==================== pipe_param_adder
pipe_param_adder/metal_stack.png
Drawn at 3 px/um. Only two layers are drawn.
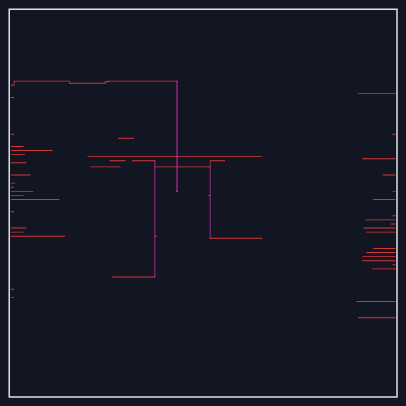

$ cat src/rtl/pipe_param_adder_pkg.sv
// Shared constants for the pipelined adder: operation encoding and chunk-width derivation.
// Both the RTL and its golden model decode the sub input through these names.
package pipe_param_adder_pkg;

    localparam logic OP_ADD = 1'b0;
    localparam logic OP_SUB = 1'b1;

    function automatic int chunk_width(input int width, input int stages);
        return (stages > 0) ? width / stages : width;
    endfunction

endpackage

$ cat src/rtl/pipe_param_adder_chunk.sv
// One registered carry-ripple slice of the pipelined adder.
// Registers the slice sum, its carry-out, and the signed-overflow flag of the slice MSB.
module pipe_param_adder_chunk #(
    parameter int CW = 4
) (
    input  logic          clk,
    input  logic          rst,
    input  logic          en,
    input  logic [CW-1:0] a,
    input  logic [CW-1:0] b,
    input  logic          ci,
    output logic [CW-1:0] s,
    output logic          co,
    output logic          ovf
);

    logic [CW:0] total;
    logic        c_msb;

    assign total = {1'b0, a} + {1'b0, b} + {{CW{1'b0}}, ci};
    // Carry into the MSB is recovered from the MSB sum bit and its operands.
    assign c_msb = total[CW-1] ^ a[CW-1] ^ b[CW-1];

    always_ff @(posedge clk or negedge rst) begin
        if (!rst) begin
            s   <= '0;
            co  <= 1'b0;
            ovf <= 1'b0;
        end else if (en) begin
            s   <= total[CW-1:0];
            co  <= total[CW];
            ovf <= total[CW] ^ c_msb;
        end
    end

endmodule

$ cat src/rtl/pipe_param_adder.sv
// Pipelined WIDTH-bit add/subtract split into STAGES registered carry chunks.
// Operand chunks are skewed in, result chunks de-skewed out, so each result leaves in one piece.
module pipe_param_adder
    import pipe_param_adder_pkg::*;
#(
    parameter int WIDTH  = 16,
    parameter int STAGES = 4
) (
    input  logic             clk,
    input  logic             rst,
    input  logic             en,
    input  logic             valid_in,
    input  logic             sub,
    input  logic             cin,
    input  logic [WIDTH-1:0] a,
    input  logic [WIDTH-1:0] b,
    output logic             valid_out,
    output logic [WIDTH-1:0] sum,
    output logic             cout,
    output logic             ovf
);

    localparam int CW = chunk_width(WIDTH, STAGES);

    if (STAGES < 1 || (WIDTH % STAGES) != 0) begin : g_bad_params
        $error("pipe_param_adder: WIDTH must be a positive multiple of STAGES");
    end

    // Handshake: an operation is accepted on a rising edge with en=1 and valid_in=1; valid_out
    // qualifies sum/cout/ovf. There is no backpressure: en=0 freezes every register, bubbles included.
    logic [WIDTH-1:0]  b_eff;
    logic              c_eff;
    logic [STAGES-1:0] valid_pipe;
    logic [STAGES-1:0] valid_next;
    logic [STAGES:0]   carry;
    logic [STAGES-1:0] ovf_tap;
    logic              unused_ovf_taps;

    assign b_eff    = (sub == OP_SUB) ? ~b : b;
    assign c_eff    = (sub == OP_SUB) ? ~cin : cin;
    assign carry[0] = c_eff;

    if (STAGES == 1) begin : g_valid_single
        assign valid_next = valid_in;
    end else begin : g_valid_multi
        assign valid_next = {valid_pipe[STAGES-2:0], valid_in};
    end

    always_ff @(posedge clk or negedge rst) begin
        if (!rst) begin
            valid_pipe <= '0;
        end else if (en) begin
            valid_pipe <= valid_next;
        end
    end

    for (genvar k = 0; k < STAGES; k++) begin : g_stage
        localparam int DSK = STAGES - 1 - k;
        logic [CW-1:0] a_k;
        logic [CW-1:0] b_k;
        logic [CW-1:0] s_k;

        if (k == 0) begin : g_direct
            assign a_k = a[k*CW +: CW];
            assign b_k = b_eff[k*CW +: CW];
        end else begin : g_skew
            // Chunk k waits k cycles so it meets the carry of the same operation.
            logic [CW-1:0] a_dly [k];
            logic [CW-1:0] b_dly [k];
            always_ff @(posedge clk or negedge rst) begin
                if (!rst) begin
                    for (int j = 0; j < k; j++) begin
                        a_dly[j] <= '0;
                        b_dly[j] <= '0;
                    end
                end else if (en) begin
                    a_dly[0] <= a[k*CW +: CW];
                    b_dly[0] <= b_eff[k*CW +: CW];
                    for (int j = 1; j < k; j++) begin
                        a_dly[j] <= a_dly[j-1];
                        b_dly[j] <= b_dly[j-1];
                    end
                end
            end
            assign a_k = a_dly[k-1];
            assign b_k = b_dly[k-1];
        end

        pipe_param_adder_chunk #(.CW(CW)) u_chunk (
            .clk (clk),
            .rst (rst),
            .en  (en),
            .a   (a_k),
            .b   (b_k),
            .ci  (carry[k]),
            .s   (s_k),
            .co  (carry[k+1]),
            .ovf (ovf_tap[k])
        );

        if (DSK == 0) begin : g_no_deskew
            assign sum[k*CW +: CW] = s_k;
        end else begin : g_deskew
            logic [CW-1:0] s_dly [DSK];
            always_ff @(posedge clk or negedge rst) begin
                if (!rst) begin
                    for (int j = 0; j < DSK; j++) begin
                        s_dly[j] <= '0;
                    end
                end else if (en) begin
                    s_dly[0] <= s_k;
                    for (int j = 1; j < DSK; j++) begin
                        s_dly[j] <= s_dly[j-1];
                    end
                end
            end
            assign sum[k*CW +: CW] = s_dly[DSK-1];
        end
    end

    assign valid_out       = valid_pipe[STAGES-1];
    assign cout            = carry[STAGES];
    assign ovf             = ovf_tap[STAGES-1];
    assign unused_ovf_taps = ^ovf_tap;

endmodule

$ cat config.mk
export PLATFORM = sky130hd
export DESIGN_NAME = pipe_param_adder
export DESIGN_NICKNAME = d
export VERILOG_FILES = /design/src/rtl/pipe_param_adder_pkg.sv /design/src/rtl/pipe_param_adder_chunk.sv /design/src/rtl/pipe_param_adder.sv
export SDC_FILE = /design/constraint.sdc
export NUM_CORES = 1
export LEC_CHECK = 0
export CAP_MARGIN = 10
export CORE_MARGIN = 4
export CORE_UTILIZATION = 30
export CTS_CLUSTER_DIAMETER = 120
export DETAILED_ROUTE_END_ITERATION = 10
export PLACE_DENSITY = 0.6
export RECOVER_POWER = 25
export SLEW_MARGIN = 25
export SYNTH_ARGS = -nofsm -noshare
export SYNTH_HDL_FRONTEND = slang
export SYNTH_SLANG_ARGS = --single-unit
export TNS_END_PERCENT = 50
$ cat constraint.sdc
create_clock -name clk -period 2.86 [get_ports clk]
set_clock_uncertainty 0.1 [all_clocks]
set_input_delay 0.715 -clock clk [delete_from_list [all_inputs] [get_ports clk]]
set_output_delay 0.715 -clock clk [all_outputs]
set_load 0.005 [all_outputs]
==================== jam_cost_feeder
$ cat config.mk
export PLATFORM = sky130hd
export DESIGN_NAME = jam_cost_feeder
export DESIGN_NICKNAME = d
export VERILOG_FILES = /design/src/rtl/jam_pkg.sv /design/src/rtl/jam_cost_buf.sv /design/src/rtl/jam_cost_feeder.sv
export SDC_FILE = /design/constraint.sdc
export NUM_CORES = 1
export LEC_CHECK = 0
export ABC_AREA = 1
export CORE_MARGIN = 5
export CORE_UTILIZATION = 60
export DETAILED_ROUTE_END_ITERATION = 6
export PLACE_DENSITY = 0.76
export SYNTH_ARGS = -nofsm -noshare
export SYNTH_HDL_FRONTEND = slang
export SYNTH_SLANG_ARGS = --single-unit
$ cat constraint.sdc
create_clock -name clk -period 1.95 [get_ports clk]
set_input_delay 0.4875 -clock clk [delete_from_list [all_inputs] [get_ports clk]]
set_output_delay 0.4875 -clock clk [all_outputs]
set_load 0.01 [all_outputs]
$ cat src/rtl/jam_pkg.sv
`default_nettype none
// +--------------------------------------------------------------------------+
// | Package     : jam_pkg                                                    |
// | Description : Shared constants, cost/row types and feeder FSM states     |
// | Revision    : 1.0                                                        |
// +--------------------------------------------------------------------------+
package jam_pkg;

  localparam int COST_W = 7;
  localparam int N      = 8;
  localparam int NN     = N * N;

  typedef logic [COST_W-1:0] cost_t;
  typedef cost_t [N-1:0]     row_t;

  typedef enum logic [1:0] {
    LOAD = 2'd0,
    SEND = 2'd1,
    WAIT = 2'd2
  } feed_state_e;

endpackage
`default_nettype wire

$ cat src/rtl/jam_cost_buf.sv
`default_nettype none
// +--------------------------------------------------------------------------+
// | Module      : jam_cost_buf                                               |
// | Description : N x N cost register file, row write port, element read     |
// | Revision    : 1.0                                                        |
// +--------------------------------------------------------------------------+
module jam_cost_buf #(
  parameter int  COST_W = 7,
  parameter int  N      = 8,
  localparam int IW     = $clog2(N)
) (
  input  logic                clk,
  input  logic                rst_n,
  input  logic                i_wr_en,
  input  logic [IW-1:0]       i_wr_row,
  input  logic [N*COST_W-1:0] i_wr_data,
  input  logic [IW-1:0]       i_rd_row,
  input  logic [IW-1:0]       i_rd_col,
  output logic [COST_W-1:0]   o_rd_data
);
  import jam_pkg::*;

  logic [N*COST_W-1:0] r_mem [N];

  always_ff @(posedge clk or negedge rst_n) begin
    if (!rst_n) begin
      for (int i = 0; i < N; i++) r_mem[i] <= '0;
    end else if (i_wr_en) begin
      r_mem[i_wr_row] <= i_wr_data;
    end
  end

  assign o_rd_data = r_mem[i_rd_row][i_rd_col*COST_W +: COST_W];

endmodule
`default_nettype wire

$ cat src/rtl/jam_cost_feeder.sv
`default_nettype none
// +--------------------------------------------------------------------------+
// | Module      : jam_cost_feeder                                            |
// | Description : Buffers an 8x8 cost matrix row by row, streams it to the   |
// |               JAM engine as one 64-beat burst, waits for its 8 results.  |
// | Options     : JAM_FEED_TRANSPOSE_EN selects column-major streaming       |
// | Revision    : 1.0                                                        |
// +--------------------------------------------------------------------------+
module jam_cost_feeder #(
  parameter int COST_W = 7,
  parameter int N      = 8
) (
  input  logic                clk,
  input  logic                rst_n,
  input  logic                row_valid,
  input  logic [N*COST_W-1:0] row_data,
  output logic                row_ready,
  output logic                in_valid,
  output logic [COST_W-1:0]   in_cost,
  input  logic                jam_out_valid,
  output logic                busy,
  output logic [7:0]          done_cnt
);
  import jam_pkg::*;

  localparam int IW = $clog2(N);
  localparam int KW = 2 * IW;

  feed_state_e         r_state;
  feed_state_e         w_state_nxt;
  logic [IW-1:0]       r_row;
  logic [KW-1:0]       r_k;
  logic [3:0]          r_wcnt;
  logic [7:0]          r_done_cnt;
  logic                r_in_valid;
  logic [COST_W-1:0]   r_in_cost;
  logic                w_accept;
  logic                w_last_beat;
  logic                w_wait_done;
  logic [IW-1:0]       w_rd_row;
  logic [IW-1:0]       w_rd_col;
  logic [COST_W-1:0]   w_rd_data;

  assign w_accept    = (r_state == LOAD) && row_valid;
  assign w_last_beat = (r_state == SEND) && (&r_k);
  assign w_wait_done = (r_state == WAIT) && jam_out_valid && (r_wcnt == 4'd7);

`ifdef JAM_FEED_TRANSPOSE_EN
  assign w_rd_row = r_k[IW-1:0];
  assign w_rd_col = r_k[KW-1:IW];
`else
  assign w_rd_row = r_k[KW-1:IW];
  assign w_rd_col = r_k[IW-1:0];
`endif

  jam_cost_buf #(
    .COST_W (COST_W),
    .N      (N)
  ) u_buf (
    .clk       (clk),
    .rst_n     (rst_n),
    .i_wr_en   (w_accept),
    .i_wr_row  (r_row),
    .i_wr_data (row_data),
    .i_rd_row  (w_rd_row),
    .i_rd_col  (w_rd_col),
    .o_rd_data (w_rd_data)
  );

  always_ff @(posedge clk or negedge rst_n) begin
    if (!rst_n) r_state <= LOAD;
    else        r_state <= w_state_nxt;
  end

  always_comb begin
    w_state_nxt = r_state;
    row_ready   = 1'b0;
    busy        = 1'b1;
    case (r_state)
      LOAD: begin
        row_ready = 1'b1;
        busy      = 1'b0;
        if (w_accept && (&r_row)) w_state_nxt = SEND;
      end
      SEND: if (w_last_beat) w_state_nxt = WAIT;
      WAIT: if (w_wait_done) w_state_nxt = LOAD;
      default: w_state_nxt = LOAD;
    endcase
  end

  // Row and beat indices wrap naturally to 0 on the last row / last beat.
  always_ff @(posedge clk or negedge rst_n) begin
    if (!rst_n) begin
      r_row      <= '0;
      r_k        <= '0;
      r_wcnt     <= '0;
      r_done_cnt <= '0;
      r_in_valid <= 1'b0;
      r_in_cost  <= '0;
    end else begin
      r_in_valid <= (r_state == SEND);
      r_in_cost  <= (r_state == SEND) ? w_rd_data : '0;
      if (w_accept) r_row <= r_row + 1'b1;
      if (r_state == SEND) r_k <= r_k + 1'b1;
      else                 r_k <= '0;
      if ((r_state == WAIT) && jam_out_valid) begin
        if (r_wcnt == 4'd7) begin
          r_wcnt     <= '0;
          r_done_cnt <= r_done_cnt + 1'b1;
        end else begin
          r_wcnt <= r_wcnt + 1'b1;
        end
      end
    end
  end

  assign in_valid = r_in_valid;
  assign in_cost  = r_in_cost;
  assign done_cnt = r_done_cnt;

endmodule
`default_nettype wire

==================== mem_port_arbiter
===== src/rtl/mem_arb_pkg.sv =====
// Shared constants and types for the two-port memory arbiter:
// FSM states, port IDs, default widths and the read-latency range.
package mem_arb_pkg;

  typedef enum logic [1:0] {
    IDLE  = 2'd0,
    ISSUE = 2'd1,
    WAIT  = 2'd2,
    DONE  = 2'd3
  } arb_state_t;

  localparam logic PORT_CPU = 1'b0;
  localparam logic PORT_LDR = 1'b1;

  localparam int ADDR_W_DEF = 24;
  localparam int DATA_W_DEF = 16;

  localparam int RD_LAT_MIN = 1;
  localparam int RD_LAT_MAX = 7;
  localparam int LAT_CNT_W  = 3;

  // Wait-counter preload: WAIT runs RD_LAT cycles, counting down to zero.
  function automatic logic [LAT_CNT_W-1:0] wait_load(input int rd_lat);
    return LAT_CNT_W'(rd_lat - 1);
  endfunction

endpackage


===== src/rtl/rr_arb2.sv =====
// Combinational two-way round-robin grant. On a tie the port that did
// not own the previous access wins.
module rr_arb2
  import mem_arb_pkg::*;
(
  input  logic [1:0] i_req,
  input  logic       i_last,
  output logic       o_gnt_vld,
  output logic       o_gnt_id
);

  // Grant decode: bit 0 is the CPU, bit 1 the loader.
  always_comb begin
    o_gnt_vld = 1'b0;
    o_gnt_id  = PORT_CPU;
    case (i_req)
      2'b01: begin
        o_gnt_vld = 1'b1;
        o_gnt_id  = PORT_CPU;
      end
      2'b10: begin
        o_gnt_vld = 1'b1;
        o_gnt_id  = PORT_LDR;
      end
      2'b11: begin
        o_gnt_vld = 1'b1;
        o_gnt_id  = ~i_last;
      end
      default: begin
        o_gnt_vld = 1'b0;
        o_gnt_id  = PORT_CPU;
      end
    endcase
  end

endmodule


===== src/rtl/mem_port_arbiter.sv =====
// Memory controller sharing one synchronous single-port memory between the
// CPU core and the loader/debug port, with a ready handshake per access.
module mem_port_arbiter
  import mem_arb_pkg::*;
#(
  parameter int ADDR_W = ADDR_W_DEF,
  parameter int DATA_W = DATA_W_DEF,
  parameter int RD_LAT = 1
)
(
  input  logic              clk,
  input  logic              reset,
  input  logic              cpu_req,
  input  logic              cpu_we,
  input  logic [ADDR_W-1:0] cpu_addr,
  input  logic [DATA_W-1:0] cpu_wdata,
  output logic [DATA_W-1:0] cpu_rdata,
  output logic              cpu_ready,
  input  logic              ldr_req,
  input  logic              ldr_we,
  input  logic [ADDR_W-1:0] ldr_addr,
  input  logic [DATA_W-1:0] ldr_wdata,
  output logic [DATA_W-1:0] ldr_rdata,
  output logic              ldr_ready,
  input  logic              ldr_lock,
  output logic              mem_en,
  output logic              mem_we,
  output logic [ADDR_W-1:0] mem_addr,
  output logic [DATA_W-1:0] mem_wdata,
  input  logic [DATA_W-1:0] mem_rdata,
  output logic              owner,
  output logic              busy
);

  arb_state_t           r_state;
  logic                 r_mem_en;
  logic                 r_mem_we;
  logic [ADDR_W-1:0]    r_mem_addr;
  logic [DATA_W-1:0]    r_mem_wdata;
  logic [DATA_W-1:0]    r_cpu_rdata;
  logic [DATA_W-1:0]    r_ldr_rdata;
  logic                 r_cpu_ready;
  logic                 r_ldr_ready;
  logic                 r_owner;
  logic                 r_busy;
  logic [LAT_CNT_W-1:0] r_cnt;

  logic [1:0]           w_req;
  logic                 w_gnt_vld;
  logic                 w_gnt_id;
  logic                 w_sel_we;
  logic [ADDR_W-1:0]    w_sel_addr;
  logic [DATA_W-1:0]    w_sel_wdata;

  // The lock masks the CPU request before arbitration, so a lock rising in
  // the same cycle as a CPU request always wins.
  assign w_req = {ldr_req, cpu_req & ~ldr_lock};

  rr_arb2 u_rr_arb2 (
    .i_req     (w_req),
    .i_last    (r_owner),
    .o_gnt_vld (w_gnt_vld),
    .o_gnt_id  (w_gnt_id)
  );

  // Grantee's access fields, captured into the memory registers at grant.
  always_comb begin
    w_sel_we    = 1'b0;
    w_sel_addr  = {ADDR_W{1'b0}};
    w_sel_wdata = {DATA_W{1'b0}};
    if (w_gnt_id == PORT_LDR) begin
      w_sel_we    = ldr_we;
      w_sel_addr  = ldr_addr;
      w_sel_wdata = ldr_wdata;
    end else begin
      w_sel_we    = cpu_we;
      w_sel_addr  = cpu_addr;
      w_sel_wdata = cpu_wdata;
    end
  end

  // Access FSM with registered memory strobes and ready pulses; ready is
  // raised on the edge into DONE so it lines up with the captured rdata.
  always_ff @(posedge clk) begin
    if (reset) begin
      r_state     <= IDLE;
      r_mem_en    <= 1'b0;
      r_mem_we    <= 1'b0;
      r_mem_addr  <= {ADDR_W{1'b0}};
      r_mem_wdata <= {DATA_W{1'b0}};
      r_cpu_rdata <= {DATA_W{1'b0}};
      r_ldr_rdata <= {DATA_W{1'b0}};
      r_cpu_ready <= 1'b0;
      r_ldr_ready <= 1'b0;
      r_owner     <= PORT_LDR;
      r_busy      <= 1'b0;
      r_cnt       <= {LAT_CNT_W{1'b0}};
    end else begin
      r_cpu_ready <= 1'b0;
      r_ldr_ready <= 1'b0;
      case (r_state)
        IDLE: begin
          if (w_gnt_vld) begin
            r_owner     <= w_gnt_id;
            r_mem_en    <= 1'b1;
            r_mem_we    <= w_sel_we;
            r_mem_addr  <= w_sel_addr;
            r_mem_wdata <= w_sel_wdata;
            r_busy      <= 1'b1;
            r_state     <= ISSUE;
          end else begin
            r_state <= IDLE;
          end
        end
        ISSUE: begin
          r_mem_en <= 1'b0;
          r_mem_we <= 1'b0;
          if (r_mem_we) begin
            r_cpu_ready <= (r_owner == PORT_CPU);
            r_ldr_ready <= (r_owner == PORT_LDR);
            r_state     <= DONE;
          end else begin
            r_cnt   <= wait_load(RD_LAT);
            r_state <= WAIT;
          end
        end
        WAIT: begin
          if (r_cnt != {LAT_CNT_W{1'b0}}) begin
            r_cnt <= r_cnt - {{(LAT_CNT_W-1){1'b0}}, 1'b1};
          end else begin
            if (r_owner == PORT_LDR) begin
              r_ldr_rdata <= mem_rdata;
              r_ldr_ready <= 1'b1;
            end else begin
              r_cpu_rdata <= mem_rdata;
              r_cpu_ready <= 1'b1;
            end
            r_state <= DONE;
          end
        end
        DONE: begin
          r_busy  <= 1'b0;
          r_state <= IDLE;
        end
        default: begin
          r_mem_en <= 1'b0;
          r_mem_we <= 1'b0;
          r_busy   <= 1'b0;
          r_state  <= IDLE;
        end
      endcase
    end
  end

  assign mem_en    = r_mem_en;
  assign mem_we    = r_mem_we;
  assign mem_addr  = r_mem_addr;
  assign mem_wdata = r_mem_wdata;
  assign cpu_rdata = r_cpu_rdata;
  assign ldr_rdata = r_ldr_rdata;
  assign cpu_ready = r_cpu_ready;
  assign ldr_ready = r_ldr_ready;
  assign owner     = r_owner;
  assign busy      = r_busy;

endmodule


===== config.mk =====
export PLATFORM = sky130hd
export DESIGN_NAME = mem_port_arbiter
export DESIGN_NICKNAME = d
export VERILOG_FILES = /design/src/rtl/mem_arb_pkg.sv /design/src/rtl/rr_arb2.sv /design/src/rtl/mem_port_arbiter.sv
export SDC_FILE = /design/constraint.sdc
export NUM_CORES = 1
export LEC_CHECK = 0
export CORE_MARGIN = 5
export CORE_UTILIZATION = 44
export CTS_BUF_LIST = sky130_fd_sc_hd__clkbuf_4
export DETAILED_ROUTE_END_ITERATION = 16
export PLACE_DENSITY_LB_ADDON = 0.15
export SLEW_MARGIN = 20
export SYNTH_ARGS = -nofsm -noshare
export SYNTH_HDL_FRONTEND = slang
export SYNTH_SLANG_ARGS = --single-unit

===== constraint.sdc =====
create_clock -name clk -period 2.1 [get_ports clk]
set_input_delay 0.42 -clock clk [delete_from_list [all_inputs] [get_ports clk]]
set_output_delay 0.42 -clock clk [all_outputs]
set_load 0.05 [all_outputs]

pipe_param_adder/clock_map.png
Drawn at 4 px/um.
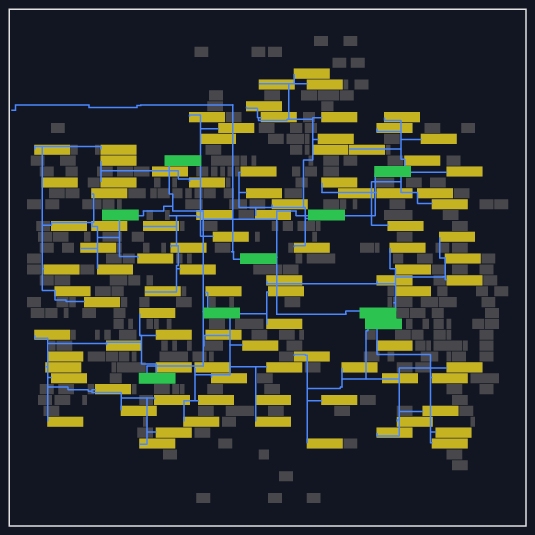
Key: yellow = flip-flops [count 97]; blue = clock wires [length 1260 um]; green = cells driving clock nets [count 9]
There are 10 routed clock nets.
P_clk: 1180 uW
Insertion Delay late pin: 0.34 ns

pipe_param_adder/final_placement.png
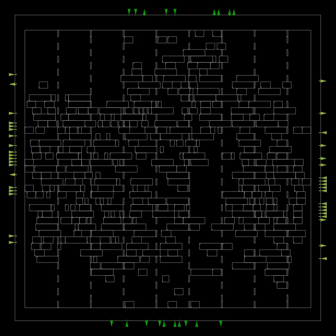
core region area: 14100 um2
Seq Cell Count: 97
number of core rows: 43
Util after Layout: 0.380
non-filler instance count after layout: 563

## Picture notes: pipe_param_adder/metal_stack.png
Key: magenta = met4 [wire length 99.3 um]; red = met3 [wire length 430 um]
sum of routed wire length over all layers: 7670 um
per-cell routed wire length: 13.6 um
overall track demand over capacity in global routing: 0.101
vias after detailed routing: 2439

==> qor.yml, pipe_param_adder <==
finish:
  seqAreaFraction: 0.453
  antenna_cells: 0
  layout_top_cell: "dfrtp_1"
  final-comb-area_um2: 1710
status:
  status: "finished clean"
floorplanning:
  design.portCount: 57
worst_setup_path:
  critical_path_class: "input port to flop"
  reg2reg_setup_slack_ns: 0.84
  worst_path_max_delay_cell: "clkdlybuf4s50_1"
yosys:
  ys_sh_adder: 0.0709
  top_cells_by_count: "dfrtp_1 (97), mux2_2 (68), inv_1 (23), xnor2_1 (23), a21oi_1 (18)"
  yosys.stat.chipArea_um2: 4380
  floorplan.nets: 386
  yosysMostFrequentCell: "dfrtp_1"
global_routing:
  grt_overflow_total: 0
  antenna_found_initial: 0
  grt.busiest_layer: "met2"
  gr-usage-met1: 0.131
flow_run:
  warning_count: 26
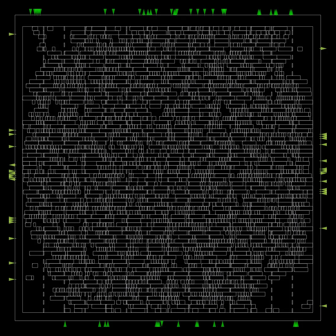
jam_cost_feeder/final_placement.png
fraction of area in registers: 0.461
Seq Cell Count: 479

==> qor.yml, jam_cost_feeder <==
sta:
  timing.final.setup_violations: 7
  post-route-worst-setup-slack_ns: -0.0823
yosys:
  synth-simple-area-share: 0.266
  synth_async_sr_flop_share: 1.00
  yosys.area.top_type_share: 0.533
finish:
  final-comb-area_um2: 8800
worst_setup_path:
  cp-startpoint: "r_k[3]$_DFF_PN0_"
  worstSetupEndpointType: "flop"
status:
  violations: "setup timing"
  status: "finished with violations"
power:
  seq_power_uw: 17000
clocking:
  post_cts_setup_driven_buffer_insertion_count: 5
floorplanning:
  die_area_um2: 41400
  tap-cell-count: 468
drt:
  wl_per_cell_um: 18.0
global_routing:
  grt.busiest_layer: "met2"
mem_port_arbiter/final_placement.png
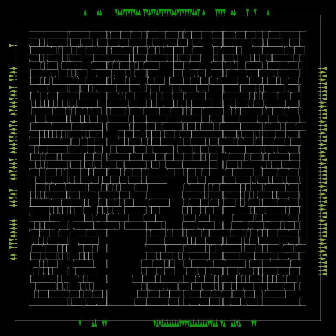
number of fill cells: 816
non-filler instance count after layout: 793

==> qor.yml, mem_port_arbiter <==
sta:
  post-route-worst-setup-slack_ns: 0.0691
  timing_worst_slew_pin_value_ns: 0.546
  timing.final.setup_violations: 0
  timing.final.hold_violations: 0
  drv_slew: 0
yosys:
  yosys.stat.chipArea_um2: 4330
  ys_sh_adder: 0.0202
  yosys.area.top_type_share: 0.384
  synth_async_sr_flop_share: 0
  syn_avg_cell_area_um2: 8.78
  synth-warning-count: 0
finish:
  final_nets: 765
  finish.instance_area_um2: 6350
  inverters: 48
  comb_share: 0.348
  seq_cells: 83
  areaGrowthSynthToFinish_pct: 46.7
  buffers: 205
power:
  switching_share: 0.462
  internal_power_uw: 4130
  p_per_area_nw_per_um2: 1210
  power.combinational.fraction: 0.596
worst_setup_path:
  worst-path-buf-inv: 1
drt:
  route.met3.wl_um: 1190
  wirelength_met1_um: 5260
  postRouteAntennaNets: 0
placement:
  placedCellCount: 777
  dp_hpwl_um: 9540
  post-place-ws_ns: 0.0793
  placement.io_buffers: 180
clocking:
  path_clk_slew_ns: 0.14
  resize_count_post_cts: 0
  insertion_delay_ns: 0.42
global_routing:
  grt_overflow_total: 0
  grt_use_met3: 0.0634
  grt.busiest_layer: "met2"
  groute.usage.overall: 0.218
  grt_start_max_net_pins: 54
hold_path:
  worst_hold_startpoint: "reset"
  worst_hold_path.endpoint: "r_state[1]$_SDFFE_PP0P_"
  hold_depth: 2
status:
  status: "finished clean"

==> screenshots <==
Supply network.
(a)
Drawn at 3 px/um. Pins as bars on the die edge.
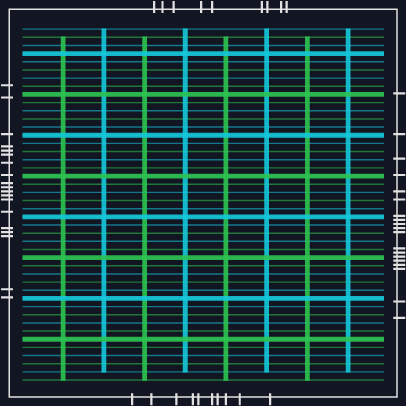
(b)
Drawn at 2 px/um. Pins as bars on the die edge.
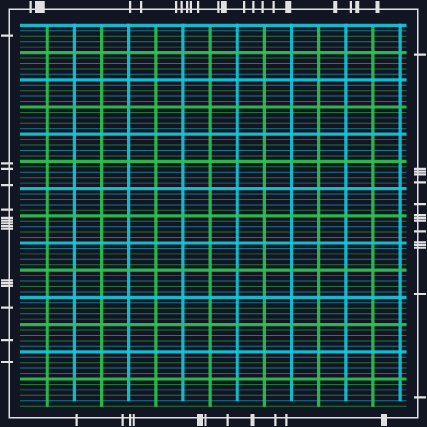
(c)
Drawn at 3 px/um. Pins as bars on the die edge.
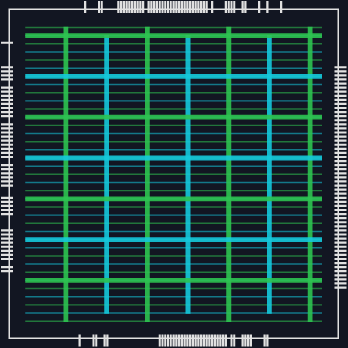
The one with the fewest pins is (a).
- (a) = pipe_param_adder
- (c) = mem_port_arbiter
- (b) = jam_cost_feeder

Key to (b):
Key: green = VSS; cyan = VDD
The core has 70 rows. 78 signal pins sit on the boundary. 14 straps on met4. 71 met1 rails follow the rows. 14 straps on met5.


==================== l2_message_responder
$ cat src/rtl/l2_message_responder.sv
// L2-side endpoint for L1 data-cache messages.
// Accepts {address, command} messages into a small FIFO, services them in order
// with a per-command modelled latency, returns a line-aligned response and
// keeps saturating per-command completion counters for simulation reporting.
module l2_message_responder #(
   parameter int FIFO_DEPTH    = 4,
   parameter int READ_LATENCY  = 4,
   parameter int WRITE_LATENCY = 2,
   parameter int CNT_W         = 32
) (
   input  logic                          clk,
   input  logic                          rst,
   input  logic                          msg_valid,
   input  logic [61:0]                   msg,
   output logic                          msg_ready,
   output logic                          resp_valid,
   output logic [1:0]                    resp_cmd,
   output logic [59:0]                   resp_addr,
   input  logic                          resp_ready,
   output logic                          busy,
   output logic [$clog2(FIFO_DEPTH):0]   fifo_level,
   output logic [CNT_W-1:0]              rd_count,
   output logic [CNT_W-1:0]              wr_count,
   output logic [CNT_W-1:0]              rfo_count,
   output logic [CNT_W-1:0]              rtn_count
);

   localparam int PTR_W   = $clog2(FIFO_DEPTH);
   localparam int LVL_W   = PTR_W + 1;
   localparam int EFF_RD  = (READ_LATENCY  < 1) ? 1 : READ_LATENCY;
   localparam int EFF_WR  = (WRITE_LATENCY < 1) ? 1 : WRITE_LATENCY;
   localparam int MAX_LAT = (EFF_RD > EFF_WR) ? EFF_RD : EFF_WR;
   localparam int LAT_W   = $clog2(MAX_LAT + 1);

   localparam logic [1:0] CMD_RTN = 2'd0;
   localparam logic [1:0] CMD_WR  = 2'd1;
   localparam logic [1:0] CMD_RD  = 2'd2;
   localparam logic [1:0] CMD_RFO = 2'd3;

   typedef enum logic [1:0] {
      IDLE = 2'd0,
      WAIT = 2'd1,
      RESP = 2'd2
   } state_t;

   state_t state;
   state_t state_next;

   logic [61:0]      fifo_mem [FIFO_DEPTH];
   logic [PTR_W-1:0] wr_ptr;
   logic [PTR_W-1:0] rd_ptr;
   logic [LVL_W-1:0] level;
   logic [61:0]      head;
   logic             push;
   logic             pop;
   logic             handshake;

   logic [LAT_W-1:0] lat_cnt;
   logic [LAT_W-1:0] lat_load;
   logic [1:0]       cur_cmd;
   logic [59:0]      cur_addr;

   // Full/ready comes purely from registered occupancy, so a pop on the same
   // edge never frees a slot for a push while the FIFO is full.
   assign msg_ready  = (level != LVL_W'(FIFO_DEPTH));
   assign push       = msg_valid && msg_ready;
   assign head       = fifo_mem[rd_ptr];
   assign handshake  = (state == RESP) && resp_ready;

   assign fifo_level = level;
   assign busy       = (state != IDLE) || (level != '0);
   assign resp_valid = (state == RESP);
   assign resp_cmd   = cur_cmd;
   assign resp_addr  = cur_addr & ~60'h3f;

   // Service time for the message at the FIFO head, chosen by its command.
   always_comb begin
      lat_load = LAT_W'(1);
      case (head[1:0])
         CMD_RD, CMD_RFO: lat_load = LAT_W'(EFF_RD);
         CMD_WR:          lat_load = LAT_W'(EFF_WR);
         default:         lat_load = LAT_W'(1);
      endcase
   end

   // Next-state logic: pop in IDLE, count down in WAIT, hold in RESP until taken.
   always_comb begin
      state_next = state;
      pop        = 1'b0;
      case (state)
         IDLE: begin
            if (level != '0) begin
               pop        = 1'b1;
               state_next = WAIT;
            end
         end
         WAIT: begin
            if (lat_cnt == LAT_W'(1)) begin
               state_next = RESP;
            end
         end
         RESP: begin
            if (resp_ready) begin
               state_next = IDLE;
            end
         end
         default: state_next = IDLE;
      endcase
   end

   // State register.
   always_ff @(posedge clk) begin
      if (rst) begin
         state <= IDLE;
      end else begin
         state <= state_next;
      end
   end

   // FIFO pointers and occupancy; pointers wrap naturally at the power-of-two depth.
   always_ff @(posedge clk) begin
      if (rst) begin
         wr_ptr <= '0;
         rd_ptr <= '0;
         level  <= '0;
      end else begin
         if (push) begin
            wr_ptr <= wr_ptr + 1'b1;
         end
         if (pop) begin
            rd_ptr <= rd_ptr + 1'b1;
         end
         case ({push, pop})
            2'b10:   level <= level + 1'b1;
            2'b01:   level <= level - 1'b1;
            default: level <= level;
         endcase
      end
   end

   // FIFO storage; contents need no reset since occupancy guards every read.
   always_ff @(posedge clk) begin
      if (push) begin
         fifo_mem[wr_ptr] <= msg;
      end
   end

   // Current message registers and latency countdown.
   always_ff @(posedge clk) begin
      if (rst) begin
         cur_cmd  <= '0;
         cur_addr <= '0;
         lat_cnt  <= '0;
      end else if (pop) begin
         cur_cmd  <= head[1:0];
         cur_addr <= head[61:2];
         lat_cnt  <= lat_load;
      end else if ((state == WAIT) && (lat_cnt != LAT_W'(1))) begin
         lat_cnt  <= lat_cnt - 1'b1;
      end
   end

   // Saturating per-command completion counters, bumped on the response handshake.
   always_ff @(posedge clk) begin
      if (rst) begin
         rd_count  <= '0;
         wr_count  <= '0;
         rfo_count <= '0;
         rtn_count <= '0;
      end else if (handshake) begin
         case (cur_cmd)
            CMD_RD:  if (rd_count  != '1) rd_count  <= rd_count  + 1'b1;
            CMD_WR:  if (wr_count  != '1) wr_count  <= wr_count  + 1'b1;
            CMD_RFO: if (rfo_count != '1) rfo_count <= rfo_count + 1'b1;
            CMD_RTN: if (rtn_count != '1) rtn_count <= rtn_count + 1'b1;
            default: ;
         endcase
      end
   end

endmodule
$ cat config.mk
export PLATFORM = sky130hd
export DESIGN_NAME = l2_message_responder
export DESIGN_NICKNAME = d
export VERILOG_FILES = /design/src/rtl/l2_message_responder.sv
export SDC_FILE = /design/constraint.sdc
export NUM_CORES = 1
export LEC_CHECK = 0
export CAP_MARGIN = 5
export CORE_UTILIZATION = 30
export CTS_CLUSTER_SIZE = 40
export DETAILED_ROUTE_END_ITERATION = 12
export GPL_TIMING_DRIVEN = 0
export PLACE_DENSITY = 0.55
export SETUP_SLACK_MARGIN = 0.05
export SLEW_MARGIN = 5
export SYNTH_ARGS = -nofsm -noshare
export SYNTH_HDL_FRONTEND = slang
export SYNTH_SLANG_ARGS = --single-unit
$ cat constraint.sdc
create_clock -name clk -period 2.6 [get_ports clk]
set_input_delay 0.39 -clock clk [delete_from_list [all_inputs] [get_ports clk]]
set_output_delay 0.39 -clock clk [all_outputs]
set_load 0.05 [all_outputs]
==================== multiport_register_file
[config.mk]
export PLATFORM = sky130hd
export DESIGN_NAME = multiport_register_file
export DESIGN_NICKNAME = d
export VERILOG_FILES = /design/src/rtl/multiport_register_file.sv
export SDC_FILE = /design/constraint.sdc
export NUM_CORES = 2
export LEC_CHECK = 0
export CAP_MARGIN = 40
export CORE_MARGIN = 2
export CORE_UTILIZATION = 55
export CTS_BUF_LIST = sky130_fd_sc_hd__clkbuf_16
export DETAILED_ROUTE_END_ITERATION = 7
export PLACE_DENSITY = 0.69
export SLEW_MARGIN = 30
export SYNTH_ARGS = -nofsm -noshare
export SYNTH_HDL_FRONTEND = slang
export SYNTH_SLANG_ARGS = --single-unit
[constraint.sdc]
create_clock -name clk -period 87.1 [get_ports clk]
set_clock_uncertainty 0.1 [all_clocks]
set_input_delay 13.065 -clock clk [delete_from_list [all_inputs] [get_ports clk]]
set_output_delay 13.065 -clock clk [all_outputs]
set_load 0.01 [all_outputs]
[src/rtl/multiport_register_file.sv]
// multiport_register_file: NRD combinational read ports, NWR write ports.
// Lower write-port index wins when several ports target the same register;
// losers raise wcoll for one cycle. Optional hardwired-zero register 0.
// Build option: define RF_BYPASS_EN to forward the winning write data to a
// read port addressing the same register in the same cycle.

// One read lane: array mux, optional forward, hardwired zero.
module rf_read_lane #(
    parameter int DW    = 32,
    parameter int NREG  = 32,
    parameter int ZERO0 = 1,
    parameter int AW    = 5
) (
    input  logic [NREG-1:0][DW-1:0] mem,
    input  logic [AW-1:0]           rsel,
    input  logic                    fwd_hit,
    input  logic [DW-1:0]           fwd_dat,
    output logic [DW-1:0]           rdat
);

    // Forwarded data takes precedence over the array; reg 0 masks everything.
    always_comb begin
        rdat = fwd_hit ? fwd_dat : mem[rsel];
        if (ZERO0 != 0 && rsel == '0)
            rdat = '0;
    end

endmodule

module multiport_register_file #(
    parameter int DW    = 32,
    parameter int NREG  = 32,
    parameter int NRD   = 2,
    parameter int NWR   = 1,
    parameter int ZERO0 = 1,
    localparam int AW   = $clog2(NREG)
) (
    input  logic              clk,
    input  logic              n_rst,
    input  logic [NWR-1:0]    wen,
    input  logic [NWR*AW-1:0] wsel,
    input  logic [NWR*DW-1:0] wdat,
    input  logic [NRD*AW-1:0] rsel,
    output logic [NRD*DW-1:0] rdat,
    output logic [NWR-1:0]    wcoll,
    output logic [15:0]       wcnt
);

    logic [NREG-1:0][DW-1:0] mem;
    logic [NWR-1:0]          win;
    logic [NWR-1:0]          drop;
    logic [NWR-1:0]          commit;
    logic [16:0]             ncommit;
    logic [16:0]             wsum;
    logic [NRD-1:0]          fwd_hit;
    logic [NRD-1:0][DW-1:0]  fwd_dat;

    // Arbitration: a port wins unless a lower-index enabled port shares its
    // index. A win on reg 0 with ZERO0 still blocks others but stores nothing.
    always_comb begin
        for (int p = 0; p < NWR; p++) begin
            win[p] = wen[p];
            for (int q = 0; q < p; q++) begin
                if (wen[q] && wsel[q*AW +: AW] == wsel[p*AW +: AW])
                    win[p] = 1'b0;
            end
            drop[p]   = wen[p] && !win[p];
            commit[p] = win[p] && !(ZERO0 != 0 && wsel[p*AW +: AW] == '0);
        end
    end

    // Committed-write tally for this edge and the saturating sum.
    always_comb begin
        ncommit = '0;
        for (int p = 0; p < NWR; p++)
            ncommit = ncommit + 17'(commit[p]);
        wsum = {1'b0, wcnt} + ncommit;
    end

    // Register array update; winners are unique per index so order is moot.
    always_ff @(posedge clk or posedge n_rst) begin
        if (n_rst) begin
            mem <= '0;
        end else begin
            for (int p = NWR - 1; p >= 0; p--) begin
                if (commit[p])
                    mem[wsel[p*AW +: AW]] <= wdat[p*DW +: DW];
            end
        end
    end

    // Collision flags and write counter, both registered.
    always_ff @(posedge clk or posedge n_rst) begin
        if (n_rst) begin
            wcoll <= '0;
            wcnt  <= '0;
        end else begin
            wcoll <= drop;
            wcnt  <= wsum[16] ? 16'hFFFF : wsum[15:0];
        end
    end

    genvar r;
    generate
        for (r = 0; r < NRD; r++) begin : g_rd
`ifdef RF_BYPASS_EN
            // Forward the (unique) winning write on this lane's index.
            always_comb begin
                fwd_hit[r] = 1'b0;
                fwd_dat[r] = '0;
                for (int p = 0; p < NWR; p++) begin
                    if (!n_rst && win[p] && wsel[p*AW +: AW] == rsel[r*AW +: AW]) begin
                        fwd_hit[r] = 1'b1;
                        fwd_dat[r] = wdat[p*DW +: DW];
                    end
                end
            end
`else
            assign fwd_hit[r] = 1'b0;
            assign fwd_dat[r] = '0;
`endif
            rf_read_lane #(
                .DW    (DW),
                .NREG  (NREG),
                .ZERO0 (ZERO0),
                .AW    (AW)
            ) u_lane (
                .mem     (mem),
                .rsel    (rsel[r*AW +: AW]),
                .fwd_hit (fwd_hit[r]),
                .fwd_dat (fwd_dat[r]),
                .rdat    (rdat[r*DW +: DW])
            );
        end
    endgenerate

endmodule

==================== hilo_muldiv_unit
`src/rtl/hilo_muldiv_unit_pkg.sv`:
```
`default_nettype none
// ============================================================================
//  Module   : hilo_muldiv_unit_pkg
//  Brief    : Shared types for the HI/LO register file and mul/div engine:
//             operation encoding and the HI/LO forward/commit record.
//  Revision : 1.0  initial release
// ============================================================================
package hilo_muldiv_unit_pkg;

   // Architectural HI/LO width; the unit's WIDTH parameter must match it
   // because the forwarding record carries full HI/LO values.
   localparam int c_xlen = 32;

   // Multi-cycle operation selector.
   typedef enum logic [1:0] {
      MD_MULT  = 2'd0,
      MD_MULTU = 2'd1,
      MD_DIV   = 2'd2,
      MD_DIVU  = 2'd3
   } muldiv_op_t;

   // One forwarding stage (or the commit port): per-half valid plus data.
   typedef struct packed {
      logic              valid_hi;
      logic              valid_lo;
      logic [c_xlen-1:0] hi;
      logic [c_xlen-1:0] lo;
   } hilo_fwd_t;

   // Signed operations treat operands as two's complement.
   function automatic logic md_is_signed(input muldiv_op_t op);
      return (op == MD_MULT) || (op == MD_DIV);
   endfunction

   // Division operations run through the iterative divider.
   function automatic logic md_is_div(input muldiv_op_t op);
      return (op == MD_DIV) || (op == MD_DIVU);
   endfunction

endpackage : hilo_muldiv_unit_pkg
`default_nettype wire

```
`src/rtl/hilo_divider.sv`:
```
`default_nettype none
// ============================================================================
//  Module   : hilo_divider
//  Brief    : Iterative unsigned restoring radix-2 divider. One quotient bit
//             per cycle, WIDTH cycles after start; valid pulses for one cycle
//             with q/r. A zero divisor yields q = all ones, r = a.
//  Revision : 1.0  initial release
// ============================================================================
module hilo_divider #(
   parameter int WIDTH = 32
) (
   input  logic             clk,
   input  logic             resetn,
   input  logic             start,
   input  logic             abort,
   input  logic [WIDTH-1:0] a,
   input  logic [WIDTH-1:0] b,
   output logic [WIDTH-1:0] q,
   output logic [WIDTH-1:0] r,
   output logic             valid
);

   localparam int c_cnt_w = $clog2(WIDTH + 1);

   logic [WIDTH-1:0]   r_rem;
   logic [WIDTH-1:0]   r_quo;
   logic [WIDTH-1:0]   r_dvs;
   logic [c_cnt_w-1:0] r_cnt;
   logic               r_busy;
   logic               r_valid;

   // Partial remainder shifted left by one with the next dividend bit; it can
   // need WIDTH+1 bits, so the trial subtraction is one bit wider again to
   // expose the borrow.
   logic [WIDTH:0]   w_shift;
   logic [WIDTH+1:0] w_diff;
   logic             w_borrow;

   // Trial subtraction of the divisor from the shifted partial remainder.
   always_comb begin
      w_shift  = {r_rem, r_quo[WIDTH-1]};
      w_diff   = {1'b0, w_shift} - {2'b00, r_dvs};
      w_borrow = w_diff[WIDTH+1];
   end

   // Iteration state: load on start, one restoring step per cycle while busy.
   always_ff @(posedge clk or negedge resetn) begin
      if (!resetn) begin
         r_rem   <= '0;
         r_quo   <= '0;
         r_dvs   <= '0;
         r_cnt   <= '0;
         r_busy  <= 1'b0;
         r_valid <= 1'b0;
      end else if (abort) begin
         r_busy  <= 1'b0;
         r_valid <= 1'b0;
      end else if (start) begin
         r_rem   <= '0;
         r_quo   <= a;
         r_dvs   <= b;
         r_cnt   <= c_cnt_w'(WIDTH);
         r_busy  <= 1'b1;
         r_valid <= 1'b0;
      end else if (r_busy) begin
         r_rem   <= w_borrow ? w_shift[WIDTH-1:0] : w_diff[WIDTH-1:0];
         r_quo   <= {r_quo[WIDTH-2:0], ~w_borrow};
         r_cnt   <= r_cnt - c_cnt_w'(1);
         if (r_cnt == c_cnt_w'(1)) begin
            r_busy  <= 1'b0;
            r_valid <= 1'b1;
         end
      end else begin
         r_valid <= 1'b0;
      end
   end

   assign q     = r_quo;
   assign r     = r_rem;
   assign valid = r_valid;

endmodule : hilo_divider
`default_nettype wire

```
`src/rtl/hilo_muldiv_unit.sv`:
```
`default_nettype none
// ============================================================================
//  Module   : hilo_muldiv_unit
//  Brief    : HI/LO architectural registers with forwarding read mux, plus a
//             single-issue multi-cycle MULT/MULTU/DIV/DIVU engine with
//             valid/ready accept, done strobe and flush abort.
//  Revision : 1.0  initial release
// ============================================================================
module hilo_muldiv_unit
   import hilo_muldiv_unit_pkg::*;
#(
   parameter int WIDTH       = 32,
   parameter int NFWD        = 2,
   parameter int MUL_LATENCY = 3
) (
   input  logic                       clk,
   input  logic                       resetn,
   input  logic                       op_valid,
   input  muldiv_op_t                 op,
   input  logic [WIDTH-1:0]           src_a,
   input  logic [WIDTH-1:0]           src_b,
   output logic                       op_ready,
   input  logic                       flush,
   output logic                       busy,
   output logic                       done,
   output logic [WIDTH-1:0]           res_hi,
   output logic [WIDTH-1:0]           res_lo,
   input  hilo_fwd_t [NFWD-1:0]       fwd,
   input  hilo_fwd_t                  wr,
   output logic [WIDTH-1:0]           vhi,
   output logic [WIDTH-1:0]           vlo
);

   localparam int c_mcnt_w = (MUL_LATENCY > 1) ? $clog2(MUL_LATENCY) : 1;

   typedef enum logic [2:0] {
      ST_IDLE = 3'd0,
      ST_MUL  = 3'd1,
      ST_DIV  = 3'd2,
      ST_FIX  = 3'd3,
      ST_DONE = 3'd4
   } state_t;

   state_t r_state;
   state_t w_state_nxt;

   logic [WIDTH-1:0]    r_hi;
   logic [WIDTH-1:0]    r_lo;
   logic [WIDTH-1:0]    r_a;
   logic [WIDTH-1:0]    r_b;
   logic                r_signed;
   logic                r_sign_a;
   logic                r_sign_b;
   logic                r_b_zero;
   logic [c_mcnt_w-1:0] r_mul_cnt;
   logic [WIDTH-1:0]    r_pend_hi;
   logic [WIDTH-1:0]    r_pend_lo;
   logic [WIDTH-1:0]    r_res_hi;
   logic [WIDTH-1:0]    r_res_lo;

   logic                w_accept;
   logic                w_op_signed;
   logic                w_op_div;
   logic                w_div_start;
   logic [WIDTH-1:0]    w_abs_a;
   logic [WIDTH-1:0]    w_abs_b;
   logic [WIDTH-1:0]    w_div_q;
   logic [WIDTH-1:0]    w_div_r;
   logic                w_div_valid;
   logic [2*WIDTH-1:0]  w_ext_a;
   logic [2*WIDTH-1:0]  w_ext_b;
   logic [2*WIDTH-1:0]  w_prod;
   logic [WIDTH-1:0]    w_q_fix;
   logic [WIDTH-1:0]    w_r_fix;

   // Request decode and divider operand magnitudes taken straight from the
   // request so the divider can start on the accept edge.
   always_comb begin
      w_accept    = op_valid && (r_state == ST_IDLE);
      w_op_signed = md_is_signed(op);
      w_op_div    = md_is_div(op);
      w_div_start = w_accept && !flush && w_op_div;
      w_abs_a     = (w_op_signed && src_a[WIDTH-1]) ? (~src_a + 1'b1) : src_a;
      w_abs_b     = (w_op_signed && src_b[WIDTH-1]) ? (~src_b + 1'b1) : src_b;
   end

   hilo_divider #(
      .WIDTH (WIDTH)
   ) u_divider (
      .clk    (clk),
      .resetn (resetn),
      .start  (w_div_start),
      .abort  (flush),
      .a      (w_abs_a),
      .b      (w_abs_b),
      .q      (w_div_q),
      .r      (w_div_r),
      .valid  (w_div_valid)
   );

   // Full-width product of the latched operands; sign extension to 2*WIDTH
   // makes the low 2*WIDTH bits of the product correct for both signednesses.
   always_comb begin
      w_ext_a = {{WIDTH{r_signed & r_a[WIDTH-1]}}, r_a};
      w_ext_b = {{WIDTH{r_signed & r_b[WIDTH-1]}}, r_b};
      w_prod  = w_ext_a * w_ext_b;
   end

   // Sign post-fix: quotient negated on differing signs (never for a zero
   // divisor, which must stay all ones), remainder follows the dividend.
   always_comb begin
      w_q_fix = (r_signed && (r_sign_a ^ r_sign_b) && !r_b_zero) ? (~w_div_q + 1'b1) : w_div_q;
      w_r_fix = (r_signed && r_sign_a) ? (~w_div_r + 1'b1) : w_div_r;
   end

   // FSM state register.
   always_ff @(posedge clk or negedge resetn) begin
      if (!resetn) begin
         r_state <= ST_IDLE;
      end else begin
         r_state <= w_state_nxt;
      end
   end

   // FSM next state and handshake outputs; flush aborts any in-flight op.
   always_comb begin
      w_state_nxt = r_state;
      op_ready    = 1'b0;
      busy        = 1'b0;
      done        = 1'b0;
      case (r_state)
         ST_IDLE: begin
            op_ready = 1'b1;
            if (w_accept && !flush) begin
               w_state_nxt = w_op_div ? ST_DIV : ST_MUL;
            end
         end
         ST_MUL: begin
            busy = 1'b1;
            if (flush) begin
               w_state_nxt = ST_IDLE;
            end else if (r_mul_cnt == '0) begin
               w_state_nxt = ST_DONE;
            end
         end
         ST_DIV: begin
            busy = 1'b1;
            if (flush) begin
               w_state_nxt = ST_IDLE;
            end else if (w_div_valid) begin
               w_state_nxt = ST_FIX;
            end
         end
         ST_FIX: begin
            busy        = 1'b1;
            w_state_nxt = flush ? ST_IDLE : ST_DONE;
         end
         ST_DONE: begin
            done        = !flush;
            w_state_nxt = ST_IDLE;
         end
         default: begin
            w_state_nxt = ST_IDLE;
         end
      endcase
   end

   // Operand/sign capture on accept and the multiplier latency countdown.
   always_ff @(posedge clk or negedge resetn) begin
      if (!resetn) begin
         r_a       <= '0;
         r_b       <= '0;
         r_signed  <= 1'b0;
         r_sign_a  <= 1'b0;
         r_sign_b  <= 1'b0;
         r_b_zero  <= 1'b0;
         r_mul_cnt <= '0;
      end else if (w_accept) begin
         r_a       <= src_a;
         r_b       <= src_b;
         r_signed  <= w_op_signed;
         r_sign_a  <= src_a[WIDTH-1];
         r_sign_b  <= src_b[WIDTH-1];
         r_b_zero  <= (src_b == '0);
         r_mul_cnt <= c_mcnt_w'(MUL_LATENCY - 1);
      end else if ((r_state == ST_MUL) && (r_mul_cnt != '0)) begin
         r_mul_cnt <= r_mul_cnt - c_mcnt_w'(1);
      end
   end

   // Pending result captured on the way into DONE; it becomes the held
   // result only when done actually fires, so a flushed DONE leaves the
   // previous result visible.
   always_ff @(posedge clk or negedge resetn) begin
      if (!resetn) begin
         r_pend_hi <= '0;
         r_pend_lo <= '0;
         r_res_hi  <= '0;
         r_res_lo  <= '0;
      end else begin
         if ((r_state == ST_MUL) && (r_mul_cnt == '0)) begin
            r_pend_hi <= w_prod[2*WIDTH-1:WIDTH];
            r_pend_lo <= w_prod[WIDTH-1:0];
         end else if (r_state == ST_FIX) begin
            r_pend_hi <= w_r_fix;
            r_pend_lo <= w_q_fix;
         end
         if (done) begin
            r_res_hi <= r_pend_hi;
            r_res_lo <= r_pend_lo;
         end
      end
   end

   assign res_hi = done ? r_pend_hi : r_res_hi;
   assign res_lo = done ? r_pend_lo : r_res_lo;

   // HI/LO commit from the write-back port, independent of flush.
   always_ff @(posedge clk or negedge resetn) begin
      if (!resetn) begin
         r_hi <= '0;
         r_lo <= '0;
      end else begin
         if (wr.valid_hi) begin
            r_hi <= wr.hi;
         end
         if (wr.valid_lo) begin
            r_lo <= wr.lo;
         end
      end
   end

   // Forwarding read mux: scan oldest to youngest so the lowest index wins.
   always_comb begin
      vhi = r_hi;
      vlo = r_lo;
      for (int i = NFWD - 1; i >= 0; i--) begin
         if (fwd[i].valid_hi) begin
            vhi = fwd[i].hi;
         end
         if (fwd[i].valid_lo) begin
            vlo = fwd[i].lo;
         end
      end
   end

endmodule : hilo_muldiv_unit
`default_nettype wire

```
`config.mk`:
```
export PLATFORM = sky130hd
export DESIGN_NAME = hilo_muldiv_unit
export DESIGN_NICKNAME = d
export VERILOG_FILES = /design/src/rtl/hilo_muldiv_unit_pkg.sv /design/src/rtl/hilo_divider.sv /design/src/rtl/hilo_muldiv_unit.sv
export SDC_FILE = /design/constraint.sdc
export NUM_CORES = 2
export LEC_CHECK = 0
export ABC_AREA = 1
export ABC_CLOCK_PERIOD_IN_PS = 9700
export CAP_MARGIN = 25
export CORE_MARGIN = 5
export CORE_UTILIZATION = 44
export DETAILED_ROUTE_END_ITERATION = 8
export GPL_TIMING_DRIVEN = 0
export PLACE_DENSITY = 0.71
export SLEW_MARGIN = 0
export SYNTH_ARGS = -nofsm -noshare
export SYNTH_HDL_FRONTEND = slang
export SYNTH_SLANG_ARGS = --single-unit
```
`constraint.sdc`:
```
create_clock -name clk -period 9.7 [get_ports clk]
set_input_delay 1.94 -clock clk [delete_from_list [all_inputs] [get_ports clk]]
set_output_delay 1.94 -clock clk [all_outputs]
set_load 0.02 [all_outputs]
```
multiport_register_file/final_placement.png
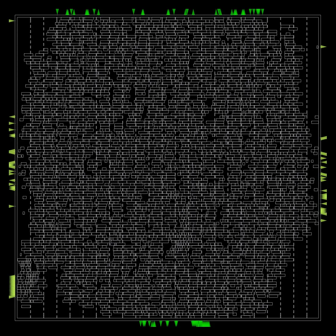
well-tap cell count: 1298
core region area: 99700 um2
Util after Layout: 0.617
fraction of area in registers: 0.423
number of core rows: 116

multiport_register_file/metal_stack.png
Drawn at 1 px/um. Only two layers are drawn.
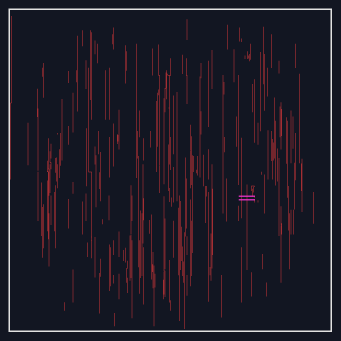
Key: magenta = met5 [wire length 29.4 um]; red = met4 [wire length 9310 um]
per-cell routed wire length: 34.7 um
sum of routed wire length over all layers: 174000 um
overall track demand over capacity in global routing: 0.344
vias after detailed routing: 36160

==> qor.yml, multiport_register_file <==
floorplanning:
  initial_core_util: 0.553
  die_area_um2: 103000
sta:
  drv_slew: 0
  finalSetupTns_ns: 0
  timing.final.setup_violations: 0
finish:
  register_area_um2: 26000
  antenna_cells: 4
  areaGrowthSynthToFinish_pct: 11.6
  final-clk-cell-share: 0.0597
  largest_registers: "mem (1024), wcnt (16)"
  inverters: 6
  comb_share: 0.443
yosys:
  synth.ff_latch_count: 1040
  yosysMostFrequentCell: "dfrtp_1"
  yosys.area_share.xor_xnor: 0.00127
  post_synth_instance_area_um2: 55100
  cell_count_in_the_yosys_report: 3670
global_routing:
  grt.busiest_layer: "met2"
  met2_usage: 0.530
status:
  status: "finished clean"
clocking:
  clockRootBuffer: "clkbuf_16"
  resize_count_post_cts: 0
  cts_tree: "yes"
  insertion_delay_ns: 0.70
worst_setup_path:
  reg2reg_setup_slack_ns: 85.25
  critical-path-max-stage-delay_ns: 0.78
  timing.critical_path.cells: "buf_8 -> buf_4 -> buf_4 -> buf_12 -> buf_6 -> mux4_2 -> mux2_2 -> o21ai_0 -> a311oi_1 -> clkdlybuf4s50_1"
hold_path:
  worst_hold_path.endpoint: "mem[20]$_DFFE_PP0P_"
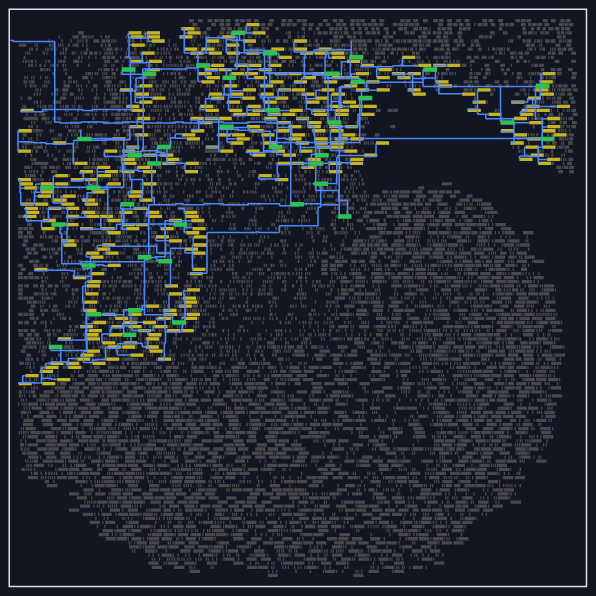
hilo_muldiv_unit/clock_map.png
Drawn at 1.5 px/um.
Key: green = cells driving clock nets [count 40]; blue = clock wires [length 5670 um]; yellow = flip-flops [count 367]
There are 41 routed clock nets.
worst clock skew on the final layout: 0.0251 ns
Insertion Delay late pin: 0.58 ns

==> qor.yml, hilo_muldiv_unit <==
drt:
  postRouteAntennaNets: 0
  first_pass_iters: 6
  route.met3.wl_um: 30000
floorplanning:
  die_w_um: 384
  design.portCount: 399
sta:
  timing.final.hold_violations: 0
  max_slew_headroom: 0.163
  hold_slack_ns: 0.466
  finalClockPeriodUsage: 0.975
  maximum_operating_frequency_mhz: 106
clocking:
  max-clock-path-buffers: 3
yosys:
  synth-simple-area-share: 0.196
  top_comb_family_area: "adder cells"
  cell_count_in_the_yosys_report: 8063
  top_cells_by_count: "nand2_1 (2181), inv_1 (1971), fa_1 (1126), nor2_1 (444), dfrtp_1 (367)"
  yosys.stat.chipArea_um2: 61500
worst_setup_path:
  critical_path_data_arrival_time_ns: 9.95
  critical_path_cell_count: 27
finish:
  seqAreaFraction: 0.131
  seq_cells: 367
  logic_gates: 5313
  fillers: 13743
hold_path:
  worst_hold_path.endpoint: "r_res_hi[28]$_DFF_PN0_"
global_routing:
  gr-usage-met1: 0.465
  grt_start_max_net_pins: 119
  met2_usage: 0.526
status:
  status: "finished clean"
l2_message_responder/cell_classes.png
Drawn at 1 px/um. Fill, decap, tap and diode cells in grey.
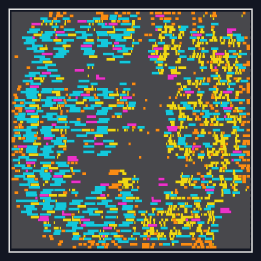
Key: cyan = flip-flops [cells 422, share of their area 49%]; magenta = clock drivers and dummy loads [cells 85, share of their area 7.5%]; orange = other buffers and delay cells [cells 333, share of their area 14%]; yellow = all other logic [cells 931, share of their area 29%]
number of core rows: 87
fin area: 22700 um2

l2_message_responder/pdn.png
Drawn at 1.5 px/um. Pins as bars on the die edge.
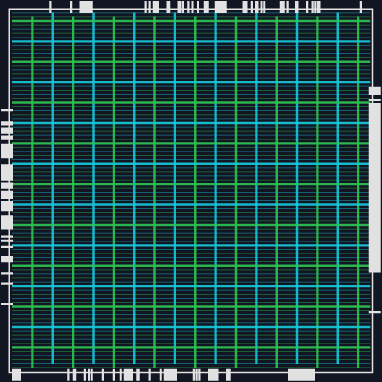
Key: cyan = VDD; green = VSS
17 straps on met5. The core has 87 rows. 17 straps on met4. 88 met1 rails follow the rows. 262 signal pins sit on the boundary.
width of the die: 241 um
core region area: 56500 um2
Die Ht: 241 um

==> qor.yml, l2_message_responder <==
status:
  status: "finished clean"
floorplanning:
  design.portCount: 262
placement:
  place.gp.congestion: 0.809
  placedCellCount: 2437
  dp_hpwl_um: 32000
worst_setup_path:
  critical-path-max-stage-delay_ns: 0.88
  cp-start-kind: "flop"
  critical_path_cell_count: 3
yosys:
  syn_inst_count: 1423
  top_cells_by_count: "edfxtp_1 (224), dfxtp_1 (198), nand2_1 (169), a21oi_1 (146), nor2_1 (71)"
  top_comb_family_area: "simple AND/OR/NAND/NOR gates"
  ys_sh_adder: 0.00918
  post_synth_instance_area_um2: 17200
  post_synth_mux_area_share: 0.0838
finish:
  logic_gates: 905
  regMostFlops: "fifo_mem"
  final-clk-cell-share: 0.0722
hold_path:
  worst_hold_startpoint: "msg[33]"
drt:
  postRouteAntennaNets: 0
  detailroute.wirelength.met2_um: 22700
sta:
  maximum_operating_frequency_mhz: 409
  finalClockPeriodUsage: 0.939
  setup_repair_after_global_routing_missed_its_margin: "false"
clocking:
  cts_tree: "yes"
  resize_count_post_cts: 20
  tritoncts_num_sinks: 422
  insertion_delay_ns: 0.58
flow_run:
  cap_violations: 0
global_routing:
  first_global_vias: 12092
  grt.busiest_layer: "met2"

==================== gpio_scan_sram_ctrl
gpio_scan_sram_ctrl/pdn.png
Drawn at 2 px/um. Pins as bars on the die edge.
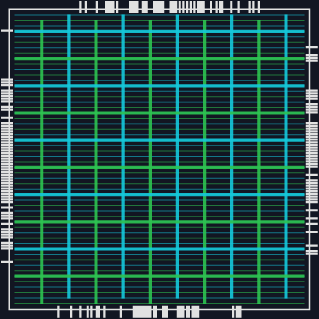
gpio_scan_sram_ctrl/cell_classes.png
Drawn at 2 px/um. Fill, decap, tap and diode cells in grey.
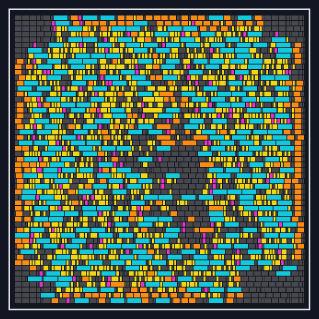
File: config.mk
export PLATFORM = sky130hd
export DESIGN_NAME = gpio_scan_sram_ctrl
export DESIGN_NICKNAME = d
export VERILOG_FILES = /design/src/rtl/gpio_scan_sram_ctrl.sv
export SDC_FILE = /design/constraint.sdc
export NUM_CORES = 1
export LEC_CHECK = 0
export CORE_MARGIN = 2
export CORE_UTILIZATION = 55
export CTS_BUF_LIST = sky130_fd_sc_hd__clkbuf_2
export DETAILED_ROUTE_END_ITERATION = 7
export HOLD_SLACK_MARGIN = 0.08
export PLACE_DENSITY = 0.84
export SLEW_MARGIN = 20
export SYNTH_ARGS = -nofsm -noshare
export SYNTH_HDL_FRONTEND = slang
export SYNTH_SLANG_ARGS = --single-unit
File: constraint.sdc
create_clock -name clk -period 2.6 [get_ports clk]
set_clock_uncertainty 0.1 [all_clocks]
set_input_delay 0.52 -clock clk [delete_from_list [all_inputs] [get_ports clk]]
set_output_delay 0.52 -clock clk [all_outputs]
set_load 0.02 [all_outputs]
File: src/rtl/gpio_scan_sram_ctrl.sv
// Scan-chain SRAM test responder: a serial command packet is shifted in, a
// global_csb falling edge issues one access to the selected macro pair, and read data is folded back into the chain.
module gpio_scan_sram_ctrl #(
    parameter int SEL_W  = 4,
    parameter int ADDR_W = 16,
    parameter int DATA_W = 32,
    parameter int MASK_W = 4,
    parameter int RD_LAT = 1
) (
    input  logic              clk,
    input  logic              resetn,
    input  logic              scan_en,
    input  logic              scan_in,
    output logic              scan_out,
    input  logic              global_csb,
    input  logic              sram_load,
    output logic [SEL_W-1:0]  sel_o,
    output logic [ADDR_W-1:0] addr0_o,
    output logic [ADDR_W-1:0] addr1_o,
    output logic [DATA_W-1:0] din0_o,
    output logic [DATA_W-1:0] din1_o,
    output logic              csb0_o,
    output logic              csb1_o,
    output logic              web0_o,
    output logic              web1_o,
    output logic [MASK_W-1:0] wmask0_o,
    output logic [MASK_W-1:0] wmask1_o,
    input  logic [DATA_W-1:0] dout0_i,
    input  logic [DATA_W-1:0] dout1_i,
    output logic              busy_o
);

    localparam int CHAIN_W = SEL_W + 2 * (ADDR_W + DATA_W + 2 + MASK_W);

    // Field positions, LSB upward: port 1 fields sit below port 0 fields.
    localparam int WMASK1_LSB = 0;
    localparam int WEB1_BIT   = WMASK1_LSB + MASK_W;
    localparam int CSB1_BIT   = WEB1_BIT + 1;
    localparam int DIN1_LSB   = CSB1_BIT + 1;
    localparam int ADDR1_LSB  = DIN1_LSB + DATA_W;
    localparam int WMASK0_LSB = ADDR1_LSB + ADDR_W;
    localparam int WEB0_BIT   = WMASK0_LSB + MASK_W;
    localparam int CSB0_BIT   = WEB0_BIT + 1;
    localparam int DIN0_LSB   = CSB0_BIT + 1;
    localparam int ADDR0_LSB  = DIN0_LSB + DATA_W;
    localparam int SEL_LSB    = ADDR0_LSB + ADDR_W;

    localparam logic [2:0] LAST_CNT = 3'(RD_LAT - 1);

    typedef enum logic [1:0] {
        IDLE,
        ISSUE,
        WAIT,
        DONE
    } state_t;

    state_t              state;
    state_t              state_nxt;
    logic [CHAIN_W-1:0]  chain;
    logic                csb_q;
    logic [2:0]          wait_cnt;
    logic                rd_flag0;
    logic                rd_flag1;
    logic                rd_vld0;
    logic                rd_vld1;
    logic [DATA_W-1:0]   cap0;
    logic [DATA_W-1:0]   cap1;

    logic idle_like;
    logic csb_fall;
    logic do_shift;
    logic do_issue;
    logic do_load;
    logic wait_last;

    assign idle_like = (state == IDLE) || (state == DONE);
    assign csb_fall  = !global_csb && csb_q;
    assign do_shift  = idle_like && scan_en;
    assign do_issue  = idle_like && !scan_en && csb_fall;
    assign do_load   = idle_like && !scan_en && !csb_fall && sram_load;
    assign wait_last = (state == WAIT) && (wait_cnt == LAST_CNT);

    assign scan_out = chain[CHAIN_W-1];
    assign busy_o   = (state == ISSUE) || (state == WAIT);

    always_ff @(posedge clk) begin
        if (!resetn) begin
            state <= IDLE;
        end else begin
            state <= state_nxt;
        end
    end

    always_comb begin
        state_nxt = state;
        case (state)
            IDLE, DONE: if (do_issue) state_nxt = ISSUE;
            ISSUE:      state_nxt = WAIT;
            WAIT:       if (wait_last) state_nxt = DONE;
            default:    state_nxt = IDLE;
        endcase
    end

    always_ff @(posedge clk) begin
        if (!resetn) begin
            chain    <= '0;
            csb_q    <= 1'b1;
            wait_cnt <= '0;
            rd_flag0 <= 1'b0;
            rd_flag1 <= 1'b0;
            rd_vld0  <= 1'b0;
            rd_vld1  <= 1'b0;
            cap0     <= '0;
            cap1     <= '0;
            sel_o    <= '0;
            addr0_o  <= '0;
            addr1_o  <= '0;
            din0_o   <= '0;
            din1_o   <= '0;
            wmask0_o <= '0;
            wmask1_o <= '0;
            csb0_o   <= 1'b1;
            csb1_o   <= 1'b1;
            web0_o   <= 1'b1;
            web1_o   <= 1'b1;
        end else begin
            csb_q <= global_csb;

            if (do_shift) begin
                chain <= {chain[CHAIN_W-2:0], scan_in};
            end

            // Only ports that completed a read overwrite their din field.
            if (do_load) begin
                if (rd_vld0) chain[DIN0_LSB +: DATA_W] <= cap0;
                if (rd_vld1) chain[DIN1_LSB +: DATA_W] <= cap1;
            end

            if (do_issue) begin
                sel_o    <= chain[SEL_LSB +: SEL_W];
                addr0_o  <= chain[ADDR0_LSB +: ADDR_W];
                din0_o   <= chain[DIN0_LSB +: DATA_W];
                csb0_o   <= chain[CSB0_BIT];
                web0_o   <= chain[WEB0_BIT];
                wmask0_o <= chain[WMASK0_LSB +: MASK_W];
                addr1_o  <= chain[ADDR1_LSB +: ADDR_W];
                din1_o   <= chain[DIN1_LSB +: DATA_W];
                csb1_o   <= chain[CSB1_BIT];
                web1_o   <= chain[WEB1_BIT];
                wmask1_o <= chain[WMASK1_LSB +: MASK_W];
            end

            // Strobes are live for the ISSUE cycle only; the rest of the bus holds.
            if (state == ISSUE) begin
                csb0_o   <= 1'b1;
                csb1_o   <= 1'b1;
                web0_o   <= 1'b1;
                web1_o   <= 1'b1;
                rd_flag0 <= !csb0_o && web0_o;
                rd_flag1 <= !csb1_o && web1_o;
                rd_vld0  <= 1'b0;
                rd_vld1  <= 1'b0;
                wait_cnt <= '0;
            end

            if (state == WAIT) begin
                wait_cnt <= wait_cnt + 3'd1;
                if (wait_last) begin
                    if (rd_flag0) begin
                        cap0    <= dout0_i;
                        rd_vld0 <= 1'b1;
                    end
                    if (rd_flag1) begin
                        cap1    <= dout1_i;
                        rd_vld1 <= 1'b1;
                    end
                end
            end
        end
    end

endmodule

==> qor.yml <==
clocking:
  max-clock-path-buffers: 3
  tritoncts_num_sinks: 298
  insertion_delay_ns: 0.79
floorplanning:
  die_area_um2: 22300
global_routing:
  first_global_vias: 9162
  gr-usage-met1: 0.284
  groute.usage.overall: 0.230
finish:
  buffers: 210
  final-comb-area_um2: 5170
  layout_top_cell: "nand2_1"
sta:
  timing.final.hold_violations: 0
  finalSetupTns_ns: 0
yosys:
  top_area_cell: "dfxtp_1"
  cell_count_in_the_yosys_report: 1392
  yosysSeqAreaShare: 0.513
worst_setup_path:
  critPathMaxFanout: 3
power:
  comb_power_uw: 1640
status:
  status: "finished clean"
drt:
  first_pass_iters: 4
Notes on gpio_scan_sram_ctrl/pdn.png above:
Key: cyan = VDD; green = VSS
184 signal pins sit on the boundary. 10 straps on met5.
width of the die: 149 um
core region area: 20900 um2
IR drop worst, VDD: 0.344 mV
Die Ht: 149 um

Notes on gpio_scan_sram_ctrl/cell_classes.png above:
Key: cyan = flip-flops [cells 298, share of their area 43%]; yellow = all other logic [cells 984, share of their area 37%]; orange = other buffers and delay cells [cells 210, share of their area 16%]; magenta = clock drivers and dummy loads [cells 125, share of their area 4.4%]
fin area: 14300 um2
fraction of area in registers: 0.418
Util after Layout: 0.684
number of core rows: 53



==> layout pictures side by side <==
Placement view.
image #1
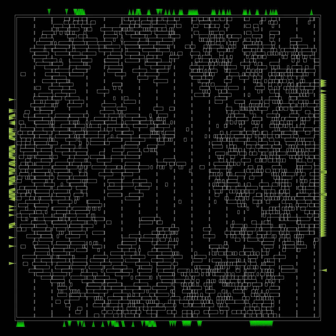
image #2
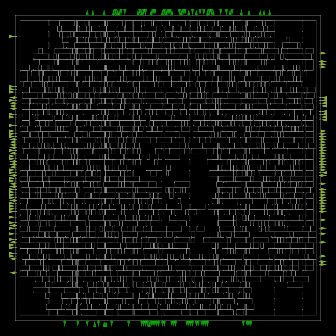
image #3
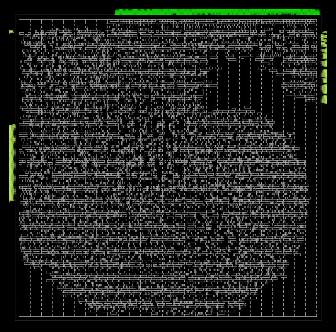
Of these, most cells: image #3
Of these, lowest utilization: image #1
For l2_message_responder, see image #1.
For gpio_scan_sram_ctrl, see image #2.
For hilo_muldiv_unit, see image #3.


==> screenshots <==
Placement by cell class.
picture 1
Drawn at 1 px/um. Fill, decap, tap and diode cells in grey.
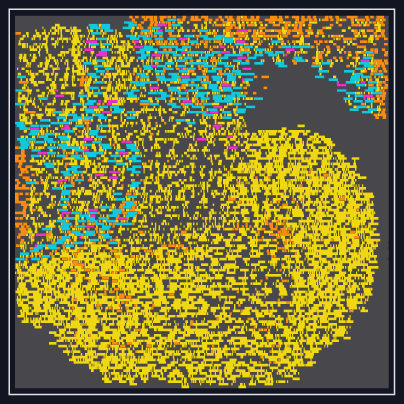
picture 2
Drawn at 1 px/um. Fill, decap, tap and diode cells in grey.
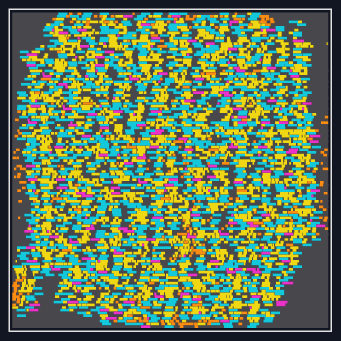
picture 3
Drawn at 2 px/um. Fill, decap, tap and diode cells in grey.
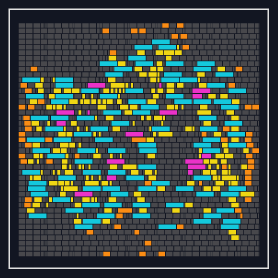
picture 4
Drawn at 1.5 px/um. Fill, decap, tap and diode cells in grey.
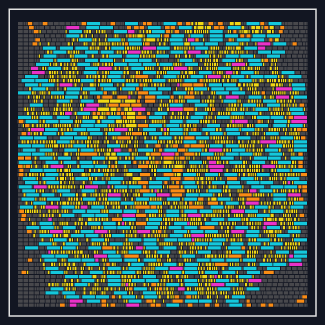
picture 5
Drawn at 2 px/um. Fill, decap, tap and diode cells in grey.
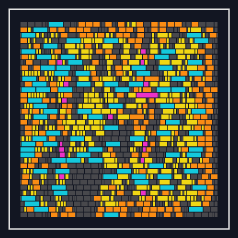
pipe_param_adder: picture 3
jam_cost_feeder: picture 4
multiport_register_file: picture 2
hilo_muldiv_unit: picture 1
mem_port_arbiter: picture 5
- fewest cells: picture 3
- most cells: picture 1

Key to picture 4:
Key: cyan = flip-flops [cells 479, share of their area 47%]; magenta = clock drivers and dummy loads [cells 84, share of their area 6.4%]; orange = other buffers and delay cells [cells 185, share of their area 9.2%]; yellow = all other logic [cells 2143, share of their area 37%]

Power and IR drop assume default switching activity.
